=== keypad_scanner ===
keypad_scanner/clock_wires.png
Bar = 20 µm.
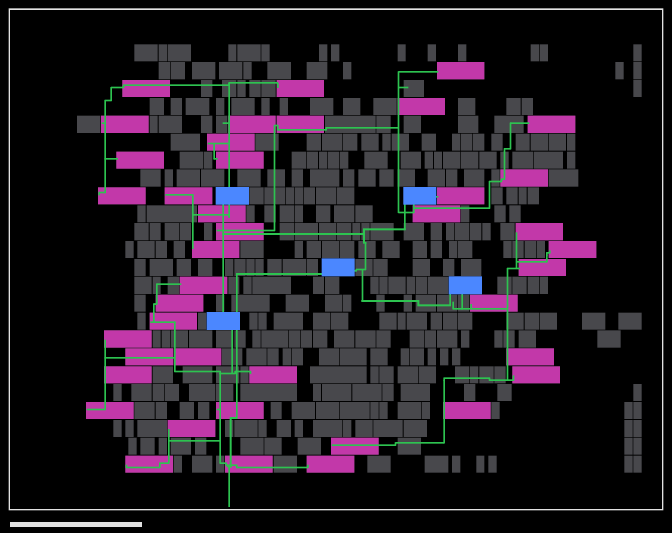

--- src/rtl/keypad_scanner.sv ---
// keypad_scanner: 4x4 matrix keypad scanner with frame-level debounce,
// a DATA/CTRL register pair and a level interrupt.
// Optional feature macro: KEYPAD_IRQ_EN. When it is defined, CTRL[0] (ie) is a
// writable enable and irq = DATA[31] & ie. When it is undefined, irq is tied
// low and CTRL[0] reads 0.
//
// Debounce FSM (evaluated only at frame completion):
//   state      | meaning
//   -----------+-----------------------------------------------------------
//   IDLE       | waiting for any key press in a frame
//   PRESS_DB   | same candidate seen for cnt_q consecutive frames
//   HELD       | key accepted and latched, waiting for release
//   RELEASE_DB | empty frames counted in cnt_q before returning to IDLE
module keypad_scanner #(
  parameter int SCAN_DIV     = 200,
  parameter int DEBOUNCE_CNT = 4
) (
  input  logic        clk,
  input  logic        reset,
  input  logic [31:0] addr,
  input  logic [3:0]  byteen,
  input  logic [31:0] wdata,
  input  logic        rd,
  output logic [31:0] rdata,
  output logic [3:0]  key_row,
  input  logic [3:0]  key_col,
  output logic        irq
);

  localparam int DW = (SCAN_DIV > 1) ? $clog2(SCAN_DIV) : 1;
  localparam int CW = $clog2(DEBOUNCE_CNT + 1);
  localparam logic [DW-1:0] DIV_LAST = DW'(SCAN_DIV - 1);
  localparam logic [CW-1:0] CNT_DONE = CW'(DEBOUNCE_CNT);

  typedef enum logic [1:0] {
    S_IDLE,
    S_PRESS_DB,
    S_HELD,
    S_RELEASE_DB
  } state_t;

  logic [1:0]    row_q;
  logic [DW-1:0] div_q;
  logic [15:0]   snap_q;
  logic [15:0]   snap_d;
  state_t        state_q;
  logic [CW-1:0] cnt_q;
  logic [CW-1:0] cnt_inc;
  logic [3:0]    cand_q;
  logic          valid_q;
  logic [3:0]    code_q;
  logic          ovr_q;
  logic          ie;

  logic          row_last;
  logic          frame_done;
  logic          cand_hit;
  logic [3:0]    cand_code;
  logic          latch_now;
  logic          rd_clr;
  logic          ctrl_wr;

  assign key_row    = ~(4'b0001 << row_q);
  assign row_last   = (div_q == DIV_LAST);
  assign frame_done = row_last && (row_q == 2'd3);
  assign rd_clr     = rd && !addr[2];
  assign ctrl_wr    = (|byteen) && addr[2] && byteen[0];
  assign cnt_inc    = cnt_q + CW'(1);

  // Snapshot as it will look after this cycle's sample, so the frame's
  // candidate already includes the row 3 columns on the completing edge.
  always_comb begin
    snap_d = snap_q;
    if (row_last) begin
      snap_d[{row_q, 2'b00} +: 4] = ~key_col;
    end
  end

  // Lowest set snapshot bit wins when several keys are down.
  always_comb begin
    cand_hit  = 1'b0;
    cand_code = 4'd0;
    for (int i = 15; i >= 0; i--) begin
      if (snap_d[i]) begin
        cand_hit  = 1'b1;
        cand_code = 4'(i);
      end
    end
  end

  assign latch_now = frame_done && (state_q == S_PRESS_DB) && cand_hit &&
                     (cand_code == cand_q) && (cnt_inc == CNT_DONE);

  // Row rotation, dwell counter and column sampling; never stalled by the bus.
  always_ff @(posedge clk) begin
    if (reset) begin
      row_q  <= 2'd0;
      div_q  <= '0;
      snap_q <= 16'h0000;
    end else if (row_last) begin
      div_q  <= '0;
      row_q  <= row_q + 2'd1;
      snap_q <= snap_d;
    end else begin
      div_q  <= div_q + DW'(1);
    end
  end

  // Debounce FSM stepping once per completed frame.
  always_ff @(posedge clk) begin
    if (reset) begin
      state_q <= S_IDLE;
      cnt_q   <= '0;
      cand_q  <= 4'd0;
    end else if (frame_done) begin
      case (state_q)
        S_IDLE: begin
          if (cand_hit) begin
            state_q <= S_PRESS_DB;
            cnt_q   <= CW'(1);
            cand_q  <= cand_code;
          end
        end
        S_PRESS_DB: begin
          if (!cand_hit) begin
            state_q <= S_IDLE;
            cnt_q   <= '0;
          end else if (cand_code != cand_q) begin
            cnt_q   <= CW'(1);
            cand_q  <= cand_code;
          end else if (cnt_inc == CNT_DONE) begin
            state_q <= S_HELD;
            cnt_q   <= cnt_inc;
          end else begin
            cnt_q   <= cnt_inc;
          end
        end
        S_HELD: begin
          if (!cand_hit) begin
            state_q <= S_RELEASE_DB;
            cnt_q   <= CW'(1);
          end
        end
        S_RELEASE_DB: begin
          if (cand_hit) begin
            state_q <= S_HELD;
          end else if (cnt_inc == CNT_DONE) begin
            state_q <= S_IDLE;
            cnt_q   <= '0;
          end else begin
            cnt_q   <= cnt_inc;
          end
        end
        default: begin
          state_q <= S_IDLE;
          cnt_q   <= '0;
        end
      endcase
    end
  end

  // DATA valid/code and sticky overrun; a latch beats a same-cycle read-clear
  // and an overrun set beats a same-cycle software clear.
  always_ff @(posedge clk) begin
    if (reset) begin
      valid_q <= 1'b0;
      code_q  <= 4'd0;
      ovr_q   <= 1'b0;
    end else begin
      if (latch_now) begin
        valid_q <= 1'b1;
        code_q  <= cand_code;
      end else if (rd_clr) begin
        valid_q <= 1'b0;
      end
      if (latch_now && valid_q && !rd_clr) begin
        ovr_q <= 1'b1;
      end else if (ctrl_wr && wdata[1]) begin
        ovr_q <= 1'b0;
      end
    end
  end

`ifdef KEYPAD_IRQ_EN
  logic ie_q;

  // Interrupt enable bit, software writable through CTRL byte 0.
  always_ff @(posedge clk) begin
    if (reset) begin
      ie_q <= 1'b0;
    end else if (ctrl_wr) begin
      ie_q <= wdata[0];
    end
  end

  assign ie  = ie_q;
  assign irq = valid_q & ie_q;

  logic unused_ok;
  assign unused_ok = ^{addr[31:3], addr[1:0], wdata[31:2]};
`else
  assign ie  = 1'b0;
  assign irq = 1'b0;

  logic unused_ok;
  assign unused_ok = ^{addr[31:3], addr[1:0], wdata[31:2], wdata[0]};
`endif

  assign rdata = addr[2] ? {30'b0, ovr_q, ie} : {valid_q, 27'b0, code_q};

endmodule
--- config.mk ---
export PLATFORM = sky130hd
export DESIGN_NAME = keypad_scanner
export DESIGN_NICKNAME = d
export VERILOG_FILES = /design/src/rtl/keypad_scanner.sv
export SDC_FILE = /design/constraint.sdc
export NUM_CORES = 1
export LEC_CHECK = 0
export CAP_MARGIN = 40
export CORE_ASPECT_RATIO = 0.75
export CORE_MARGIN = 3
export CORE_UTILIZATION = 45
export DETAILED_ROUTE_END_ITERATION = 10
export PLACE_DENSITY = 0.82
export REMOVE_ABC_BUFFERS = 1
export SLEW_MARGIN = 20
export SYNTH_ARGS = -nofsm -noshare
export SYNTH_HDL_FRONTEND = slang
export SYNTH_SLANG_ARGS = --single-unit
--- constraint.sdc ---
create_clock -name clk -period 3.6 [get_ports clk]
set_input_delay 0.72 -clock clk [delete_from_list [all_inputs] [get_ports clk]]
set_output_delay 0.72 -clock clk [all_outputs]
set_load 0.01 [all_outputs]
=== alu_issue_ctrl_flat ===
## config.mk

```make
export PLATFORM = sky130hd
export DESIGN_NAME = alu_issue_ctrl_flat
export DESIGN_NICKNAME = d
export VERILOG_FILES = /design/src/rtl/alu_issue_pkg.sv /design/src/rtl/alu_issue_ctrl_if.sv /design/src/rtl/alu_funct_decode.sv /design/src/rtl/alu_issue_ctrl.sv /design/src/flat_wrapper.sv
export SDC_FILE = /design/constraint.sdc
export NUM_CORES = 1
export LEC_CHECK = 0
export CAP_MARGIN = 0
export CORE_ASPECT_RATIO = 1.2
export CORE_MARGIN = 2
export CORE_UTILIZATION = 25
export CTS_BUF_LIST = sky130_fd_sc_hd__clkbuf_8
export DETAILED_ROUTE_END_ITERATION = 10
export PLACE_DENSITY = 0.57
export SLEW_MARGIN = 20
export SYNTH_ARGS = -nofsm -noshare
export SYNTH_HDL_FRONTEND = slang
export SYNTH_SLANG_ARGS = --single-unit
```

## constraint.sdc

```tcl
create_clock -name Clk -period 2.3 [get_ports Clk]
set_clock_uncertainty 0.1 [all_clocks]
set_input_delay 0.23 -clock Clk [delete_from_list [all_inputs] [get_ports Clk]]
set_output_delay 0.23 -clock Clk [all_outputs]
set_load 0.01 [all_outputs]
```

## src/rtl/alu_issue_pkg.sv

```systemverilog
// alu_issue_pkg: shared encodings for the ALU issue controller.
//   - alu_ctrl_e    : 3-bit ALUControl codes understood by ALU32Bit
//   - alu_op_e      : 2-bit ALUOp request class
//   - FUNCT_*       : function-field values decoded for R-type/extended ops
//   - issue_state_e : issue FSM states
package alu_issue_pkg;

   typedef enum logic [2:0] {
      ALUC_AND  = 3'd0,
      ALUC_OR   = 3'd1,
      ALUC_ADD  = 3'd2,
      ALUC_ANDN = 3'd4,
      ALUC_ORN  = 3'd5,
      ALUC_SUB  = 3'd6,
      ALUC_SLT  = 3'd7
   } alu_ctrl_e;

   typedef enum logic [1:0] {
      ALUOP_ADD   = 2'b00,
      ALUOP_SUB   = 2'b01,
      ALUOP_RTYPE = 2'b10,
      ALUOP_EXT   = 2'b11
   } alu_op_e;

   localparam logic [5:0] FUNCT_ADD = 6'h20;
   localparam logic [5:0] FUNCT_SUB = 6'h22;
   localparam logic [5:0] FUNCT_AND = 6'h24;
   localparam logic [5:0] FUNCT_OR  = 6'h25;
   localparam logic [5:0] FUNCT_SLT = 6'h2A;

   typedef enum logic [1:0] {
      ST_IDLE = 2'd0,
      ST_EXEC = 2'd1,
      ST_RESP = 2'd2
   } issue_state_e;

endpackage

```

## src/rtl/alu_issue_ctrl_if.sv

```systemverilog
// alu_issue_ctrl_if: request/response handshake bundle of the ALU issue controller.
//   Request  : ReqValid/ReqReady, ReqALUOp, ReqFunct, ReqA, ReqB, ReqTag
//   Response : RspValid/RspReady, RspResult, RspZero, RspIllegal, RspTag
//   master = requester side, slave = alu_issue_ctrl side.
interface alu_issue_ctrl_if #(
   parameter int unsigned TAG_W = 4
);
   logic             ReqValid;
   logic             ReqReady;
   logic [1:0]       ReqALUOp;
   logic [5:0]       ReqFunct;
   logic [31:0]      ReqA;
   logic [31:0]      ReqB;
   logic [TAG_W-1:0] ReqTag;

   logic             RspValid;
   logic             RspReady;
   logic [31:0]      RspResult;
   logic             RspZero;
   logic             RspIllegal;
   logic [TAG_W-1:0] RspTag;

   modport master (
      output ReqValid, ReqALUOp, ReqFunct, ReqA, ReqB, ReqTag, RspReady,
      input  ReqReady, RspValid, RspResult, RspZero, RspIllegal, RspTag
   );

   modport slave (
      input  ReqValid, ReqALUOp, ReqFunct, ReqA, ReqB, ReqTag, RspReady,
      output ReqReady, RspValid, RspResult, RspZero, RspIllegal, RspTag
   );
endinterface

```

## src/rtl/alu_funct_decode.sv

```systemverilog
// alu_funct_decode: combinational ALUOp/Funct -> ALUControl decoder.
//   ALUOp      in  2  request class
//   Funct      in  6  function field
//   ALUControl out 3  ALU operation code (ADD when illegal)
//   Illegal    out 1  combination is not decodable
module alu_funct_decode
   import alu_issue_pkg::*;
(
   input  logic [1:0] ALUOp,
   input  logic [5:0] Funct,
   output logic [2:0] ALUControl,
   output logic       Illegal
);

   always_comb begin
      ALUControl = ALUC_ADD;
      Illegal    = 1'b0;
      case (ALUOp)
         ALUOP_ADD: ALUControl = ALUC_ADD;
         ALUOP_SUB: ALUControl = ALUC_SUB;
         ALUOP_RTYPE: begin
            case (Funct)
               FUNCT_ADD: ALUControl = ALUC_ADD;
               FUNCT_SUB: ALUControl = ALUC_SUB;
               FUNCT_AND: ALUControl = ALUC_AND;
               FUNCT_OR:  ALUControl = ALUC_OR;
               FUNCT_SLT: ALUControl = ALUC_SLT;
               default:   Illegal    = 1'b1;
            endcase
         end
         ALUOP_EXT: begin
            case (Funct)
               FUNCT_AND: ALUControl = ALUC_ANDN;
               FUNCT_OR:  ALUControl = ALUC_ORN;
               default:   Illegal    = 1'b1;
            endcase
         end
         default: Illegal = 1'b1;
      endcase
   end

endmodule

```

## src/rtl/alu_issue_ctrl.sv

```systemverilog
// alu_issue_ctrl: initiator side of the ALU32Bit interface.
//   Clk, Rst_n         clock (rising edge), async active-low reset
//   bus (slave)        request/response handshake bundle
//   ALUControl, A, B   registered operation/operands driven to the ALU
//   ALUResult, Zero    combinational ALU outputs, captured in EXEC
//   OpCount            saturating count of completed responses
//   IllegalCount       saturating count of completed illegal responses
// One op every two cycles at best: IDLE/RESP accept -> EXEC -> RESP.
module alu_issue_ctrl
   import alu_issue_pkg::*;
#(
   parameter int unsigned TAG_W = 4,
   parameter int unsigned CNT_W = 16
) (
   input  logic              Clk,
   input  logic              Rst_n,
   alu_issue_ctrl_if.slave   bus,
   output logic [2:0]        ALUControl,
   output logic [31:0]       A,
   output logic [31:0]       B,
   input  logic [31:0]       ALUResult,
   input  logic              Zero,
   output logic [CNT_W-1:0]  OpCount,
   output logic [CNT_W-1:0]  IllegalCount
);

   issue_state_e     state, state_nxt;
   logic             req_ready, rsp_valid;
   logic             accept, rsp_hs;
   logic [2:0]       dec_ctrl;
   logic             dec_illegal;
   logic [TAG_W-1:0] tag_q;
   logic             illegal_q;
   logic [31:0]      rsp_result;
   logic             rsp_zero;
   logic             rsp_illegal;
   logic [TAG_W-1:0] rsp_tag;

   alu_funct_decode u_decode (
      .ALUOp      (bus.ReqALUOp),
      .Funct      (bus.ReqFunct),
      .ALUControl (dec_ctrl),
      .Illegal    (dec_illegal)
   );

   always_ff @(posedge Clk or negedge Rst_n) begin
      if (!Rst_n) state <= ST_IDLE;
      else        state <= state_nxt;
   end

   // In RESP the request side is ready exactly when the response is being
   // consumed, so a waiting request can slip straight into EXEC.
   always_comb begin
      state_nxt = state;
      req_ready = 1'b0;
      rsp_valid = 1'b0;
      case (state)
         ST_IDLE: begin
            req_ready = 1'b1;
            if (bus.ReqValid) state_nxt = ST_EXEC;
         end
         ST_EXEC: state_nxt = ST_RESP;
         ST_RESP: begin
            rsp_valid = 1'b1;
            req_ready = bus.RspReady;
            if (bus.RspReady) state_nxt = bus.ReqValid ? ST_EXEC : ST_IDLE;
         end
         default: state_nxt = ST_IDLE;
      endcase
   end

   assign accept = bus.ReqValid & req_ready;
   assign rsp_hs = rsp_valid & bus.RspReady;

   // Operands and decoded control hold their last values between requests.
   always_ff @(posedge Clk or negedge Rst_n) begin
      if (!Rst_n) begin
         A          <= '0;
         B          <= '0;
         ALUControl <= '0;
         tag_q      <= '0;
         illegal_q  <= 1'b0;
      end else if (accept) begin
         A          <= bus.ReqA;
         B          <= bus.ReqB;
         ALUControl <= dec_ctrl;
         tag_q      <= bus.ReqTag;
         illegal_q  <= dec_illegal;
      end
   end

   // Illegal ops still pass through EXEC so responses stay in tag order;
   // their ALU output is masked off here.
   always_ff @(posedge Clk or negedge Rst_n) begin
      if (!Rst_n) begin
         rsp_result  <= '0;
         rsp_zero    <= 1'b0;
         rsp_illegal <= 1'b0;
         rsp_tag     <= '0;
      end else if (state == ST_EXEC) begin
         rsp_result  <= illegal_q ? '0 : ALUResult;
         rsp_zero    <= illegal_q ? 1'b0 : Zero;
         rsp_illegal <= illegal_q;
         rsp_tag     <= tag_q;
      end
   end

   always_ff @(posedge Clk or negedge Rst_n) begin
      if (!Rst_n) begin
         OpCount      <= '0;
         IllegalCount <= '0;
      end else if (rsp_hs) begin
         if (OpCount != '1) OpCount <= OpCount + 1'b1;
         if (rsp_illegal && (IllegalCount != '1)) IllegalCount <= IllegalCount + 1'b1;
      end
   end

   assign bus.ReqReady   = req_ready;
   assign bus.RspValid   = rsp_valid;
   assign bus.RspResult  = rsp_result;
   assign bus.RspZero    = rsp_zero;
   assign bus.RspIllegal = rsp_illegal;
   assign bus.RspTag     = rsp_tag;

endmodule

```

## src/flat_wrapper.sv

```systemverilog
// flat-port wrapper written by rule: the top's interface ports become plain ports
module alu_issue_ctrl_flat import alu_issue_pkg::*;
#(
   parameter int unsigned TAG_W = 4,
   parameter int unsigned CNT_W = 16
)
  (Clk, Rst_n, ALUControl, A, B, ALUResult, Zero, OpCount, IllegalCount, bus_ReqValid, bus_ReqALUOp, bus_ReqFunct, bus_ReqA, bus_ReqB, bus_ReqTag, bus_RspReady, bus_ReqReady, bus_RspValid, bus_RspResult, bus_RspZero, bus_RspIllegal, bus_RspTag);
  alu_issue_ctrl_if #(.TAG_W(TAG_W)) bus_i ();
  input  logic Clk;
  input  logic Rst_n;
  output logic [2:0] ALUControl;
  output logic [31:0] A;
  output logic [31:0] B;
  input  logic [31:0] ALUResult;
  input  logic Zero;
  output logic [CNT_W-1:0] OpCount;
  output logic [CNT_W-1:0] IllegalCount;
  input wire logic [$bits(bus_i.ReqValid)-1:0] bus_ReqValid;
  input wire logic [$bits(bus_i.ReqALUOp)-1:0] bus_ReqALUOp;
  input wire logic [$bits(bus_i.ReqFunct)-1:0] bus_ReqFunct;
  input wire logic [$bits(bus_i.ReqA)-1:0] bus_ReqA;
  input wire logic [$bits(bus_i.ReqB)-1:0] bus_ReqB;
  input wire logic [$bits(bus_i.ReqTag)-1:0] bus_ReqTag;
  input wire logic [$bits(bus_i.RspReady)-1:0] bus_RspReady;
  output wire logic [$bits(bus_i.ReqReady)-1:0] bus_ReqReady;
  output wire logic [$bits(bus_i.RspValid)-1:0] bus_RspValid;
  output wire logic [$bits(bus_i.RspResult)-1:0] bus_RspResult;
  output wire logic [$bits(bus_i.RspZero)-1:0] bus_RspZero;
  output wire logic [$bits(bus_i.RspIllegal)-1:0] bus_RspIllegal;
  output wire logic [$bits(bus_i.RspTag)-1:0] bus_RspTag;
  assign bus_i.ReqValid = bus_ReqValid;
  assign bus_i.ReqALUOp = bus_ReqALUOp;
  assign bus_i.ReqFunct = bus_ReqFunct;
  assign bus_i.ReqA = bus_ReqA;
  assign bus_i.ReqB = bus_ReqB;
  assign bus_i.ReqTag = bus_ReqTag;
  assign bus_i.RspReady = bus_RspReady;
  assign bus_ReqReady = bus_i.ReqReady;
  assign bus_RspValid = bus_i.RspValid;
  assign bus_RspResult = bus_i.RspResult;
  assign bus_RspZero = bus_i.RspZero;
  assign bus_RspIllegal = bus_i.RspIllegal;
  assign bus_RspTag = bus_i.RspTag;
  alu_issue_ctrl #(.TAG_W(TAG_W), .CNT_W(CNT_W)) u_core (.Clk(Clk), .Rst_n(Rst_n), .bus(bus_i), .ALUControl(ALUControl), .A(A), .B(B), .ALUResult(ALUResult), .Zero(Zero), .OpCount(OpCount), .IllegalCount(IllegalCount));
endmodule
```

=== bip_run_controller ===
### src/rtl/bip_pkg.sv
// -----------------------------------------------------------------------------
// bip_pkg
// Shared definitions for the BIP1 processor.
//   - Opcode encodings used by instruction_decoder and bip_run_controller.
//   - State encoding of the run/halt controller.
// No ports (package).
// -----------------------------------------------------------------------------
package bip_pkg;

   localparam logic [4:0] OP_HLT  = 5'b00000;
   localparam logic [4:0] OP_STO  = 5'b00001;
   localparam logic [4:0] OP_LD   = 5'b00010;
   localparam logic [4:0] OP_LDI  = 5'b00011;
   localparam logic [4:0] OP_ADD  = 5'b00100;
   localparam logic [4:0] OP_ADDI = 5'b00101;
   localparam logic [4:0] OP_SUB  = 5'b00110;
   localparam logic [4:0] OP_SUBI = 5'b00111;

   typedef enum logic [2:0] {
      ST_IDLE  = 3'd0,
      ST_CLEAR = 3'd1,
      ST_RUN   = 3'd2,
      ST_SEND  = 3'd3,
      ST_WAIT  = 3'd4
   } run_state_t;

endpackage

### src/rtl/bip_frame_mux.sv
// -----------------------------------------------------------------------------
// bip_frame_mux
// Combinational byte selector for the result frame. The frame is the
// instruction count (MSB byte first) followed by the accumulator snapshot
// (MSB byte first).
// Ports:
//   byte_idx   in   frame byte position (0 = cycle-count MSB)
//   cycles     in   executed-instruction count
//   snapshot   in   accumulator captured at HLT
//   frame_byte out  selected byte (zero for out-of-range positions)
// -----------------------------------------------------------------------------
module bip_frame_mux #(
   parameter int NB_DATA   = 16,
   parameter int NB_CYCLES = 16,
   parameter int NB_BYTE   = 8,
   parameter int NB_IDX    = 2
) (
   input  logic [NB_IDX-1:0]    byte_idx,
   input  logic [NB_CYCLES-1:0] cycles,
   input  logic [NB_DATA-1:0]   snapshot,
   output logic [NB_BYTE-1:0]   frame_byte
);

   localparam int CYC_BYTES = NB_CYCLES / NB_BYTE;
   localparam int DAT_BYTES = NB_DATA / NB_BYTE;

   always_comb begin
      frame_byte = '0;
      for (int k = 0; k < CYC_BYTES; k++) begin
         if (int'(byte_idx) == k)
            frame_byte = cycles[NB_CYCLES-1-NB_BYTE*k -: NB_BYTE];
      end
      for (int k = 0; k < DAT_BYTES; k++) begin
         if (int'(byte_idx) == CYC_BYTES + k)
            frame_byte = snapshot[NB_DATA-1-NB_BYTE*k -: NB_BYTE];
      end
   end

endmodule

### src/rtl/bip_run_controller.sv
// -----------------------------------------------------------------------------
// bip_run_controller
// Run/halt sequencer for the BIP1 processor. A start command clears the PC and
// lets the datapath execute one instruction per clock until HLT is addressed;
// the datapath is then frozen and a result frame (instruction count, then the
// accumulator snapshot, each MSB byte first) is streamed to the UART TX.
//
// Optional feature: define RUN_CTRL_STEP_EN to add the i_step input; in RUN a
// non-HLT instruction then executes only in cycles where i_step is high.
//
// Ports:
//   i_clk       in   system clock (rising edge)
//   i_rst       in   synchronous active-low reset
//   i_start     in   one-cycle run command, honoured only in IDLE
//   i_step      in   single-step enable (RUN_CTRL_STEP_EN builds only)
//   i_opcode    in   opcode currently addressed by the PC
//   i_acc       in   accumulator value
//   i_tx_done   in   one-cycle pulse: UART byte transmitted
//   o_cpu_en    out  datapath write-enable gate (combinational)
//   o_pc_clr    out  synchronous PC clear
//   o_halted    out  result frame fully sent, held until next start
//   o_cycles    out  executed-instruction count (saturating)
//   o_tx_start  out  one-cycle UART TX request
//   o_tx_data   out  byte to transmit, valid with o_tx_start
// -----------------------------------------------------------------------------
module bip_run_controller
   import bip_pkg::*;
#(
   parameter int NB_OPCODE = 5,
   parameter int NB_DATA   = 16,
   parameter int NB_CYCLES = 16,
   parameter int NB_BYTE   = 8
) (
   input  logic                 i_clk,
   input  logic                 i_rst,
   input  logic                 i_start,
`ifdef RUN_CTRL_STEP_EN
   input  logic                 i_step,
`endif
   input  logic [NB_OPCODE-1:0] i_opcode,
   input  logic [NB_DATA-1:0]   i_acc,
   input  logic                 i_tx_done,
   output logic                 o_cpu_en,
   output logic                 o_pc_clr,
   output logic                 o_halted,
   output logic [NB_CYCLES-1:0] o_cycles,
   output logic                 o_tx_start,
   output logic [NB_BYTE-1:0]   o_tx_data
);

   localparam int FRAME_BYTES = (NB_CYCLES / NB_BYTE) + (NB_DATA / NB_BYTE);
   localparam int NB_IDX      = (FRAME_BYTES > 1) ? $clog2(FRAME_BYTES) : 1;
   localparam logic [NB_IDX-1:0]    LAST_IDX = NB_IDX'(FRAME_BYTES - 1);
   localparam logic [NB_OPCODE-1:0] HLT      = NB_OPCODE'(OP_HLT);

   run_state_t          state;
   logic [NB_IDX-1:0]   byte_idx;
   logic [NB_IDX-1:0]   mux_idx;
   logic [NB_DATA-1:0]  snapshot;
   logic [NB_BYTE-1:0]  frame_byte;
   logic                is_hlt;
   logic                step_ok;

`ifdef RUN_CTRL_STEP_EN
   assign step_ok = i_step;
`else
   assign step_ok = 1'b1;
`endif

   assign is_hlt   = (i_opcode == HLT);
   // The opcode comes from the same-cycle program-memory read, so the enable
   // cannot wait for a register stage.
   assign o_cpu_en = (state == ST_RUN) && !is_hlt && step_ok;

   // o_tx_data is registered on entry to SEND, so the mux looks at the byte
   // that SEND is about to present: byte 0 when leaving RUN, the following
   // byte when leaving WAIT. Byte 0 always comes from the cycle count, so the
   // snapshot being captured on that same edge is never needed yet.
   assign mux_idx = (state == ST_WAIT) ? byte_idx + 1'b1 : '0;

   bip_frame_mux #(
      .NB_DATA   (NB_DATA),
      .NB_CYCLES (NB_CYCLES),
      .NB_BYTE   (NB_BYTE),
      .NB_IDX    (NB_IDX)
   ) u_frame_mux (
      .byte_idx   (mux_idx),
      .cycles     (o_cycles),
      .snapshot   (snapshot),
      .frame_byte (frame_byte)
   );

   always_ff @(posedge i_clk) begin
      if (!i_rst) begin
         state      <= ST_IDLE;
         byte_idx   <= '0;
         snapshot   <= '0;
         o_pc_clr   <= 1'b0;
         o_halted   <= 1'b0;
         o_cycles   <= '0;
         o_tx_start <= 1'b0;
         o_tx_data  <= '0;
      end else begin
         case (state)
            ST_IDLE: begin
               if (i_start) begin
                  state    <= ST_CLEAR;
                  o_halted <= 1'b0;
                  o_pc_clr <= 1'b1;
               end
            end
            ST_CLEAR: begin
               o_pc_clr <= 1'b0;
               o_cycles <= '0;
               byte_idx <= '0;
               state    <= ST_RUN;
            end
            ST_RUN: begin
               if (is_hlt) begin
                  snapshot   <= i_acc;
                  o_tx_start <= 1'b1;
                  o_tx_data  <= frame_byte;
                  state      <= ST_SEND;
               end else if (step_ok && (o_cycles != '1)) begin
                  o_cycles <= o_cycles + 1'b1;
               end
            end
            ST_SEND: begin
               o_tx_start <= 1'b0;
               state      <= ST_WAIT;
            end
            ST_WAIT: begin
               if (i_tx_done) begin
                  if (byte_idx == LAST_IDX) begin
                     o_halted <= 1'b1;
                     state    <= ST_IDLE;
                  end else begin
                     byte_idx   <= byte_idx + 1'b1;
                     o_tx_start <= 1'b1;
                     o_tx_data  <= frame_byte;
                     state      <= ST_SEND;
                  end
               end
            end
            default: state <= ST_IDLE;
         endcase
      end
   end

endmodule

### config.mk
export PLATFORM = sky130hd
export DESIGN_NAME = bip_run_controller
export DESIGN_NICKNAME = d
export VERILOG_FILES = /design/src/rtl/bip_pkg.sv /design/src/rtl/bip_frame_mux.sv /design/src/rtl/bip_run_controller.sv
export SDC_FILE = /design/constraint.sdc
export NUM_CORES = 1
export LEC_CHECK = 0
export ABC_CLOCK_PERIOD_IN_PS = 2500
export CORE_UTILIZATION = 40
export CTS_CLUSTER_DIAMETER = 60
export DETAILED_ROUTE_END_ITERATION = 6
export GPL_ROUTABILITY_DRIVEN = 0
export PLACE_DENSITY = 0.7
export SYNTH_ARGS = -nofsm -noshare
export SYNTH_HDL_FRONTEND = slang
export SYNTH_SLANG_ARGS = --single-unit
### constraint.sdc
create_clock -name i_clk -period 2.5 [get_ports i_clk]
set_clock_uncertainty 0.05 [all_clocks]
set_input_delay 0.5 -clock i_clk [delete_from_list [all_inputs] [get_ports i_clk]]
set_output_delay 0.5 -clock i_clk [all_outputs]
set_load 0.1 [all_outputs]
=== imem_loader ===
===== src/rtl/imem_loader_pkg.sv =====
// Shared definitions for the instruction-memory loader: state encoding, default sizes
// and the running checksum helper.
package imem_loader_pkg;

  localparam int unsigned MEM_BYTES_DEF = 1024;
  localparam int unsigned TIMEOUT_DEF   = 100000;

  typedef enum logic [2:0] {
    ST_IDLE    = 3'd0,
    ST_LEN_LO  = 3'd1,
    ST_LEN_HI  = 3'd2,
    ST_PAYLOAD = 3'd3,
    ST_CHECK   = 3'd4,
    ST_DONE    = 3'd5,
    ST_ERROR   = 3'd6
  } state_t;

  function automatic logic [7:0] chk_update(input logic [7:0] acc, input logic [7:0] b);
    return acc ^ b;
  endfunction

endpackage


===== src/rtl/imem_loader_timeout.sv =====
// Inter-byte idle counter: counts cycles while enabled and not cleared, and flags the
// cycle whose idle tick would reach TIMEOUT.
module loader_timeout
  import imem_loader_pkg::*;
#(
  parameter int unsigned TIMEOUT = TIMEOUT_DEF
) (
  input  logic clk,
  input  logic reset,
  input  logic clear,
  input  logic enable,
  output logic expired
);

  localparam int unsigned CNT_W = $clog2(TIMEOUT + 1);
  localparam logic [CNT_W-1:0] LAST = CNT_W'(TIMEOUT - 1);

  logic [CNT_W-1:0] count_r;

  // idle cycle counter, saturating at the expiry point
  always_ff @(posedge clk or negedge reset) begin
    if (!reset) begin
      count_r <= '0;
    end else if (clear || !enable) begin
      count_r <= '0;
    end else if (count_r != LAST) begin
      count_r <= count_r + 1'b1;
    end else begin
      count_r <= count_r;
    end
  end

  assign expired = enable && !clear && (count_r == LAST);

endmodule


===== src/rtl/imem_loader.sv =====
// Receives a length-prefixed, XOR-checksummed program image byte by byte, writes it into
// instruction memory and releases the core only once the whole image checks out.
module imem_loader
  import imem_loader_pkg::*;
#(
  parameter int unsigned MEM_BYTES  = MEM_BYTES_DEF,
  parameter int unsigned ADDR_W     = $clog2(MEM_BYTES),
  parameter int unsigned TIMEOUT    = TIMEOUT_DEF,
  parameter bit          AUTO_START = 1'b1
) (
  input  logic              clk,
  input  logic              reset,
  input  logic              start,
  input  logic              rx_valid,
  input  logic [7:0]        rx_data,
  output logic              rx_ready,
  output logic              wr_en,
  output logic [ADDR_W-1:0] wr_addr,
  output logic [7:0]        wr_data,
  output logic              cpu_hold,
  output logic              done,
  output logic              error,
  output logic [15:0]       word_count
);

  localparam logic [17:0] MEM_LIMIT = 18'(MEM_BYTES);

  state_t      state_r;
  logic [7:0]  len_lo_r;
  logic [7:0]  chk_r;
  logic [17:0] byte_cnt_r;
  logic [17:0] hdr_bytes_s;
  logic [17:0] frame_bytes_s;
  logic        xfer_s;
  logic        tmo_en_s;
  logic        tmo_expired_s;

  assign xfer_s        = rx_valid && rx_ready;
  assign hdr_bytes_s   = {rx_data, len_lo_r, 2'b00};
  assign frame_bytes_s = {word_count, 2'b00};
  assign tmo_en_s      = (state_r == ST_LEN_HI) || (state_r == ST_PAYLOAD) || (state_r == ST_CHECK);

  loader_timeout #(.TIMEOUT(TIMEOUT)) u_timeout (
    .clk    (clk),
    .reset  (reset),
    .clear  (xfer_s),
    .enable (tmo_en_s),
    .expired(tmo_expired_s)
  );

  // frame FSM with byte counter, checksum and registered write port / status outputs
  always_ff @(posedge clk or negedge reset) begin
    if (!reset) begin
      if (AUTO_START) state_r <= ST_LEN_LO;
      else            state_r <= ST_IDLE;
      rx_ready   <= 1'b0;
      wr_en      <= 1'b0;
      wr_addr    <= '0;
      wr_data    <= 8'h00;
      cpu_hold   <= 1'b1;
      done       <= 1'b0;
      error      <= 1'b0;
      word_count <= 16'h0000;
      len_lo_r   <= 8'h00;
      chk_r      <= 8'h00;
      byte_cnt_r <= 18'd0;
    end else begin
      wr_en <= 1'b0;
      case (state_r)
        ST_IDLE, ST_DONE, ST_ERROR: begin
          if (start) begin
            state_r  <= ST_LEN_LO;
            rx_ready <= 1'b1;
            cpu_hold <= 1'b1;
            done     <= 1'b0;
            error    <= 1'b0;
          end
        end
        ST_LEN_LO: begin
          // also covers the first cycle after reset, where rx_ready still reads 0
          rx_ready <= 1'b1;
          if (xfer_s) begin
            len_lo_r   <= rx_data;
            chk_r      <= 8'h00;
            byte_cnt_r <= 18'd0;
            state_r    <= ST_LEN_HI;
          end
        end
        ST_LEN_HI: begin
          if (xfer_s) begin
            word_count <= {rx_data, len_lo_r};
            if (hdr_bytes_s == 18'd0) begin
              state_r <= ST_CHECK;
            end else if (hdr_bytes_s > MEM_LIMIT) begin
              state_r  <= ST_ERROR;
              rx_ready <= 1'b0;
              error    <= 1'b1;
            end else begin
              state_r <= ST_PAYLOAD;
            end
          end else if (tmo_expired_s) begin
            state_r  <= ST_ERROR;
            rx_ready <= 1'b0;
            error    <= 1'b1;
          end
        end
        ST_PAYLOAD: begin
          if (xfer_s) begin
            wr_en      <= 1'b1;
            wr_addr    <= byte_cnt_r[ADDR_W-1:0];
            wr_data    <= rx_data;
            chk_r      <= chk_update(chk_r, rx_data);
            byte_cnt_r <= byte_cnt_r + 18'd1;
            if (byte_cnt_r == frame_bytes_s - 18'd1) state_r <= ST_CHECK;
          end else if (tmo_expired_s) begin
            state_r  <= ST_ERROR;
            rx_ready <= 1'b0;
            error    <= 1'b1;
          end
        end
        ST_CHECK: begin
          if (xfer_s) begin
            rx_ready <= 1'b0;
            if (rx_data == chk_r) begin
              state_r  <= ST_DONE;
              done     <= 1'b1;
              cpu_hold <= 1'b0;
            end else begin
              state_r <= ST_ERROR;
              error   <= 1'b1;
            end
          end else if (tmo_expired_s) begin
            state_r  <= ST_ERROR;
            rx_ready <= 1'b0;
            error    <= 1'b1;
          end
        end
        default: begin
          state_r  <= ST_ERROR;
          rx_ready <= 1'b0;
          cpu_hold <= 1'b1;
          done     <= 1'b0;
          error    <= 1'b1;
        end
      endcase
    end
  end

endmodule

===== config.mk =====
export PLATFORM = sky130hd
export DESIGN_NAME = imem_loader
export DESIGN_NICKNAME = d
export VERILOG_FILES = /design/src/rtl/imem_loader_pkg.sv /design/src/rtl/imem_loader_timeout.sv /design/src/rtl/imem_loader.sv
export SDC_FILE = /design/constraint.sdc
export NUM_CORES = 1
export LEC_CHECK = 0
export ABC_CLOCK_PERIOD_IN_PS = 2310
export CAP_MARGIN = 30
export CORE_MARGIN = 1
export CORE_UTILIZATION = 50
export DETAILED_ROUTE_END_ITERATION = 10
export GPL_ROUTABILITY_DRIVEN = 0
export MAX_ROUTING_LAYER = met4
export PLACE_DENSITY = 0.81
export SLEW_MARGIN = 25
export SYNTH_ARGS = -nofsm -noshare
export SYNTH_HDL_FRONTEND = slang
export SYNTH_HIERARCHICAL = 1
export SYNTH_SLANG_ARGS = --single-unit

===== constraint.sdc =====
create_clock -name clk -period 2.31 [get_ports clk]
set_input_delay 0.231 -clock clk [delete_from_list [all_inputs] [get_ports clk]]
set_output_delay 0.231 -clock clk [all_outputs]
set_load 0.02 [all_outputs]

imem_loader/layers.png
Bar = 20 µm.
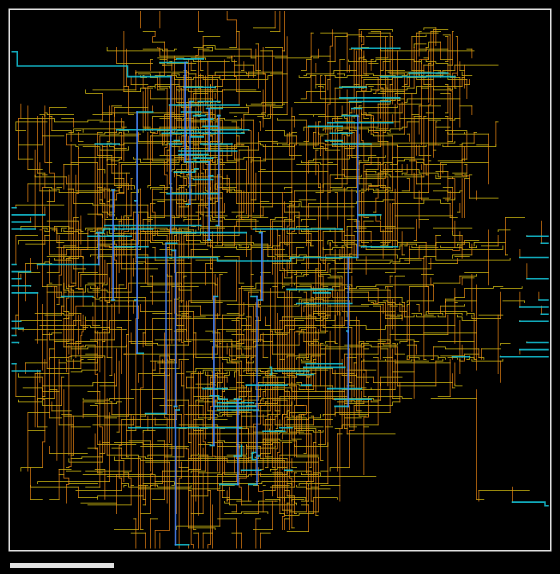
[M3] cyan | wire length: 696 µm
[M2] orange | wire length: 6480 µm
[M4] blue | wire length: 424 µm
[M1] yellow | wire length: 5500 µm

==> results_slide.txt, imem_loader <==
Physical Implementation Snapshot

Routing
  • WL/cell: 16.7 µm
  • Vias per cell: 5.90

Floorplanning
  • Initial Util: 52.3%
  • IO Count: 51

Status
  • Violated checks: negative setup slack
  • Status: complete, but fails checks

Cells and area
  • Fillers: 761
  • # clk buffers: 10
  • Fraction of area in multi-input gates: 41.7%
  • Share of layout cells above drive strength 1: 19.6%
  • Reg with most FFs: byte_cnt_r
  • Core Util, Final: 65.4%
  • ANT cells: 0
  • Max FFs per register: 18
  • Synth-to-Final Area Change: 25.2%
  • Number of logic gates: 414
  • FF+latch area: 2330 µm²

Setup path
  • Data required, critical path: 2.59 ns
  • Worst path max stage delay: 0.41 ns
  • Crit start category: flop
  • Worst setup path startpoint: word_count[2]
  • Crit. End Element: flop
  • R2R depth: 7

Logic synthesis
  • Number of cells in the yosys synthesis report: 550
  • Ys flops: 93
  • Post-synthesis cell count: 550
  • Top_reg_cell synth: dfrtp_1
  • Cell type with the largest total area: dfrtp_1

Power
  • Clock power frac: 14.7%
  • Cell Int Power: 0.00460 W
  • Leakage: 2.77 nW

CTS
  • Setup bufs post-CTS: 0
  • CTS clk-pin slew, worst paths: 0.09 ns
  • Root buffer cell: clkbuf_8

Final timing
  • Setup ws final: -0.00662 ns
  • Final setup vio count: 1
  • Worst-Margin Slew: 0.523 ns
  • Unrepaired setup endpoints after global routing: true

Placement
  • Placed Area: 6190 µm²
  • Pre-CTS setup slack: -0.0921 ns
[imem_loader: layer usage]
metal,up-vias,wire length [µm]
met5,-,0
met4,0,424
met3,44,695
met2,205,6480
met1,2207,5500
li1,2173,-
[imem_loader: cells by family after synthesis]
family                     share of synthesized area, %
DFF                                                45.2
muxes                                              7.43
and+or+nand+nor                                    25.3
buffers and inverters                              3.30
xor gates and xnor gates                           5.19
AOI/OAI and AO/OA                                  12.7
adders and majority gates                         0.922
[imem_loader: cell usage after synthesis (12+ instances only)]
master and count:
nand4_1 16, nor2_1 25, inv_1 15, xnor2_1 12
nor4_1 12, xor2_1 16, nand2_1 91, clkbuf_1 18
o21ai_0 43, mux2_2 26, a21oi_1 17, nand2b_1 12
nand3_1 16, dfrtp_1 91, or3_1 13
[imem_loader: through the flow]
stage / TNS, ns / hold slack [ns]
final: -0.00662 / 0.393
after global routing: -0.234 / 0.429
after CTS: 0 / 0.397
after detailed placement: -0.131 / 0.245
after global placement: 0 / 0.228
after floorplan: 0 / -0.0646
[imem_loader: worst paths after layout]
path	to
worst min-delay path	wr_addr[8]
min in group clk	wr_addr[1]
worst min register to register	wr_addr[1]
worst max register to register	state_r[0]
worst max-delay path	state_r[0]
max in group asynchronous	state_r[0]
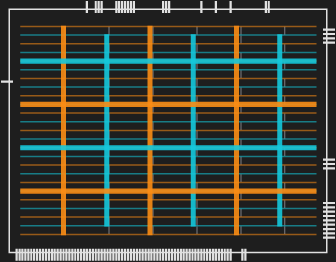
keypad_scanner/floorplan.png
Pins as bars on the die edge. Tap cells in gray.
[VDD] cyan
[VSS] orange
signal pins: 112
met1 rails: 25

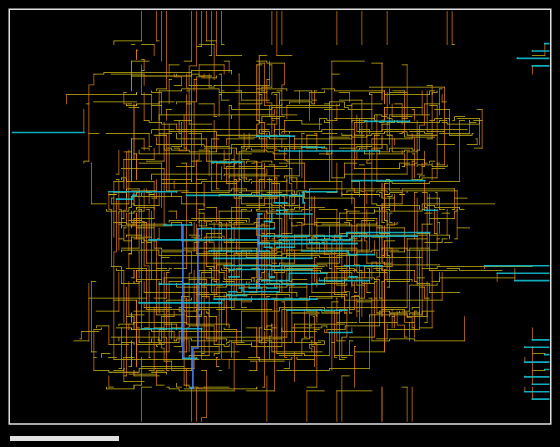
keypad_scanner/layers.png
Bar = 20 µm.
[M2] orange | wire length: 3100 µm
[M1] yellow | wire length: 3150 µm
[M4] blue | wire length: 68.2 µm
[M3] cyan | wire length: 540 µm

About keypad_scanner/clock_wires.png:
[flip-flops] magenta | count: 41
[clock wires] green | length: 544 µm
[clock-net drivers] blue | count: 5
routed clock nets: 6
flops lie: spread over the die

==> results_slide.txt, keypad_scanner <==
Physical Implementation Snapshot

CTS
  • CTS clk-pin slew, worst paths: 0.09 ns
  • Htree depth: 2
  • Root buffer cell: clkbuf_8

Setup path
  • Crit path DAT: 3.54 ns

Final timing
  • Slew headroom: 55.2%
  • Layout Skew: 0.00861 ns
  • Fmax achieved: 301 MHz
  • Worst-Margin Slew: 0.666 ns
  • Period utilization: 92.3%

Logic synthesis
  • Top comb family, area: simple AND/OR/NAND/NOR gates
  • Number of enable flip-flop cells: 0
  • Count leader, synth: dfxtp_1
  • XOR Share, Synth: 2.39%
  • Top-area cell share: 28.0%

Global routing
  • Grt total ovfl: 0
  • Vias in the first global route: 2431

Status
  • Status: complete, no violations

Floorplanning
  • Row cnt: 24
  • IO Count: 112

Power
  • Top power group: sequential cells
  • Clock power frac: 37.8%

Cells and area
  • Final Net Count: 474
  • Fillers: 549
  • Commonest non-fill, non-tap cell in the layout: dfxtp_1

Routing
  • Final wirelength: 6.85 mm
-- keypad_scanner: metrics by stage --
step	area, µm²	setup WS (ns)	total power [W]	std cells	TNS (ns)
global route	3260	0.0244	0.000867	469	0
CTS	3260	0.278	0.000837	469	0
global placement	3170	0.0123	0.000527	461	0
floorplan	2730	0.544	0.000496	343	0
finish	3260	0.279	0.000834	469	0
detailed placement	3170	-0.0464	0.000528	461	-0.0695
-- keypad_scanner: cells by family after synthesis --
logic type / count (synthesis)
flip-flops: 41
buffers and inverters: 62
XOR/XNOR: 8
multiplexers: 12
adder cells (fa/ha/maj): 9
other: 1
AND-OR/OR-AND: 83
AND/OR/NAND/NOR: 146
-- keypad_scanner: worst paths after layout --
kind	depth (start not counted)	slack, ns	end
worst max-delay path	12	0.28	ovr_q
worst min-delay path	1	0.45	div_q[0]
worst max register to register	12	0.28	ovr_q
worst min register to register	1	0.45	div_q[0]
-- keypad_scanner: final cells by class --
type	count	area, µm²	area share [%]
well taps	78	97.6	2.99
inverters	16	60.1	1.84
clock inverters	3	22.5	0.691
repair buffers	40	345	10.6
flip-flops and latches	41	821	25.2
clock buffers	5	68.8	2.11
multi-input cells	286	1840	56.6
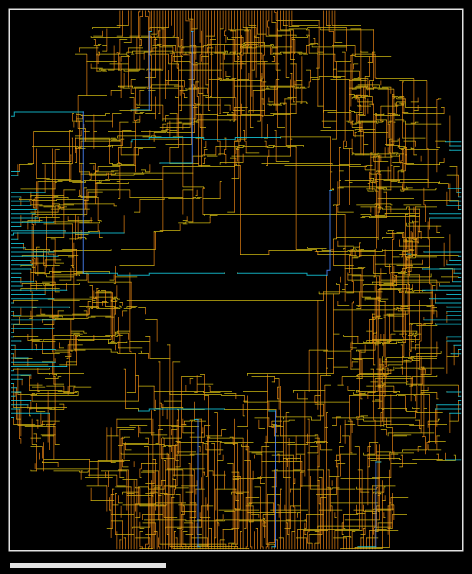
alu_issue_ctrl_flat/layers.png
Bar = 50 µm.
[M3] cyan | wire length: 812 µm
[M4] blue | wire length: 259 µm
[M1] yellow | wire length: 6610 µm
[M2] orange | wire length: 8480 µm

==> results_slide.txt, alu_issue_ctrl_flat <==
Physical Implementation Snapshot

Global routing
  • Grt total ovfl: 0
  • Maximum number of pins on one net before global-route repair: 55
  • GRT Total Usage: 13.2%

Placement
  • Placed Area: 8950 µm²
  • # port buffers: 251
  • Pre-CTS setup slack: 0.185 ns

Logic synthesis
  • Floorplan Nets: 581
  • Post-synth seq share: 60.5%
  • Area fraction in compound gates: 5.08%
  • Mean Syn Cell Area: 12.8 µm²
  • Count leader, synth: dfrtp_1
  • Mux area share: 14.5%
  • Number of enable flip-flop cells: 0
  • Simple-gate area share of the yosys netlist: 13.8%

Power
  • Combinational power: 0.00292 W
  • NetSw: 0.00260 W
  • Pwr dens: 931 nW/µm²
  • Sequential cell power: 0.00359 W

Cells and area
  • Finished Cell Area: 9400 µm²
  • Share of layout cells above drive strength 1: 17.5%
  • ANT cells: 0

Floorplanning
  • IO Count: 252
  • Initial Util: 25.6%
  • Row cnt: 61

CTS
  • Clk sinks: 144
  • Root buffer cell: clkbuf_8
  • Setup bufs post-CTS: 0

Status
  • Status: complete, no violations

Setup path
  • Worst r2r src: u_core.OpCount[0]
  • Crit. End Element: output port

Routing
  • Uppermost layer routed: met4
-- alu_issue_ctrl_flat: per-layer routing --
metal | GRT usage [%] | vias to the layer above
li1 | - | 2153
met3 | 3.96 | 14
met2 | 23.1 | 119
met1 | 15.4 | 2191
met5 | 0 | -
met4 | 4.33 | 0
-- alu_issue_ctrl_flat: cell usage in the layout, fill, tap and decap left out, types with 2 or more instances in the layout --
master,count
nand4_1,12
xnor2_1,16
inv_6,3
o21ai_0,38
and4_1,2
dfrtp_1,144
ha_1,2
clkbuf_8,17
nor2_1,11
nor3_1,6
bufinv_16,4
o211ai_1,2
clkinv_2,3
clkdlybuf4s50_1,250
nand2b_1,36
nand3_1,9
buf_12,7
nand2_1,47
mux2_2,77
clkinvlp_4,2
xor2_1,11
clkinv_4,2
nor2b_1,2
buf_4,4
a31oi_1,3
inv_1,3
and3_1,4
-- alu_issue_ctrl_flat: cell type report --
class	instances	area (µm²)	area share, %
timing repair buffer	263	2690	28.6
multi-input combinational	300	2260	24.0
inverter	3	11.3	0.120
clock inverter	15	205	2.18
clock buffer	17	234	2.49
sequential	144	3600	38.3
tap	315	394	4.19
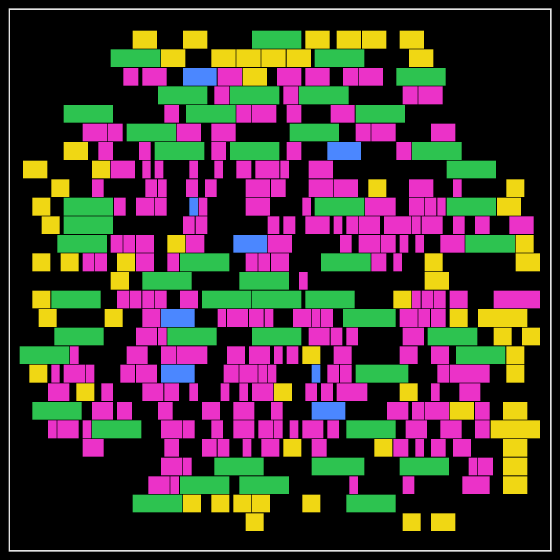
bip_run_controller/class_map.png
[remaining logic cells] magenta | cells: 202 | share of their area: 46%
[remaining buffers and delay cells] yellow | cells: 62 | share of their area: 19%
[clock drivers and dummy loads] blue | cells: 8 | share of their area: 3.1%
[registers] green | cells: 48 | share of their area: 33%

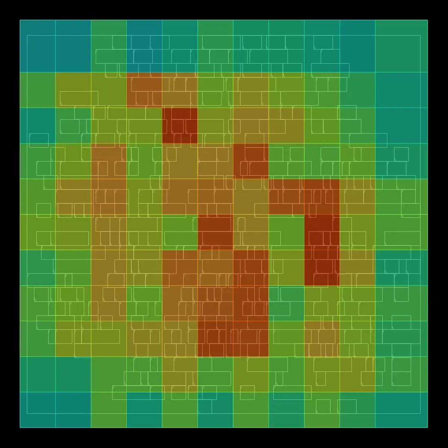
bip_run_controller/congestion_map.png
GR Util met2: 29.4%
GRT met3 Usage: 4.71%
GRT Total Usage: 19.1%
Core Util, Final: 54.2%

==> results_slide.txt, bip_run_controller <==
Physical Implementation Snapshot

Cells and area
  • Synth-to-Final Area Change: 27.6%
  • Number of logic gates: 199
  • Share of layout cells above drive strength 1: 18.1%
  • Fraction of area in multi-input gates: 43.8%
  • Logic area: 1330 µm²
  • Fillers: 562
  • Buffers, non-clock: 62
  • FF+latch area: 965 µm²
  • Non-clock inverters: 3

Routing
  • Drt initial violations: 140
  • Final wirelength: 5.74 mm

Setup path
  • Data required, critical path: 1.95 ns
  • Crit start category: input port
  • Levels on crit path: 5
  • CP delay by family, top: simple AND/OR/NAND/NOR gates
  • Worst path max stage delay: 0.57 ns
  • Critical R2R Capture: o_cycles[3]
  • Worst Path Class, Setup: in2out
  • Worst r2r src: state[2]

Flow run
  • Max Cap Viol: 0

Final timing
  • Fmax achieved: 415 MHz
  • Unrepaired setup endpoints after global routing: false
  • Max-slew violations: 0
  • Slew headroom: 64.4%
  • Worst-Margin Slew: 0.535 ns
  • Setup ws final: 0.0912 ns

Logic synthesis
  • Post-synthesis cell count: 267
  • Cell type with the largest total area: dfxtp_1
  • Ys flops: 48
  • Post-synth seq share: 40.4%
  • Number of cells in the yosys synthesis report: 267

Global routing
  • Initial antenna violation count: 0
  • Vias in the first global route: 1885

Placement
  • Placed Instances: 384
  • Placed Area: 2950 µm²

CTS
  • Clock Path Buffers: 2

Floorplanning
  • Die Height: 79.2 µm
  • Die Area: 6260 µm²
  • Tap cells: 72

Status
  • Status: complete, no violations

Hold path
  • Worst hold path endpoint: o_tx_data[6]
## bip_run_controller: kinds of logic after synthesis
logic type	synth area share, %
DFF	40.4
AOI/OAI and AO/OA	17.1
xor gates and xnor gates	4.05
muxes	11.0
buffers and inverters	3.94
adders and majority gates	1.05
and+or+nand+nor	22.5
## bip_run_controller: cell usage in the layout (no fill, tap or decap), drive strengths merged, types with 2 or more instances in the layout
| cell type | count |
|---|---|
| nand3b | 2 |
| nor2 | 24 |
| and2 | 4 |
| nand3 | 11 |
| buf | 38 |
| nor4 | 2 |
| nand4 | 5 |
| nor2b | 17 |
| or4 | 2 |
| clkdlybuf4s50 | 24 |
| nor3b | 2 |
| o211ai | 3 |
| o2111ai | 8 |
| dfxtp | 48 |
| clkbuf | 8 |
| a31oi | 2 |
| inv | 3 |
| a22oi | 7 |
| a21oi | 11 |
| and3 | 3 |
| nand2 | 16 |
| ha | 2 |
| xor2 | 10 |
| o21bai | 2 |
| o21ai | 25 |
| or3b | 3 |
| mux2i | 25 |
## bip_run_controller: where the power goes
part / internal (W) / switching (W)
logic: 0.0000887 / 0.000127
registers: 0.000773 / 0.0000110
clock network: 0.000226 / 0.000253

=== snax_gemmx_csr_manager ===
snax_gemmx_csr_manager/floorplan.png
Pins as bars on the die edge. Tap cells in gray.
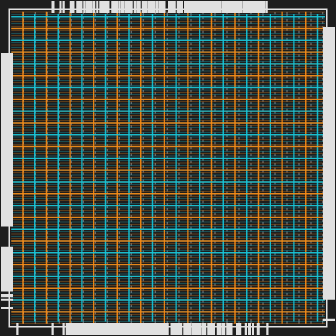

$ cat src/rtl/snax_gemmx_csr_manager.sv
// CSR manager between the Snitch CSR request port and the GEMMX shell: stages RW
// registers, commits them as a snapshot on launch, and answers core reads.
module snax_gemmx_csr_manager #(
  parameter int unsigned RegRWCount   = 19,
  parameter int unsigned RegROCount   = 2,
  parameter int unsigned RegDataWidth = 32,
  parameter int unsigned RegAddrWidth = 32
) (
  input  logic                                      clk_i,
  input  logic                                      rst_ni,
  input  logic [RegAddrWidth-1:0]                   csr_req_addr_i,
  input  logic [RegDataWidth-1:0]                   csr_req_data_i,
  input  logic                                      csr_req_write_i,
  input  logic                                      csr_req_valid_i,
  output logic                                      csr_req_ready_o,
  output logic [RegDataWidth-1:0]                   csr_rsp_data_o,
  output logic                                      csr_rsp_valid_o,
  input  logic                                      csr_rsp_ready_i,
  output logic [RegRWCount-1:0][RegDataWidth-1:0]   csr_reg_set_o,
  output logic                                      csr_reg_set_valid_o,
  input  logic                                      csr_reg_set_ready_i,
  input  logic [RegROCount-1:0][RegDataWidth-1:0]   csr_reg_ro_set_i
);

  localparam int unsigned RwIdxW = (RegRWCount > 1) ? $clog2(RegRWCount) : 1;
  localparam int unsigned RoIdxW = (RegROCount > 1) ? $clog2(RegROCount) : 1;
  localparam logic [RegAddrWidth-1:0] LaunchIdx = RegAddrWidth'(RegRWCount);
  localparam logic [RegAddrWidth-1:0] RoLastIdx = RegAddrWidth'(RegRWCount + RegROCount);

  typedef enum logic {IDLE, LAUNCH} state_e;

  state_e                                  state_q, state_d;
  logic [RegRWCount-1:0][RegDataWidth-1:0] staging_q, staging_d;
  logic [RegRWCount-1:0][RegDataWidth-1:0] snapshot_q, snapshot_d;
  logic                                    rsp_valid_q, rsp_valid_d;
  logic [RegDataWidth-1:0]                 rsp_data_q, rsp_data_d;

  logic                    is_rw, is_launch, is_ro;
  logic                    launch_req, rsp_slot_free, req_accept;
  logic [RwIdxW-1:0]       rw_idx;
  logic [RoIdxW-1:0]       ro_idx;
  logic [RegDataWidth-1:0] rd_data;

  // Address decode: the address is a register index, not a byte address.
  always_comb begin
    is_rw      = (csr_req_addr_i < LaunchIdx);
    is_launch  = (csr_req_addr_i == LaunchIdx);
    is_ro      = (csr_req_addr_i > LaunchIdx) && (csr_req_addr_i <= RoLastIdx);
    rw_idx     = RwIdxW'(csr_req_addr_i);
    ro_idx     = RoIdxW'(csr_req_addr_i - LaunchIdx - RegAddrWidth'(1));
    launch_req = csr_req_write_i && is_launch && csr_req_data_i[0];
  end

  // Handshakes: a transfer happens on a rising edge where valid & ready are both
  // high; valid never waits on ready, and a raised valid holds its payload stable
  // until that transfer. Reads need a free response slot (empty or draining this
  // cycle); a launch write needs IDLE; every other write is always taken.
  always_comb begin
    rsp_slot_free = !rsp_valid_q || csr_rsp_ready_i;
    if (!csr_req_write_i) begin
      csr_req_ready_o = rsp_slot_free;
    end else if (launch_req) begin
      csr_req_ready_o = (state_q == IDLE);
    end else begin
      csr_req_ready_o = 1'b1;
    end
    req_accept = csr_req_valid_i && csr_req_ready_o;
  end

  always_comb begin
    rd_data = '0;
    if (is_rw) begin
      rd_data = staging_q[rw_idx];
    end else if (is_launch) begin
      rd_data = RegDataWidth'(state_q == LAUNCH);
    end else if (is_ro) begin
      rd_data = csr_reg_ro_set_i[ro_idx];
    end
  end

  always_comb begin
    staging_d   = staging_q;
    snapshot_d  = snapshot_q;
    state_d     = state_q;
    rsp_valid_d = rsp_valid_q;
    rsp_data_d  = rsp_data_q;

    if (req_accept && csr_req_write_i && is_rw) begin
      staging_d[rw_idx] = csr_req_data_i;
    end

    // The snapshot takes staging as it stood before this edge.
    case (state_q)
      IDLE: begin
        if (req_accept && launch_req) begin
          snapshot_d = staging_q;
          state_d    = LAUNCH;
        end
      end
      LAUNCH: begin
        if (csr_reg_set_ready_i) begin
          state_d = IDLE;
        end
      end
      default: state_d = IDLE;
    endcase

    if (req_accept && !csr_req_write_i) begin
      rsp_valid_d = 1'b1;
      rsp_data_d  = rd_data;
    end else if (csr_rsp_ready_i) begin
      rsp_valid_d = 1'b0;
    end
  end

  always_ff @(posedge clk_i or negedge rst_ni) begin
    if (!rst_ni) begin
      state_q     <= IDLE;
      staging_q   <= '0;
      snapshot_q  <= '0;
      rsp_valid_q <= 1'b0;
      rsp_data_q  <= '0;
    end else begin
      state_q     <= state_d;
      staging_q   <= staging_d;
      snapshot_q  <= snapshot_d;
      rsp_valid_q <= rsp_valid_d;
      rsp_data_q  <= rsp_data_d;
    end
  end

  assign csr_rsp_valid_o     = rsp_valid_q;
  assign csr_rsp_data_o      = rsp_data_q;
  assign csr_reg_set_o       = snapshot_q;
  assign csr_reg_set_valid_o = (state_q == LAUNCH);

endmodule

$ cat config.mk
export PLATFORM = sky130hd
export DESIGN_NAME = snax_gemmx_csr_manager
export DESIGN_NICKNAME = d
export VERILOG_FILES = /design/src/rtl/snax_gemmx_csr_manager.sv
export SDC_FILE = /design/constraint.sdc
export NUM_CORES = 2
export LEC_CHECK = 0
export CORE_UTILIZATION = 40
export CTS_BUF_LIST = sky130_fd_sc_hd__clkbuf_2 sky130_fd_sc_hd__clkbuf_4 sky130_fd_sc_hd__clkbuf_8
export CTS_CLUSTER_SIZE = 20
export DETAILED_ROUTE_END_ITERATION = 8
export GPL_TIMING_DRIVEN = 0
export HOLD_SLACK_MARGIN = 0.08
export PLACE_DENSITY = 0.58
export SLEW_MARGIN = 15
export SYNTH_ARGS = -nofsm -noshare
export SYNTH_HDL_FRONTEND = slang
export SYNTH_SLANG_ARGS = --single-unit
$ cat constraint.sdc
create_clock -name clk_i -period 2.8 [get_ports clk_i]
set_input_delay 0.7 -clock clk_i [delete_from_list [all_inputs] [get_ports clk_i]]
set_output_delay 0.7 -clock clk_i [all_outputs]
set_load 0.02 [all_outputs]
=== demux_16_regbank_wr ===
$ cat config.mk
export PLATFORM = sky130hd
export DESIGN_NAME = demux_16_regbank_wr
export DESIGN_NICKNAME = d
export VERILOG_FILES = /design/src/rtl/demux_16_regbank_wr.sv
export SDC_FILE = /design/constraint.sdc
export NUM_CORES = 1
export LEC_CHECK = 0
export CAP_MARGIN = 25
export CORE_AREA = 2 2 219 221
export DETAILED_ROUTE_END_ITERATION = 12
export DIE_AREA = 0 0 221 223
export PLACE_DENSITY = 0.74
export SLEW_MARGIN = 10
export SYNTH_ARGS = -nofsm -noshare
export SYNTH_HDL_FRONTEND = slang
export SYNTH_SLANG_ARGS = --single-unit
$ cat constraint.sdc
create_clock -name clk -period 12.7 [get_ports clk]
set_input_delay 1.905 -clock clk [delete_from_list [all_inputs] [get_ports clk]]
set_output_delay 1.905 -clock clk [all_outputs]
set_load 0.01 [all_outputs]
$ cat src/rtl/demux_16_regbank_wr.sv
// 16-entry register bank write port: one-hot decoded handshake writes,
// a sequenced 16-cycle clear walk, and all entries exposed flattened.
module demux_16_regbank_wr #(
  parameter int unsigned      WIDTH    = 32,
  parameter logic [WIDTH-1:0] CLR_VAL  = '0,
  parameter bit               ZERO_REG = 1'b1
) (
  input  logic                  clk,
  input  logic                  rst_n,
  input  logic                  wr_valid,
  output logic                  wr_ready,
  input  logic [3:0]            wr_addr,
  input  logic [WIDTH-1:0]      wr_data,
  input  logic                  clr_req,
  output logic                  busy,
  output logic [15:0]           we_onehot,
  output logic [16*WIDTH-1:0]   q_flat
);

  typedef enum logic {IDLE, CLEAR} state_t;

  state_t           state;
  logic [3:0]       cnt;
  logic [WIDTH-1:0] mem [16];

  assign wr_ready = (state == IDLE) && !clr_req;

  always_ff @(posedge clk) begin
    if (!rst_n) begin
      for (int unsigned k = 0; k < 16; k++) mem[k] <= CLR_VAL;
      state     <= IDLE;
      cnt       <= '0;
      we_onehot <= '0;
      busy      <= 1'b0;
    end else begin
      case (state)
        IDLE: begin
          we_onehot <= '0;
          if (clr_req) begin
            state <= CLEAR;
            cnt   <= '0;
            busy  <= 1'b1;
          end else if (wr_valid) begin
            // Writes to a hard-wired entry 0 complete the handshake but leave no trace.
            if (!(ZERO_REG && (wr_addr == 4'd0))) begin
              mem[wr_addr] <= wr_data;
              we_onehot    <= 16'd1 << wr_addr;
            end
          end
        end
        CLEAR: begin
          mem[cnt]  <= CLR_VAL;
          we_onehot <= 16'd1 << cnt;
          cnt       <= cnt + 4'd1;
          if (cnt == 4'd15) begin
            state <= IDLE;
            busy  <= 1'b0;
            cnt   <= '0;
          end
        end
        default: state <= IDLE;
      endcase
    end
  end

  always_comb begin
    q_flat = '0;
    for (int unsigned k = 0; k < 16; k++) q_flat[k*WIDTH +: WIDTH] = mem[k];
  end

endmodule

=== cordic_result_fifo_flat ===
`src/rtl/cordic_if_pkg.sv`:
```
// rtl/cordic_if_pkg.sv - shared CORDIC result types, widths and packing helpers
// Purpose : common widths, the packed bus word type and reference helpers
//           for negating and packing one CORDIC result into a bus word.
// Ports   : none (package).
package cordic_if_pkg;

   localparam int CORDIC_OUT_W = 16;
   localparam int CORDIC_BUS_W = 32;

   typedef logic [CORDIC_BUS_W-1:0] cordic_word_t;

   // Two's complement negation that clamps the single unrepresentable case
   // (-(-2^(W-1))) to the most positive value instead of wrapping.
   function automatic logic [CORDIC_OUT_W-1:0] sat_neg(input logic [CORDIC_OUT_W-1:0] v);
      if (v == {1'b1, {(CORDIC_OUT_W-1){1'b0}}})
         return {1'b0, {(CORDIC_OUT_W-1){1'b1}}};
      else
         return -v;
   endfunction

   // Arctan results carry only the angle in the low half; vector results
   // carry y in the high half and the (optionally negated) x in the low half.
   function automatic cordic_word_t pack_result(input logic [CORDIC_OUT_W-1:0] degree,
                                                input logic [CORDIC_OUT_W-1:0] x,
                                                input logic [CORDIC_OUT_W-1:0] y,
                                                input logic                    flip,
                                                input logic                    arctan_en);
      if (arctan_en)
         return {{CORDIC_OUT_W{1'b0}}, degree};
      else
         return {y, (flip ? sat_neg(x) : x)};
   endfunction

endpackage

```
`src/rtl/cordic_result_fifo_if.sv`:
```
// rtl/cordic_result_fifo_if.sv - head-of-queue valid/ready bus handshake
// Purpose : carries the packed head word from the result queue to the bus.
// Signals : out_data  - packed head-of-queue word
//           out_valid - queue non-empty
//           out_ready - consumer takes the head this cycle
// Modports: master (queue side), slave (bus consumer side).
interface cordic_result_fifo_if #(
   parameter int BUS_WIDTH = 32
);
   logic [BUS_WIDTH-1:0] out_data;
   logic                 out_valid;
   logic                 out_ready;

   modport master (output out_data, output out_valid, input out_ready);
   modport slave  (input out_data, input out_valid, output out_ready);
endinterface

```
`src/rtl/cordic_result_pack.sv`:
```
// rtl/cordic_result_pack.sv - combinational result packer with saturating x negation
// Purpose : forms one bus word from a CORDIC core result.
// Ports   : degree_out, x_out, y_out - core results (signed Q7.8)
//           flip_out                 - negate x when nonzero
//           arctan_en_out            - select arctan packing
//           word                     - packed bus word
module cordic_result_pack
   import cordic_if_pkg::*;
#(
   parameter int OUTPUT_WIDTH    = CORDIC_OUT_W,
   parameter int FLIP_FLAG_WIDTH = 1,
   parameter int BUS_WIDTH       = CORDIC_BUS_W
) (
   input  logic [OUTPUT_WIDTH-1:0]    degree_out,
   input  logic [OUTPUT_WIDTH-1:0]    x_out,
   input  logic [OUTPUT_WIDTH-1:0]    y_out,
   input  logic [FLIP_FLAG_WIDTH-1:0] flip_out,
   input  logic                       arctan_en_out,
   output logic [BUS_WIDTH-1:0]       word
);

   localparam logic [OUTPUT_WIDTH-1:0] MOST_NEG = {1'b1, {(OUTPUT_WIDTH-1){1'b0}}};
   localparam logic [OUTPUT_WIDTH-1:0] MOST_POS = {1'b0, {(OUTPUT_WIDTH-1){1'b1}}};

   logic [OUTPUT_WIDTH-1:0] x_neg;
   logic [OUTPUT_WIDTH-1:0] x_sel;

   // The most negative value has no positive counterpart; clamp it.
   assign x_neg = (x_out == MOST_NEG) ? MOST_POS : (~x_out + 1'b1);
   assign x_sel = (|flip_out) ? x_neg : x_out;

   always_comb begin
      word = '0;
      if (arctan_en_out)
         word = {{OUTPUT_WIDTH{1'b0}}, degree_out};
      else
         word = {y_out, x_sel};
   end

endmodule

```
`src/rtl/cordic_result_fifo.sv`:
```
// rtl/cordic_result_fifo.sv - queued packer of CORDIC results onto the SoC bus
// Purpose : buffers packed CORDIC results so none are lost while the bus
//           master is slow; flags (and optionally counts) dropped results.
// Ports   : clk, rst                     - clock, async active-high reset
//           degree_out, x_out, y_out,
//           flip_out, arctan_en_out,
//           valid_out                    - core result strobe and payload
//           bus (master)                 - out_data / out_valid / out_ready
//           fifo_level                   - entries currently held
//           overflow, overflow_clr       - sticky drop flag and its clear
//           drop_count                   - saturating drop counter (only
//                                          with CORDIC_RESULT_DROP_CNT_EN)
// Config  : define CORDIC_RESULT_DROP_CNT_EN to add the drop_count port.
module cordic_result_fifo
   import cordic_if_pkg::*;
#(
   parameter int OUTPUT_WIDTH    = CORDIC_OUT_W,
   parameter int FLIP_FLAG_WIDTH = 1,
   parameter int BUS_WIDTH       = CORDIC_BUS_W,
   parameter int FIFO_DEPTH      = 4,
   parameter int PTR_WIDTH       = 2
) (
   input  logic                       clk,
   input  logic                       rst,
   input  logic [OUTPUT_WIDTH-1:0]    degree_out,
   input  logic [OUTPUT_WIDTH-1:0]    x_out,
   input  logic [OUTPUT_WIDTH-1:0]    y_out,
   input  logic [FLIP_FLAG_WIDTH-1:0] flip_out,
   input  logic                       arctan_en_out,
   input  logic                       valid_out,
   cordic_result_fifo_if.master       bus,
   output logic [PTR_WIDTH:0]         fifo_level,
   output logic                       overflow,
   input  logic                       overflow_clr
`ifdef CORDIC_RESULT_DROP_CNT_EN
   ,output logic [7:0]                drop_count
`endif
);

   localparam logic [PTR_WIDTH:0] PTR_ONE  = {{PTR_WIDTH{1'b0}}, 1'b1};
   localparam logic [PTR_WIDTH:0] LVL_FULL = (PTR_WIDTH+1)'(FIFO_DEPTH);

   logic [BUS_WIDTH-1:0] mem [FIFO_DEPTH];
   logic [BUS_WIDTH-1:0] push_word;
   logic [PTR_WIDTH:0]   wr_ptr;
   logic [PTR_WIDTH:0]   rd_ptr;
   logic [PTR_WIDTH:0]   level;
   logic                 full;
   logic                 pop;
   logic                 push;
   logic                 drop;

   cordic_result_pack #(
      .OUTPUT_WIDTH    (OUTPUT_WIDTH),
      .FLIP_FLAG_WIDTH (FLIP_FLAG_WIDTH),
      .BUS_WIDTH       (BUS_WIDTH)
   ) u_pack (
      .degree_out    (degree_out),
      .x_out         (x_out),
      .y_out         (y_out),
      .flip_out      (flip_out),
      .arctan_en_out (arctan_en_out),
      .word          (push_word)
   );

   // Pointers carry one extra bit so full and empty are distinguishable.
   assign level = wr_ptr - rd_ptr;
   assign full  = (level == LVL_FULL);

   assign bus.out_valid = (level != '0);
   assign bus.out_data  = mem[rd_ptr[PTR_WIDTH-1:0]];
   assign fifo_level    = level;

   assign pop  = bus.out_valid & bus.out_ready;
   // A pop frees the head slot this edge, so a full queue can still accept.
   assign push = valid_out & (~full | pop);
   assign drop = valid_out & full & ~pop;

   always_ff @(posedge clk or posedge rst) begin
      if (rst) begin
         wr_ptr   <= '0;
         rd_ptr   <= '0;
         overflow <= 1'b0;
      end else begin
         if (push)
            wr_ptr <= wr_ptr + PTR_ONE;
         if (pop)
            rd_ptr <= rd_ptr + PTR_ONE;
         // A drop in the same cycle as a clear keeps the flag set.
         if (drop)
            overflow <= 1'b1;
         else if (overflow_clr)
            overflow <= 1'b0;
      end
   end

   // Storage is intentionally not reset; pointers alone define contents.
   always_ff @(posedge clk) begin
      if (push && !rst)
         mem[wr_ptr[PTR_WIDTH-1:0]] <= push_word;
   end

`ifdef CORDIC_RESULT_DROP_CNT_EN
   always_ff @(posedge clk or posedge rst) begin
      if (rst)
         drop_count <= 8'h00;
      else if (overflow_clr)
         drop_count <= drop ? 8'h01 : 8'h00;
      else if (drop && drop_count != 8'hFF)
         drop_count <= drop_count + 8'h01;
   end
`endif

endmodule

```
`src/flat_wrapper.sv`:
```
// flat-port wrapper written by rule: the top's interface ports become plain ports
module cordic_result_fifo_flat import cordic_if_pkg::*;
#(
   parameter int OUTPUT_WIDTH    = CORDIC_OUT_W,
   parameter int FLIP_FLAG_WIDTH = 1,
   parameter int BUS_WIDTH       = CORDIC_BUS_W,
   parameter int FIFO_DEPTH      = 4,
   parameter int PTR_WIDTH       = 2
)
  (clk, rst, degree_out, x_out, y_out, flip_out, arctan_en_out, valid_out, fifo_level, overflow, overflow_clr, bus_out_data, bus_out_valid, bus_out_ready);
  cordic_result_fifo_if #(.BUS_WIDTH(BUS_WIDTH)) bus_i ();
  input  logic clk;
  input  logic rst;
  input  logic [OUTPUT_WIDTH-1:0] degree_out;
  input  logic [OUTPUT_WIDTH-1:0] x_out;
  input  logic [OUTPUT_WIDTH-1:0] y_out;
  input  logic [FLIP_FLAG_WIDTH-1:0] flip_out;
  input  logic arctan_en_out;
  input  logic valid_out;
  output logic [PTR_WIDTH:0] fifo_level;
  output logic overflow;
  input  logic overflow_clr;
  output wire logic [$bits(bus_i.out_data)-1:0] bus_out_data;
  output wire logic [$bits(bus_i.out_valid)-1:0] bus_out_valid;
  input wire logic [$bits(bus_i.out_ready)-1:0] bus_out_ready;
  assign bus_out_data = bus_i.out_data;
  assign bus_out_valid = bus_i.out_valid;
  assign bus_i.out_ready = bus_out_ready;
  cordic_result_fifo #(.OUTPUT_WIDTH(OUTPUT_WIDTH), .FLIP_FLAG_WIDTH(FLIP_FLAG_WIDTH), .BUS_WIDTH(BUS_WIDTH), .FIFO_DEPTH(FIFO_DEPTH), .PTR_WIDTH(PTR_WIDTH)) u_core (.clk(clk), .rst(rst), .degree_out(degree_out), .x_out(x_out), .y_out(y_out), .flip_out(flip_out), .arctan_en_out(arctan_en_out), .valid_out(valid_out), .bus(bus_i), .fifo_level(fifo_level), .overflow(overflow), .overflow_clr(overflow_clr));
endmodule
```
`config.mk`:
```
export PLATFORM = sky130hd
export DESIGN_NAME = cordic_result_fifo_flat
export DESIGN_NICKNAME = d
export VERILOG_FILES = /design/src/rtl/cordic_if_pkg.sv /design/src/rtl/cordic_result_fifo_if.sv /design/src/rtl/cordic_result_pack.sv /design/src/rtl/cordic_result_fifo.sv /design/src/flat_wrapper.sv
export SDC_FILE = /design/constraint.sdc
export NUM_CORES = 1
export LEC_CHECK = 0
export ABC_AREA = 1
export CAP_MARGIN = 15
export CORE_ASPECT_RATIO = 0.8
export CORE_MARGIN = 4
export CORE_UTILIZATION = 54
export DETAILED_ROUTE_END_ITERATION = 8
export GPL_ROUTABILITY_DRIVEN = 1
export PLACE_DENSITY = 0.8
export SLEW_MARGIN = 0
export SYNTH_ARGS = -nofsm -noshare
export SYNTH_HDL_FRONTEND = slang
export SYNTH_HIERARCHICAL = 1
export SYNTH_SLANG_ARGS = --single-unit
```
`constraint.sdc`:
```
create_clock -name clk -period 4.85 [get_ports clk]
set_clock_uncertainty 0.2 [all_clocks]
set_input_delay 0.7275 -clock clk [delete_from_list [all_inputs] [get_ports clk]]
set_output_delay 0.7275 -clock clk [all_outputs]
set_load 0.02 [all_outputs]
```
=== delay_arbiter ===
[src/rtl/delay_arb_pkg.sv]
// Shared types and constants for the 2-second delay arbiter.
// Requester indices name the game FSMs wired to each request bit.
package delay_arb_pkg;

  typedef enum logic [2:0] {
    ST_IDLE  = 3'd0,
    ST_CLEAR = 3'd1,
    ST_RUN   = 3'd2,
    ST_DONE  = 3'd3,
    ST_ABORT = 3'd4
  } state_e;

  localparam int REQ_DEAL   = 0;
  localparam int REQ_DEALER = 1;
  localparam int REQ_SHOW   = 2;
  localparam int REQ_SPARE  = 3;

endpackage

[src/rtl/delay_arb_pick.sv]
// Combinational winner selection for the delay arbiter.
// DELAY_ARB_ROUND_ROBIN_EN: round-robin from i_Ptr; otherwise lowest index wins.
module delay_arb_pick #(
  parameter int N_REQ = 4
) (
  input  logic [N_REQ-1:0]         i_Req,
`ifdef DELAY_ARB_ROUND_ROBIN_EN
  input  logic [$clog2(N_REQ)-1:0] i_Ptr,
`endif
  output logic [N_REQ-1:0]         o_Win,
  output logic                     o_Any
);

  assign o_Any = |i_Req;

`ifdef DELAY_ARB_ROUND_ROBIN_EN
  int rank;
  int best_rank;

  // Rank is the upward distance from the pointer; the smallest requesting rank wins.
  always_comb begin
    o_Win     = '0;
    rank      = 0;
    best_rank = N_REQ;
    for (int i = 0; i < N_REQ; i++) begin
      rank = (i >= int'(i_Ptr)) ? (i - int'(i_Ptr)) : (i + N_REQ - int'(i_Ptr));
      if (i_Req[i] && (rank < best_rank)) begin
        best_rank = rank;
        o_Win     = '0;
        o_Win[i]  = 1'b1;
      end
    end
  end
`else
  assign o_Win = i_Req & (~i_Req + N_REQ'(1));
`endif

endmodule

[src/rtl/delay_arbiter.sv]
// Shares the single 2-second delay counter among the game FSMs.
// DELAY_ARB_ROUND_ROBIN_EN selects round-robin instead of fixed-priority arbitration.
//   state    | meaning
//   IDLE     | no owner; pick a winner from i_Req
//   CLEAR    | clearing counter, waiting for i_RstOK
//   RUN      | counter active, waiting for i_TwoSec
//   DONE     | pulse o_Done to owner, re-clear counter
//   ABORT    | owner dropped its request; re-clear counter
module delay_arbiter
  import delay_arb_pkg::*;
#(
  parameter int N_REQ = 4,
  parameter int PTR_W = 2
) (
  input  logic             clk_2K,
  input  logic             i_ResetNeg,
  input  logic [N_REQ-1:0] i_Req,
  output logic [N_REQ-1:0] o_Grant,
  output logic [N_REQ-1:0] o_Done,
  output logic             o_ActCounter,
  output logic             o_RstCounter,
  input  logic             i_TwoSec,
  input  logic             i_RstOK,
  output logic             o_Busy
);

  if (PTR_W != $clog2(N_REQ)) begin : g_bad_ptr_w
    $error("delay_arbiter: PTR_W must equal clog2(N_REQ)");
  end

  state_e           state_q;
  logic [N_REQ-1:0] grant_q;
  logic [N_REQ-1:0] done_q;
  logic             act_q;
  logic             rstc_q;
  logic             busy_q;

  logic [N_REQ-1:0] win_d;
  logic             any_d;
  logic             req_held;

  assign req_held = |(i_Req & grant_q);

`ifdef DELAY_ARB_ROUND_ROBIN_EN
  logic [PTR_W-1:0] ptr_q;
  logic [PTR_W-1:0] ptr_d;

  always_comb begin
    ptr_d = ptr_q;
    for (int i = 0; i < N_REQ; i++) begin
      if (grant_q[i]) begin
        ptr_d = (i == N_REQ - 1) ? '0 : PTR_W'(i + 1);
      end
    end
  end

  delay_arb_pick #(.N_REQ(N_REQ)) u_pick (
    .i_Req (i_Req),
    .i_Ptr (ptr_q),
    .o_Win (win_d),
    .o_Any (any_d)
  );
`else
  delay_arb_pick #(.N_REQ(N_REQ)) u_pick (
    .i_Req (i_Req),
    .o_Win (win_d),
    .o_Any (any_d)
  );
`endif

  always_ff @(posedge clk_2K or posedge i_ResetNeg) begin
    if (i_ResetNeg) begin
      state_q <= ST_IDLE;
      grant_q <= '0;
      done_q  <= '0;
      act_q   <= 1'b0;
      rstc_q  <= 1'b0;
      busy_q  <= 1'b0;
`ifdef DELAY_ARB_ROUND_ROBIN_EN
      ptr_q   <= '0;
`endif
    end else begin
      done_q <= '0;
      case (state_q)
        ST_IDLE: begin
          if (any_d) begin
            state_q <= ST_CLEAR;
            grant_q <= win_d;
            rstc_q  <= 1'b1;
            busy_q  <= 1'b1;
          end
        end
        ST_CLEAR: begin
          // A dropped request beats a clear confirmation arriving in the same cycle.
          if (!req_held) begin
            state_q <= ST_ABORT;
          end else if (i_RstOK) begin
            state_q <= ST_RUN;
            rstc_q  <= 1'b0;
            act_q   <= 1'b1;
          end
        end
        ST_RUN: begin
          if (i_TwoSec) begin
            state_q <= ST_DONE;
            act_q   <= 1'b0;
            rstc_q  <= 1'b1;
            done_q  <= grant_q;
          end else if (!req_held) begin
            state_q <= ST_ABORT;
            act_q   <= 1'b0;
            rstc_q  <= 1'b1;
          end
        end
        ST_DONE: begin
          state_q <= ST_IDLE;
          grant_q <= '0;
          rstc_q  <= 1'b0;
          busy_q  <= 1'b0;
`ifdef DELAY_ARB_ROUND_ROBIN_EN
          ptr_q   <= ptr_d;
`endif
        end
        ST_ABORT: begin
          state_q <= ST_IDLE;
          grant_q <= '0;
          rstc_q  <= 1'b0;
          busy_q  <= 1'b0;
        end
        default: begin
          state_q <= ST_IDLE;
          grant_q <= '0;
          act_q   <= 1'b0;
          rstc_q  <= 1'b0;
          busy_q  <= 1'b0;
        end
      endcase
    end
  end

  assign o_Grant      = grant_q;
  assign o_Done       = done_q;
  assign o_ActCounter = act_q;
  assign o_RstCounter = rstc_q;
  assign o_Busy       = busy_q;

  a_act_rst_excl : assert property (@(posedge clk_2K) disable iff (i_ResetNeg)
    !(act_q && rstc_q));

  a_grant_stable : assert property (@(posedge clk_2K) disable iff (i_ResetNeg)
    (state_q == ST_CLEAR || state_q == ST_RUN) |=> $stable(grant_q));

endmodule

[config.mk]
export PLATFORM = sky130hd
export DESIGN_NAME = delay_arbiter
export DESIGN_NICKNAME = d
export VERILOG_FILES = /design/src/rtl/delay_arb_pkg.sv /design/src/rtl/delay_arb_pick.sv /design/src/rtl/delay_arbiter.sv
export SDC_FILE = /design/constraint.sdc
export NUM_CORES = 1
export LEC_CHECK = 0
export ABC_AREA = 1
export CELL_PAD_IN_SITES_DETAIL_PLACEMENT = 0
export CELL_PAD_IN_SITES_GLOBAL_PLACEMENT = 1
export CORE_MARGIN = 8
export CORE_UTILIZATION = 32
export DETAILED_ROUTE_END_ITERATION = 10
export PLACE_DENSITY_LB_ADDON = 0.08
export SYNTH_ARGS = -nofsm -noshare
export SYNTH_HDL_FRONTEND = slang
export SYNTH_HIERARCHICAL = 1
export SYNTH_SLANG_ARGS = --single-unit
[constraint.sdc]
create_clock -name clk_2K -period 1.3 [get_ports clk_2K]
set_clock_uncertainty 0.05 [all_clocks]
set_input_delay 0.39 -clock clk_2K [delete_from_list [all_inputs] [get_ports clk_2K]]
set_output_delay 0.39 -clock clk_2K [all_outputs]
set_load 0.02 [all_outputs]

==> notes/layouts.md <==
Pictures saved along the way, in no particular order.

Routed clock nets over the placement.
Plate I
Bar = 20 µm.
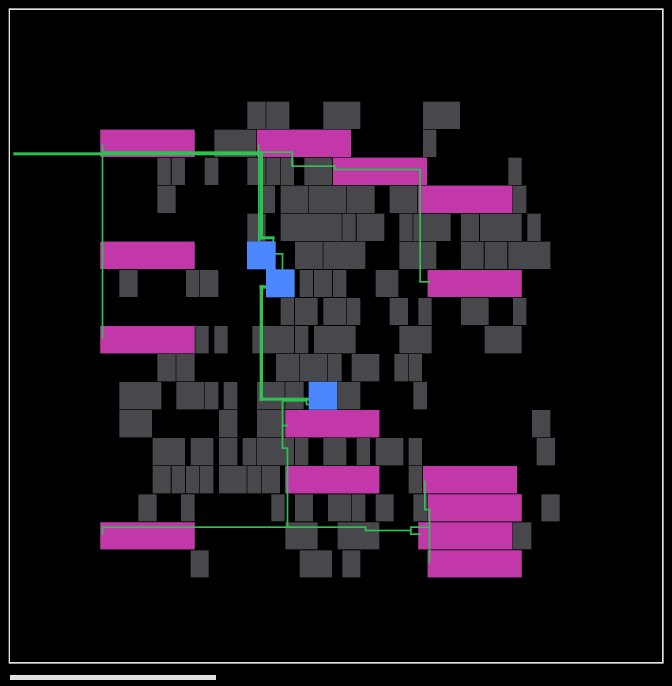
Plate II
Bar = 50 µm.
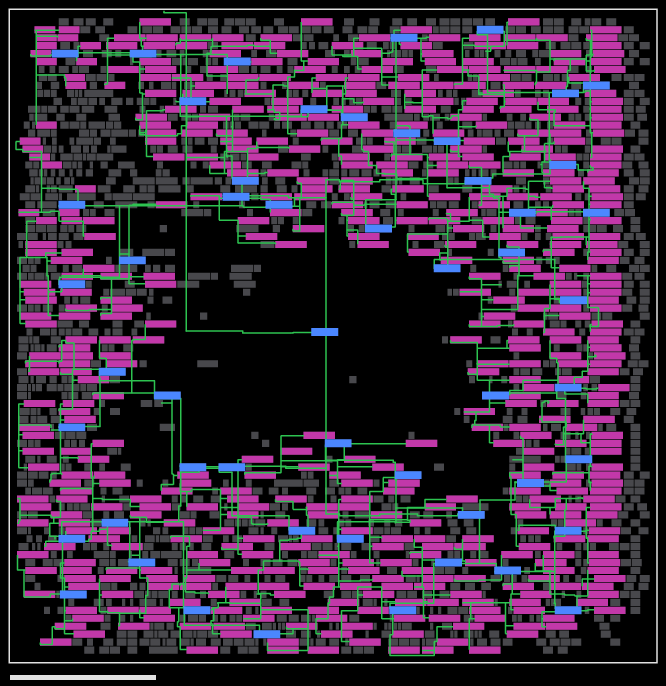
Plate III
Bar = 50 µm.
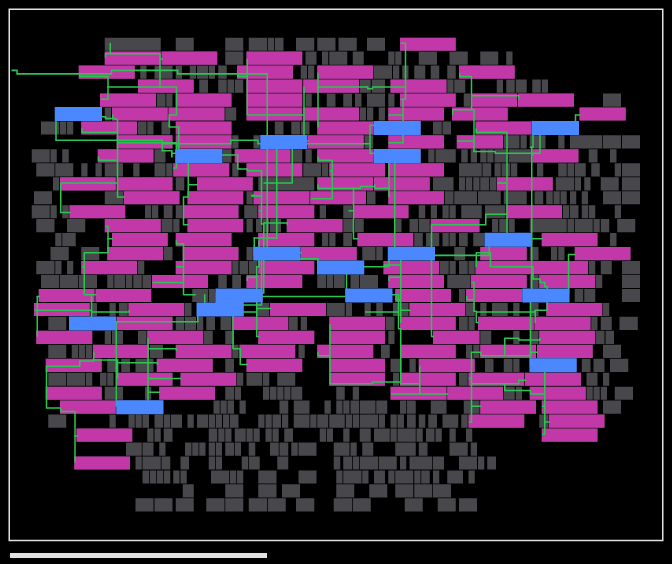
Plate IV
Bar = 100 µm.
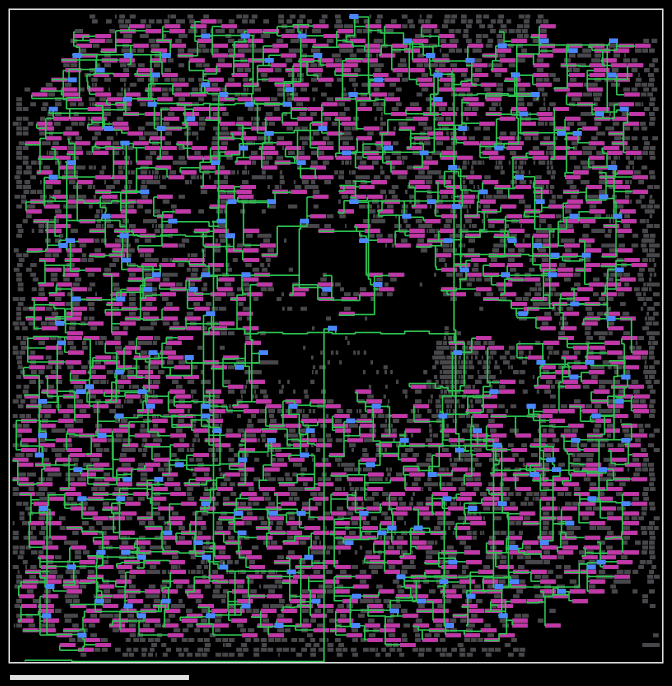
delay_arbiter -> Plate I
demux_16_regbank_wr -> Plate II
snax_gemmx_csr_manager -> Plate IV
cordic_result_fifo_flat -> Plate III
Of these, largest die: Plate IV
Of these, smallest die: Plate I

Key to Plate II:
[clock-net drivers] blue | count: 52
[clock wires] green | length: 6160 µm
[flip-flops] magenta | count: 534
flops lie: spread over the die

cordic_result_fifo_flat/class_map.png
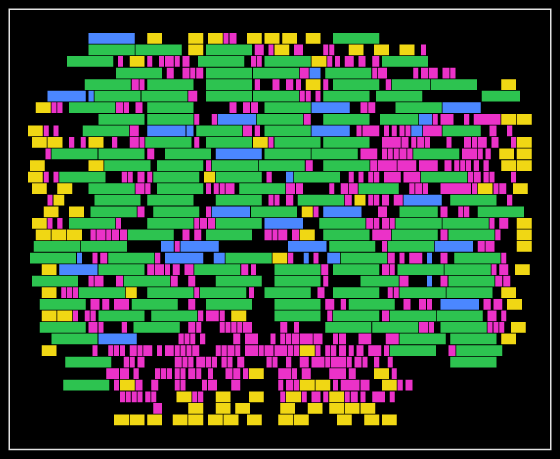
[remaining logic cells] magenta | cells: 404 | share of their area: 26%
[remaining buffers and delay cells] yellow | cells: 96 | share of their area: 13%
[clock drivers and dummy loads] blue | cells: 32 | share of their area: 7.5%
[registers] green | cells: 135 | share of their area: 54%

==> results_slide.txt, cordic_result_fifo_flat <==
Physical Implementation Snapshot

Status
  • Status: complete, no violations

Logic synthesis
  • Ys flops: 135
  • Post-synthesis cell count: 564
  • Mean Syn Cell Area: 10.9 µm²
  • Post-Syn Area: 6120 µm²

Global routing
  • Grt total ovfl: 0
  • GRT Total Usage: 22.2%

Setup path
  • Worst Path Max Fanout: 32
  • Crit start category: flop
  • Worst r2r src: u_core/rd_ptr[0]
  • Critical R2R Capture: u_core/mem[3][11]

Flow run
  • Tool warnings: 29
  • Max Cap Viol: 0

Cells and area
  • Most frequent cells in the layout: edfxtp_1, nor2_1, clkdlybuf4s50_1
  • Core Util, Final: 70.0%
  • Data buffer area share: 12.3%
  • Top class by area: flip-flops and latches

Hold path
  • Cells on Worst Hold Path: 2

Routing
  • DR vias: 4523
  • Final wirelength: 14.2 mm
  • WL met1: 6.05 mm
  • Pre-antenna DRT Iters: 6

Floorplanning
  • Die Height: 103 µm

CTS
  • Clk Latency, worst-skew pair: 0.41 ns
  • Resized Gates After CTS: 0
==> cordic_result_fifo_flat: layer usage <==
metal | vias up | GRT usage (%)
met2 | 190 | 36.5
met4 | 0 | 8.57
li1 | 2140 | -
met3 | 20 | 5.75
met1 | 2173 | 29.0
met5 | - | 0
==> cordic_result_fifo_flat: worst max-delay path, cell delays in order, from the launching register on <==
cell and delay, ns:
dfrtp_1 0.64, inv_1 0.89, o21ai_1 0.20, o22ai_1 0.31
clkdlybuf4s50_1 0.67
==> cordic_result_fifo_flat: where the power goes <==
part | leakage, nW | internal [W] | switching [W] | total (W)
registers | 1.26 | 0.00145 | 0.0000950 | 0.00154
clock network | 0.266 | 0.000748 | 0.000455 | 0.00120
logic | 1.35 | 0.000726 | 0.00113 | 0.00186
==> cordic_result_fifo_flat: logic make-up after synthesis <==
kind of cell    count (synthesis)  share of synthesized area (%)
compound gates                115                           10.4
xor+xnor                        9                           1.29
fa+ha+maj                       8                           1.76
buf+inv                        79                           5.97
flops                         135                           65.7
simple gates                  218                           15.0
==> cordic_result_fifo_flat: state kept, by name, indices dropped and copies added (netlist names) <==
register	cells
u_core/mem	128
u_core/rd_ptr	3
u_core/overflow	1
u_core/wr_ptr	3
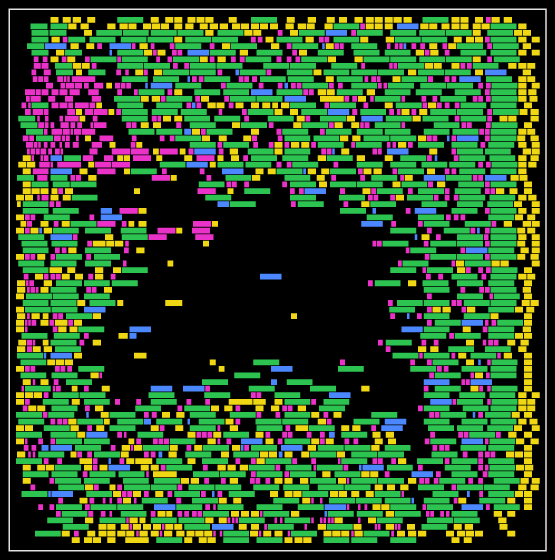
demux_16_regbank_wr/class_map.png
[remaining logic cells] magenta | cells: 662 | share of their area: 16%
[remaining buffers and delay cells] yellow | cells: 625 | share of their area: 22%
[clock drivers and dummy loads] blue | cells: 95 | share of their area: 5.6%
[registers] green | cells: 534 | share of their area: 56%

==> results_slide.txt, demux_16_regbank_wr <==
Physical Implementation Snapshot

Placement
  • Routability cong.: 0.826
  • DP Wirelength: 45.6 mm

Setup path
  • Crit path DAT: 3.53 ns
  • Worst path slowest cell: clkdlybuf4s50_1
  • Worst setup path startpoint: clr_req
  • R2R depth: 5
  • Worst R2R Setup Slack: 8.91 ns
  • Worst Path Max Fanout: 5
  • Crit-path cells: clkdlybuf4s50_1 > or2_2 > inv_1 > clkdlybuf4s50_1
  • Crit start category: input port

Routing
  • Uppermost layer routed: met4

Logic synthesis
  • Post-Syn Area: 20700 µm²
  • Mean Syn Cell Area: 15.2 µm²
  • Ys flops: 534
  • Post-synth seq share: 76.3%
  • Top_reg_cell synth: edfxtp_1
  • Post-synth top cells: edfxtp_1, nor4_1, buf_2
  • Cell type with the largest total area: edfxtp_1
  • Yosys cell types: 48
  • Yosys stat chip area: 20700 µm²

Cells and area
  • Logic area: 4350 µm²
  • Number of logic gates: 656
  • # clk buffers: 75
  • Share of layout cells above drive strength 1: 8.46%
  • Finished Cell Area: 28800 µm²

Floorplanning
  • CORE AREA: 47100 µm²
  • Die X-Extent: 221 µm
  • Tap cells: 615
  • Die Area: 49300 µm²
  • Die Height: 223 µm

Status
  • Status: complete, no violations

Hold path
  • Worst Hold Class: reg2reg
  • Worst hold path endpoint: busy
  • Hold path startpoint: busy

CTS
  • Htree depth: 2
  • Clk sinks: 534
  • Root buffer cell: clkbuf_16
  • Inserted Clock Buffers: 52

Final timing
  • Worst-Margin Slew: 1.25 ns
  • Layout Skew: 0.0191 ns

Global routing
  • Maximum number of pins on one net before global-route repair: 239
[demux_16_regbank_wr: registers in the layout, indices dropped and copies added, names as in the netlist]
signal,cells
busy,1
cnt,4
mem,512
state,1
we_onehot,16
[demux_16_regbank_wr: worst max-delay path, delay by kind of cell]
family	cells	cell delay, ns
buffers and inverters	3	1.22
AND/OR/NAND/NOR	1	0.40
[demux_16_regbank_wr: placed cells by master, fill, tap and decap left out, types with 3 or more instances in the layout]
cell type          n
a32oi_1            7
conb_1            32
clkinv_1          10
inv_1              6
nor2b_1           14
nor2_1             3
buf_4             42
nor3_1            65
and4b_1            4
buf_16             4
nand2_1           37
clkbuf_2           3
clkbuf_8           3
o31ai_4           16
clkinv_2           3
a21oi_4            5
inv_6              3
nand3_1            6
nor4_1           418
dfxtp_1           22
clkbuf_16         53
edfxtp_1         512
a21boi_0           3
a32o_1             3
clkdlybuf4s50_1  568
buf_8              7
clkbuf_1          16
ha_1               6
a21oi_1            3
[demux_16_regbank_wr: where the power goes]
group	switching, W	leakage (nW)	internal [W]
clock network	0.000656	0.766	0.000809
logic	0.000277	3.00	0.000156
registers	0.0000273	5.45	0.00200
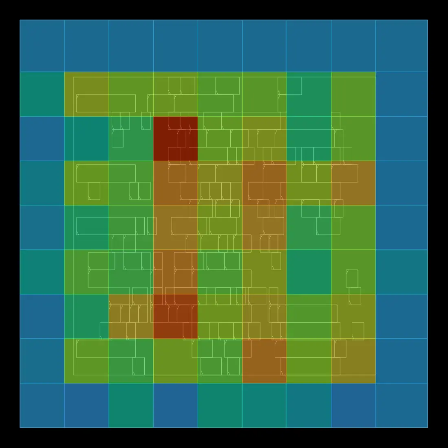
delay_arbiter/congestion_map.png
GRT Max-Usage Layer: met2
GRT Total Usage: 9.57%
Core Util, Final: 49.8%
WL/cell: 11.6 µm
GR Util met2: 14.6%

==> results_slide.txt, delay_arbiter <==
Physical Implementation Snapshot

Status
  • Status: complete, no violations

Logic synthesis
  • Area fraction in compound gates: 8.41%
  • Simple-gate area share of the yosys netlist: 32.0%
  • Top comb family, area: simple AND/OR/NAND/NOR gates
  • Top_reg_cell synth: dfrtp_1
  • Floorplan Nets: 103
  • XOR Share, Synth: 0%
  • Post-Syn Area: 714 µm²

Power
  • Sequential cell power: 0.000671 W
  • Cell Int Power: 0.00120 W
  • Sw Share: 45.5%

Setup path
  • Data required, critical path: 1.42 ns

Final timing
  • Max-slew violations: 0
  • Period utilization: 99.4%
  • Final hold viol count: 0
  • Final setup vio count: 0

Routing
  • ANT nets after route: 0
  • Metal2 WL: 821 µm
  • Pre-antenna DRT Iters: 2

Cells and area
  • Fraction of area in multi-input gates: 33.9%
  • Logic area: 367 µm²
  • Clock network area share: 2.08%
  • Final Net Count: 139
  • Synth-to-Final Area Change: 51.3%
  • Number of logic gates: 62

CTS
  • Clk Latency, worst-skew pair: 0.27 ns
  • Clk sinks: 14
  • # hold bufs at CTS: 0
  • CTS clk-pin slew, worst paths: 0.08 ns

Floorplanning
  • Die Area: 4000 µm²

Placement
  • Pre-CTS setup slack: -0.481 ns
-- delay_arbiter: layout by cell type, fill, tap and decap left out, types with 2 or more instances in the layout --
cell,netlist,layout
clkbuf_4,0,3
nand3_2,0,2
nand2_2,0,8
buf_4,1,12
nor2_2,7,3
nand2_1,23,15
inv_1,13,10
clkdlybuf4s50_1,0,3
nand3_1,9,7
nor2_1,9,8
buf_6,0,3
inv_2,5,8
dfrtp_1,14,14
nor3_2,1,2
a21oi_1,2,2
dlygate4sd2_1,0,4
o21ai_1,6,4
buf_2,0,10
nor2_4,0,5
-- delay_arbiter: critical path, cell delays in order (launching register included) --
cell	delay, ns
dfrtp_1	0.40
buf_6	0.12
nand2_2	0.06
nand2_2	0.06
nor2_4	0.15
buf_4	0.15
o21ai_4	0.06
nand3_1	0.09
nand2_1	0.06
-- delay_arbiter: through the flow --
| step | hold slack (ns) | power (W) |
|---|---|---|
| finish | 0.357 | 0.00221 |
| CTS | 0.358 | 0.00204 |
| global route | 0.391 | 0.00239 |
| detailed placement | 0.412 | 0.00180 |
| floorplan | 0.229 | 0.00132 |
| global placement | 0.411 | 0.00181 |
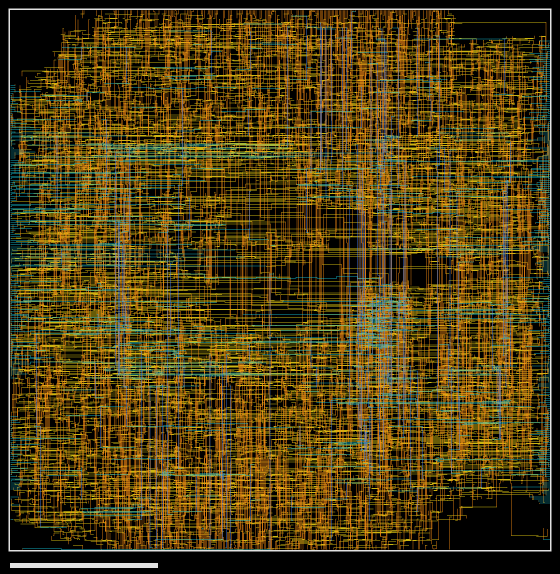
snax_gemmx_csr_manager/layers.png
Bar = 100 µm.
[M4] blue | wire length: 8400 µm
[M2] orange | wire length: 97.2 mm
[M1] yellow | wire length: 89.3 mm
[M3] cyan | wire length: 16100 µm

About snax_gemmx_csr_manager/floorplan.png:
[VSS] orange
[VDD] cyan
signal pins: 777
rows: 132
met5 straps: 26
tap cells: 1742

==> results_slide.txt, snax_gemmx_csr_manager <==
Physical Implementation Snapshot

Logic synthesis
  • Post-synth top cells: dfrtp_1, mux2_2, mux2i_1
  • Top-area cell share: 59.7%
  • Top cells by area: dfrtp_1, mux2_2, mux4_2, mux2_4, mux2i_1

Routing
  • ANT nets after route: 0
  • Drt initial violations: 2701
  • Uppermost layer routed: met4

Status
  • Violated checks: negative setup slack
  • Status: complete, but fails checks

Setup path
  • Crit start category: input port
  • Worst path slowest cell: nor4_4
  • CP delay by family, top: simple AND/OR/NAND/NOR gates

Cells and area
  • ANT cells: 3

Global routing
  • GRT met3 Usage: 8.11%
  • Initial antenna violation count: 9
  • First-pass GRT wire length: 289 mm

CTS
  • Clk sinks: 1250
  • Clock Path Buffers: 3

Floorplanning
  • Die Area: 133000 µm²

Final timing
  • Setup ws final: -0.130 ns
  • Final setup vio count: 7

Power
  • Sequential cell power: 0.0181 W
==> snax_gemmx_csr_manager: cell families (layout without fill, tap and decap cells) <==
kind of cell | Yosys count | count (layout) | synth area share [%]
other | 0 | 3 | 0
AND-OR/OR-AND | 226 | 226 | 3.02
buffers and inverters | 282 | 1427 | 2.43
multiplexers | 1440 | 1440 | 33.4
AND/OR/NAND/NOR | 162 | 162 | 1.45
flip-flops | 1250 | 1250 | 59.7
==> snax_gemmx_csr_manager: final timing paths <==
check	from	to	slack [ns]	depth (start not counted)
max in group asynchronous	rst_ni	csr_reg_set_o[145]	0.38	5
min in group clk_i	csr_req_data_i[18]	staging_q[50]	0.32	2
hold / removal	rst_ni	csr_reg_set_o[346]	0.30	2
setup / recovery	csr_req_addr_i[20]	csr_req_ready_o	-0.13	8
setup reg to reg	csr_rsp_valid_o	csr_rsp_data_o[18]	0.11	7
hold reg to reg	csr_rsp_data_o[0]	csr_rsp_data_o[0]	0.48	2
==> snax_gemmx_csr_manager: worst register-to-register path: cells and delay by family, from the launching register on <==
family	cells	cell delay [ns]
AND/OR/NAND/NOR	3	0.88
flip-flops	1	0.37
buffers and inverters	2	0.77
AND-OR/OR-AND	2	0.55


## Gallery

Metal layers overlaid.
(a)
Bar = 20 µm.
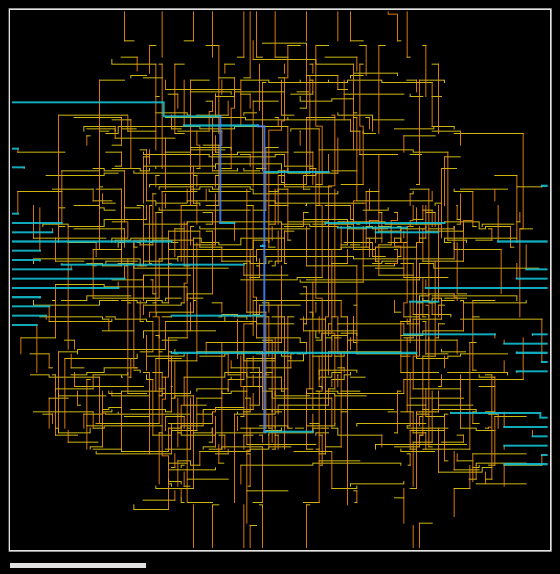
(b)
Bar = 20 µm.
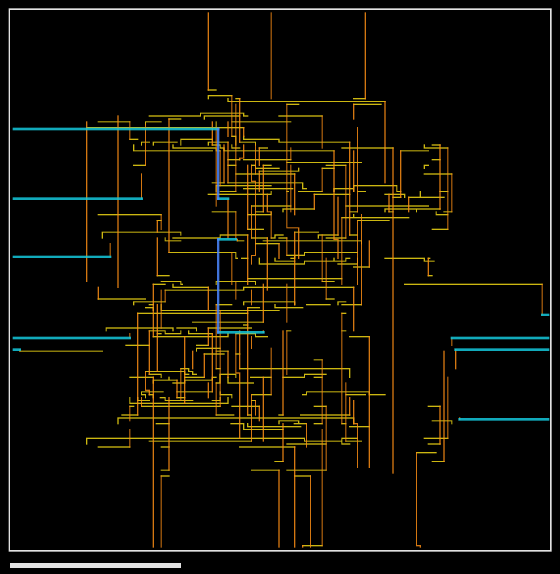
(c)
Bar = 50 µm.
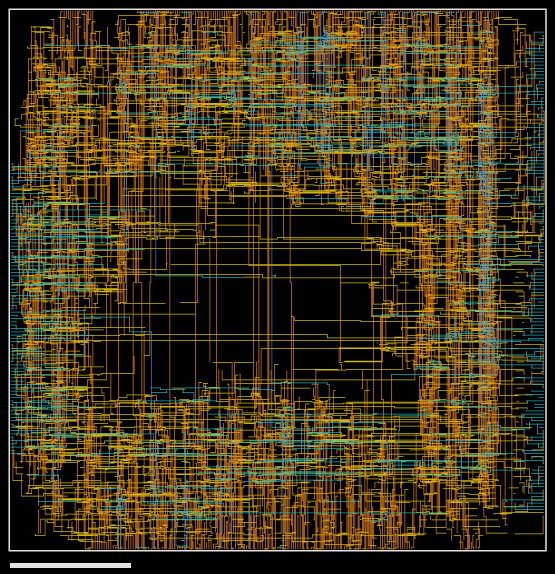
(d)
Bar = 50 µm.
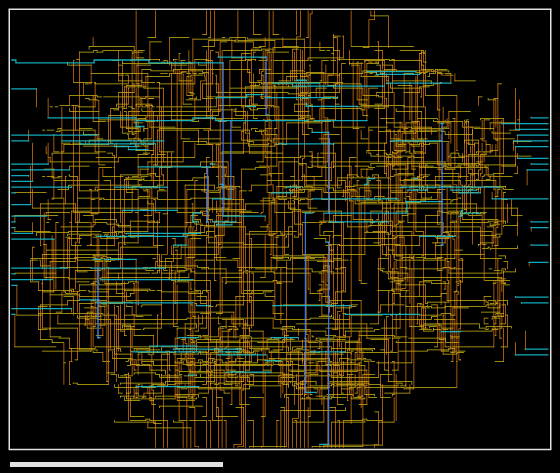
(c) is demux_16_regbank_wr.
(d) is cordic_result_fifo_flat.
(a) is bip_run_controller.
(b) is delay_arbiter.
Of these, least wire: (b)
Of these, largest die: (c)

Key to (d):
[M2] orange | wire length: 6800 µm
[M1] yellow | wire length: 6050 µm
[M4] blue | wire length: 235 µm
[M3] cyan | wire length: 1080 µm


## Gallery

Placement by cell class.
image #1
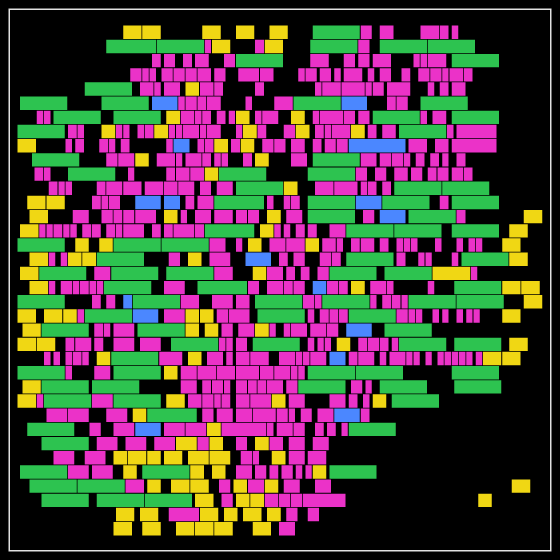
image #2
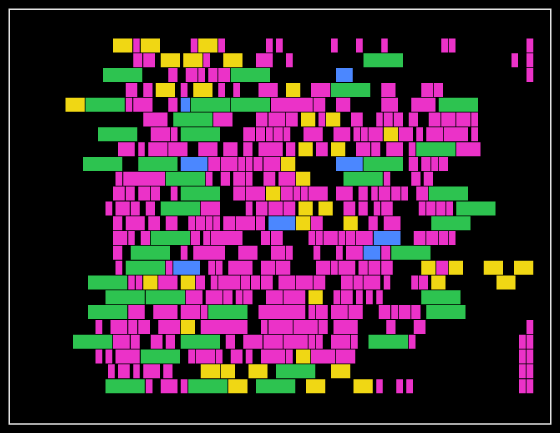
image #3
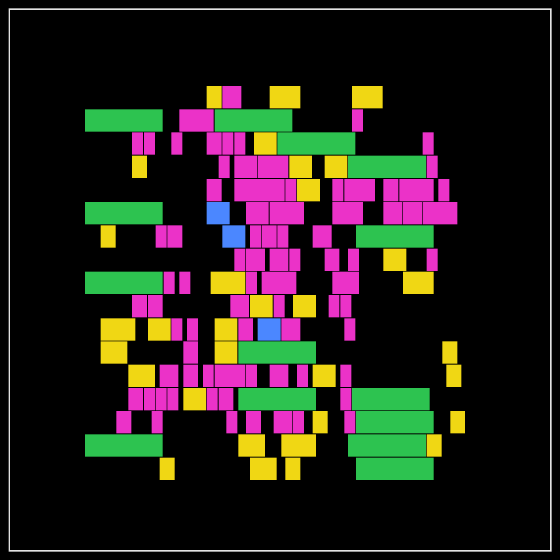
image #4
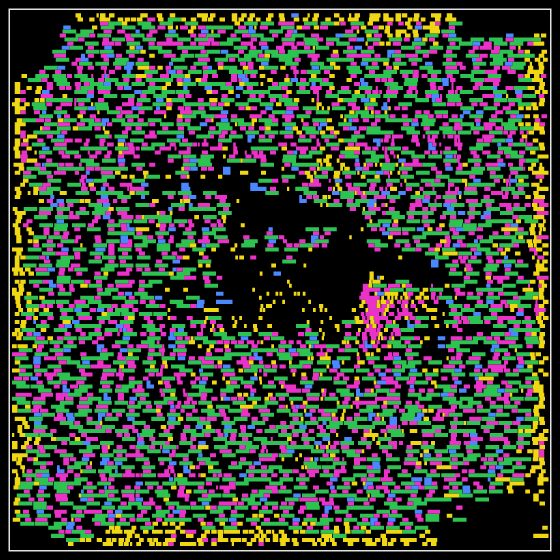
image #5
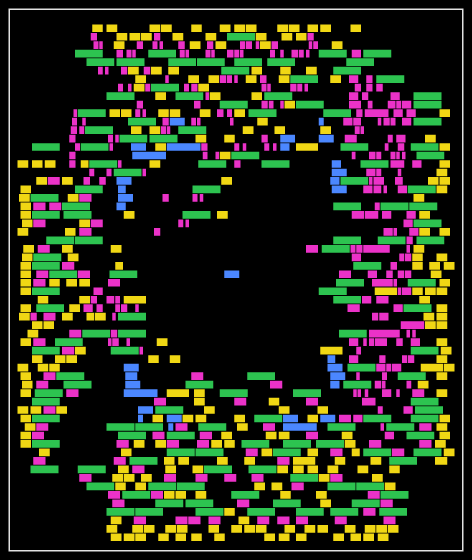
image #5: alu_issue_ctrl_flat
image #2: keypad_scanner
image #4: snax_gemmx_csr_manager
image #1: imem_loader
image #3: delay_arbiter
- most cells: image #4
- lowest utilization: image #5

Key to image #1:
[registers] green | cells: 93 | share of their area: 37%
[clock drivers and dummy loads] blue | cells: 16 | share of their area: 3.3%
[remaining buffers and delay cells] yellow | cells: 112 | share of their area: 16%
[remaining logic cells] magenta | cells: 431 | share of their area: 44%

Power is estimated from default activity; no workload was simulated.
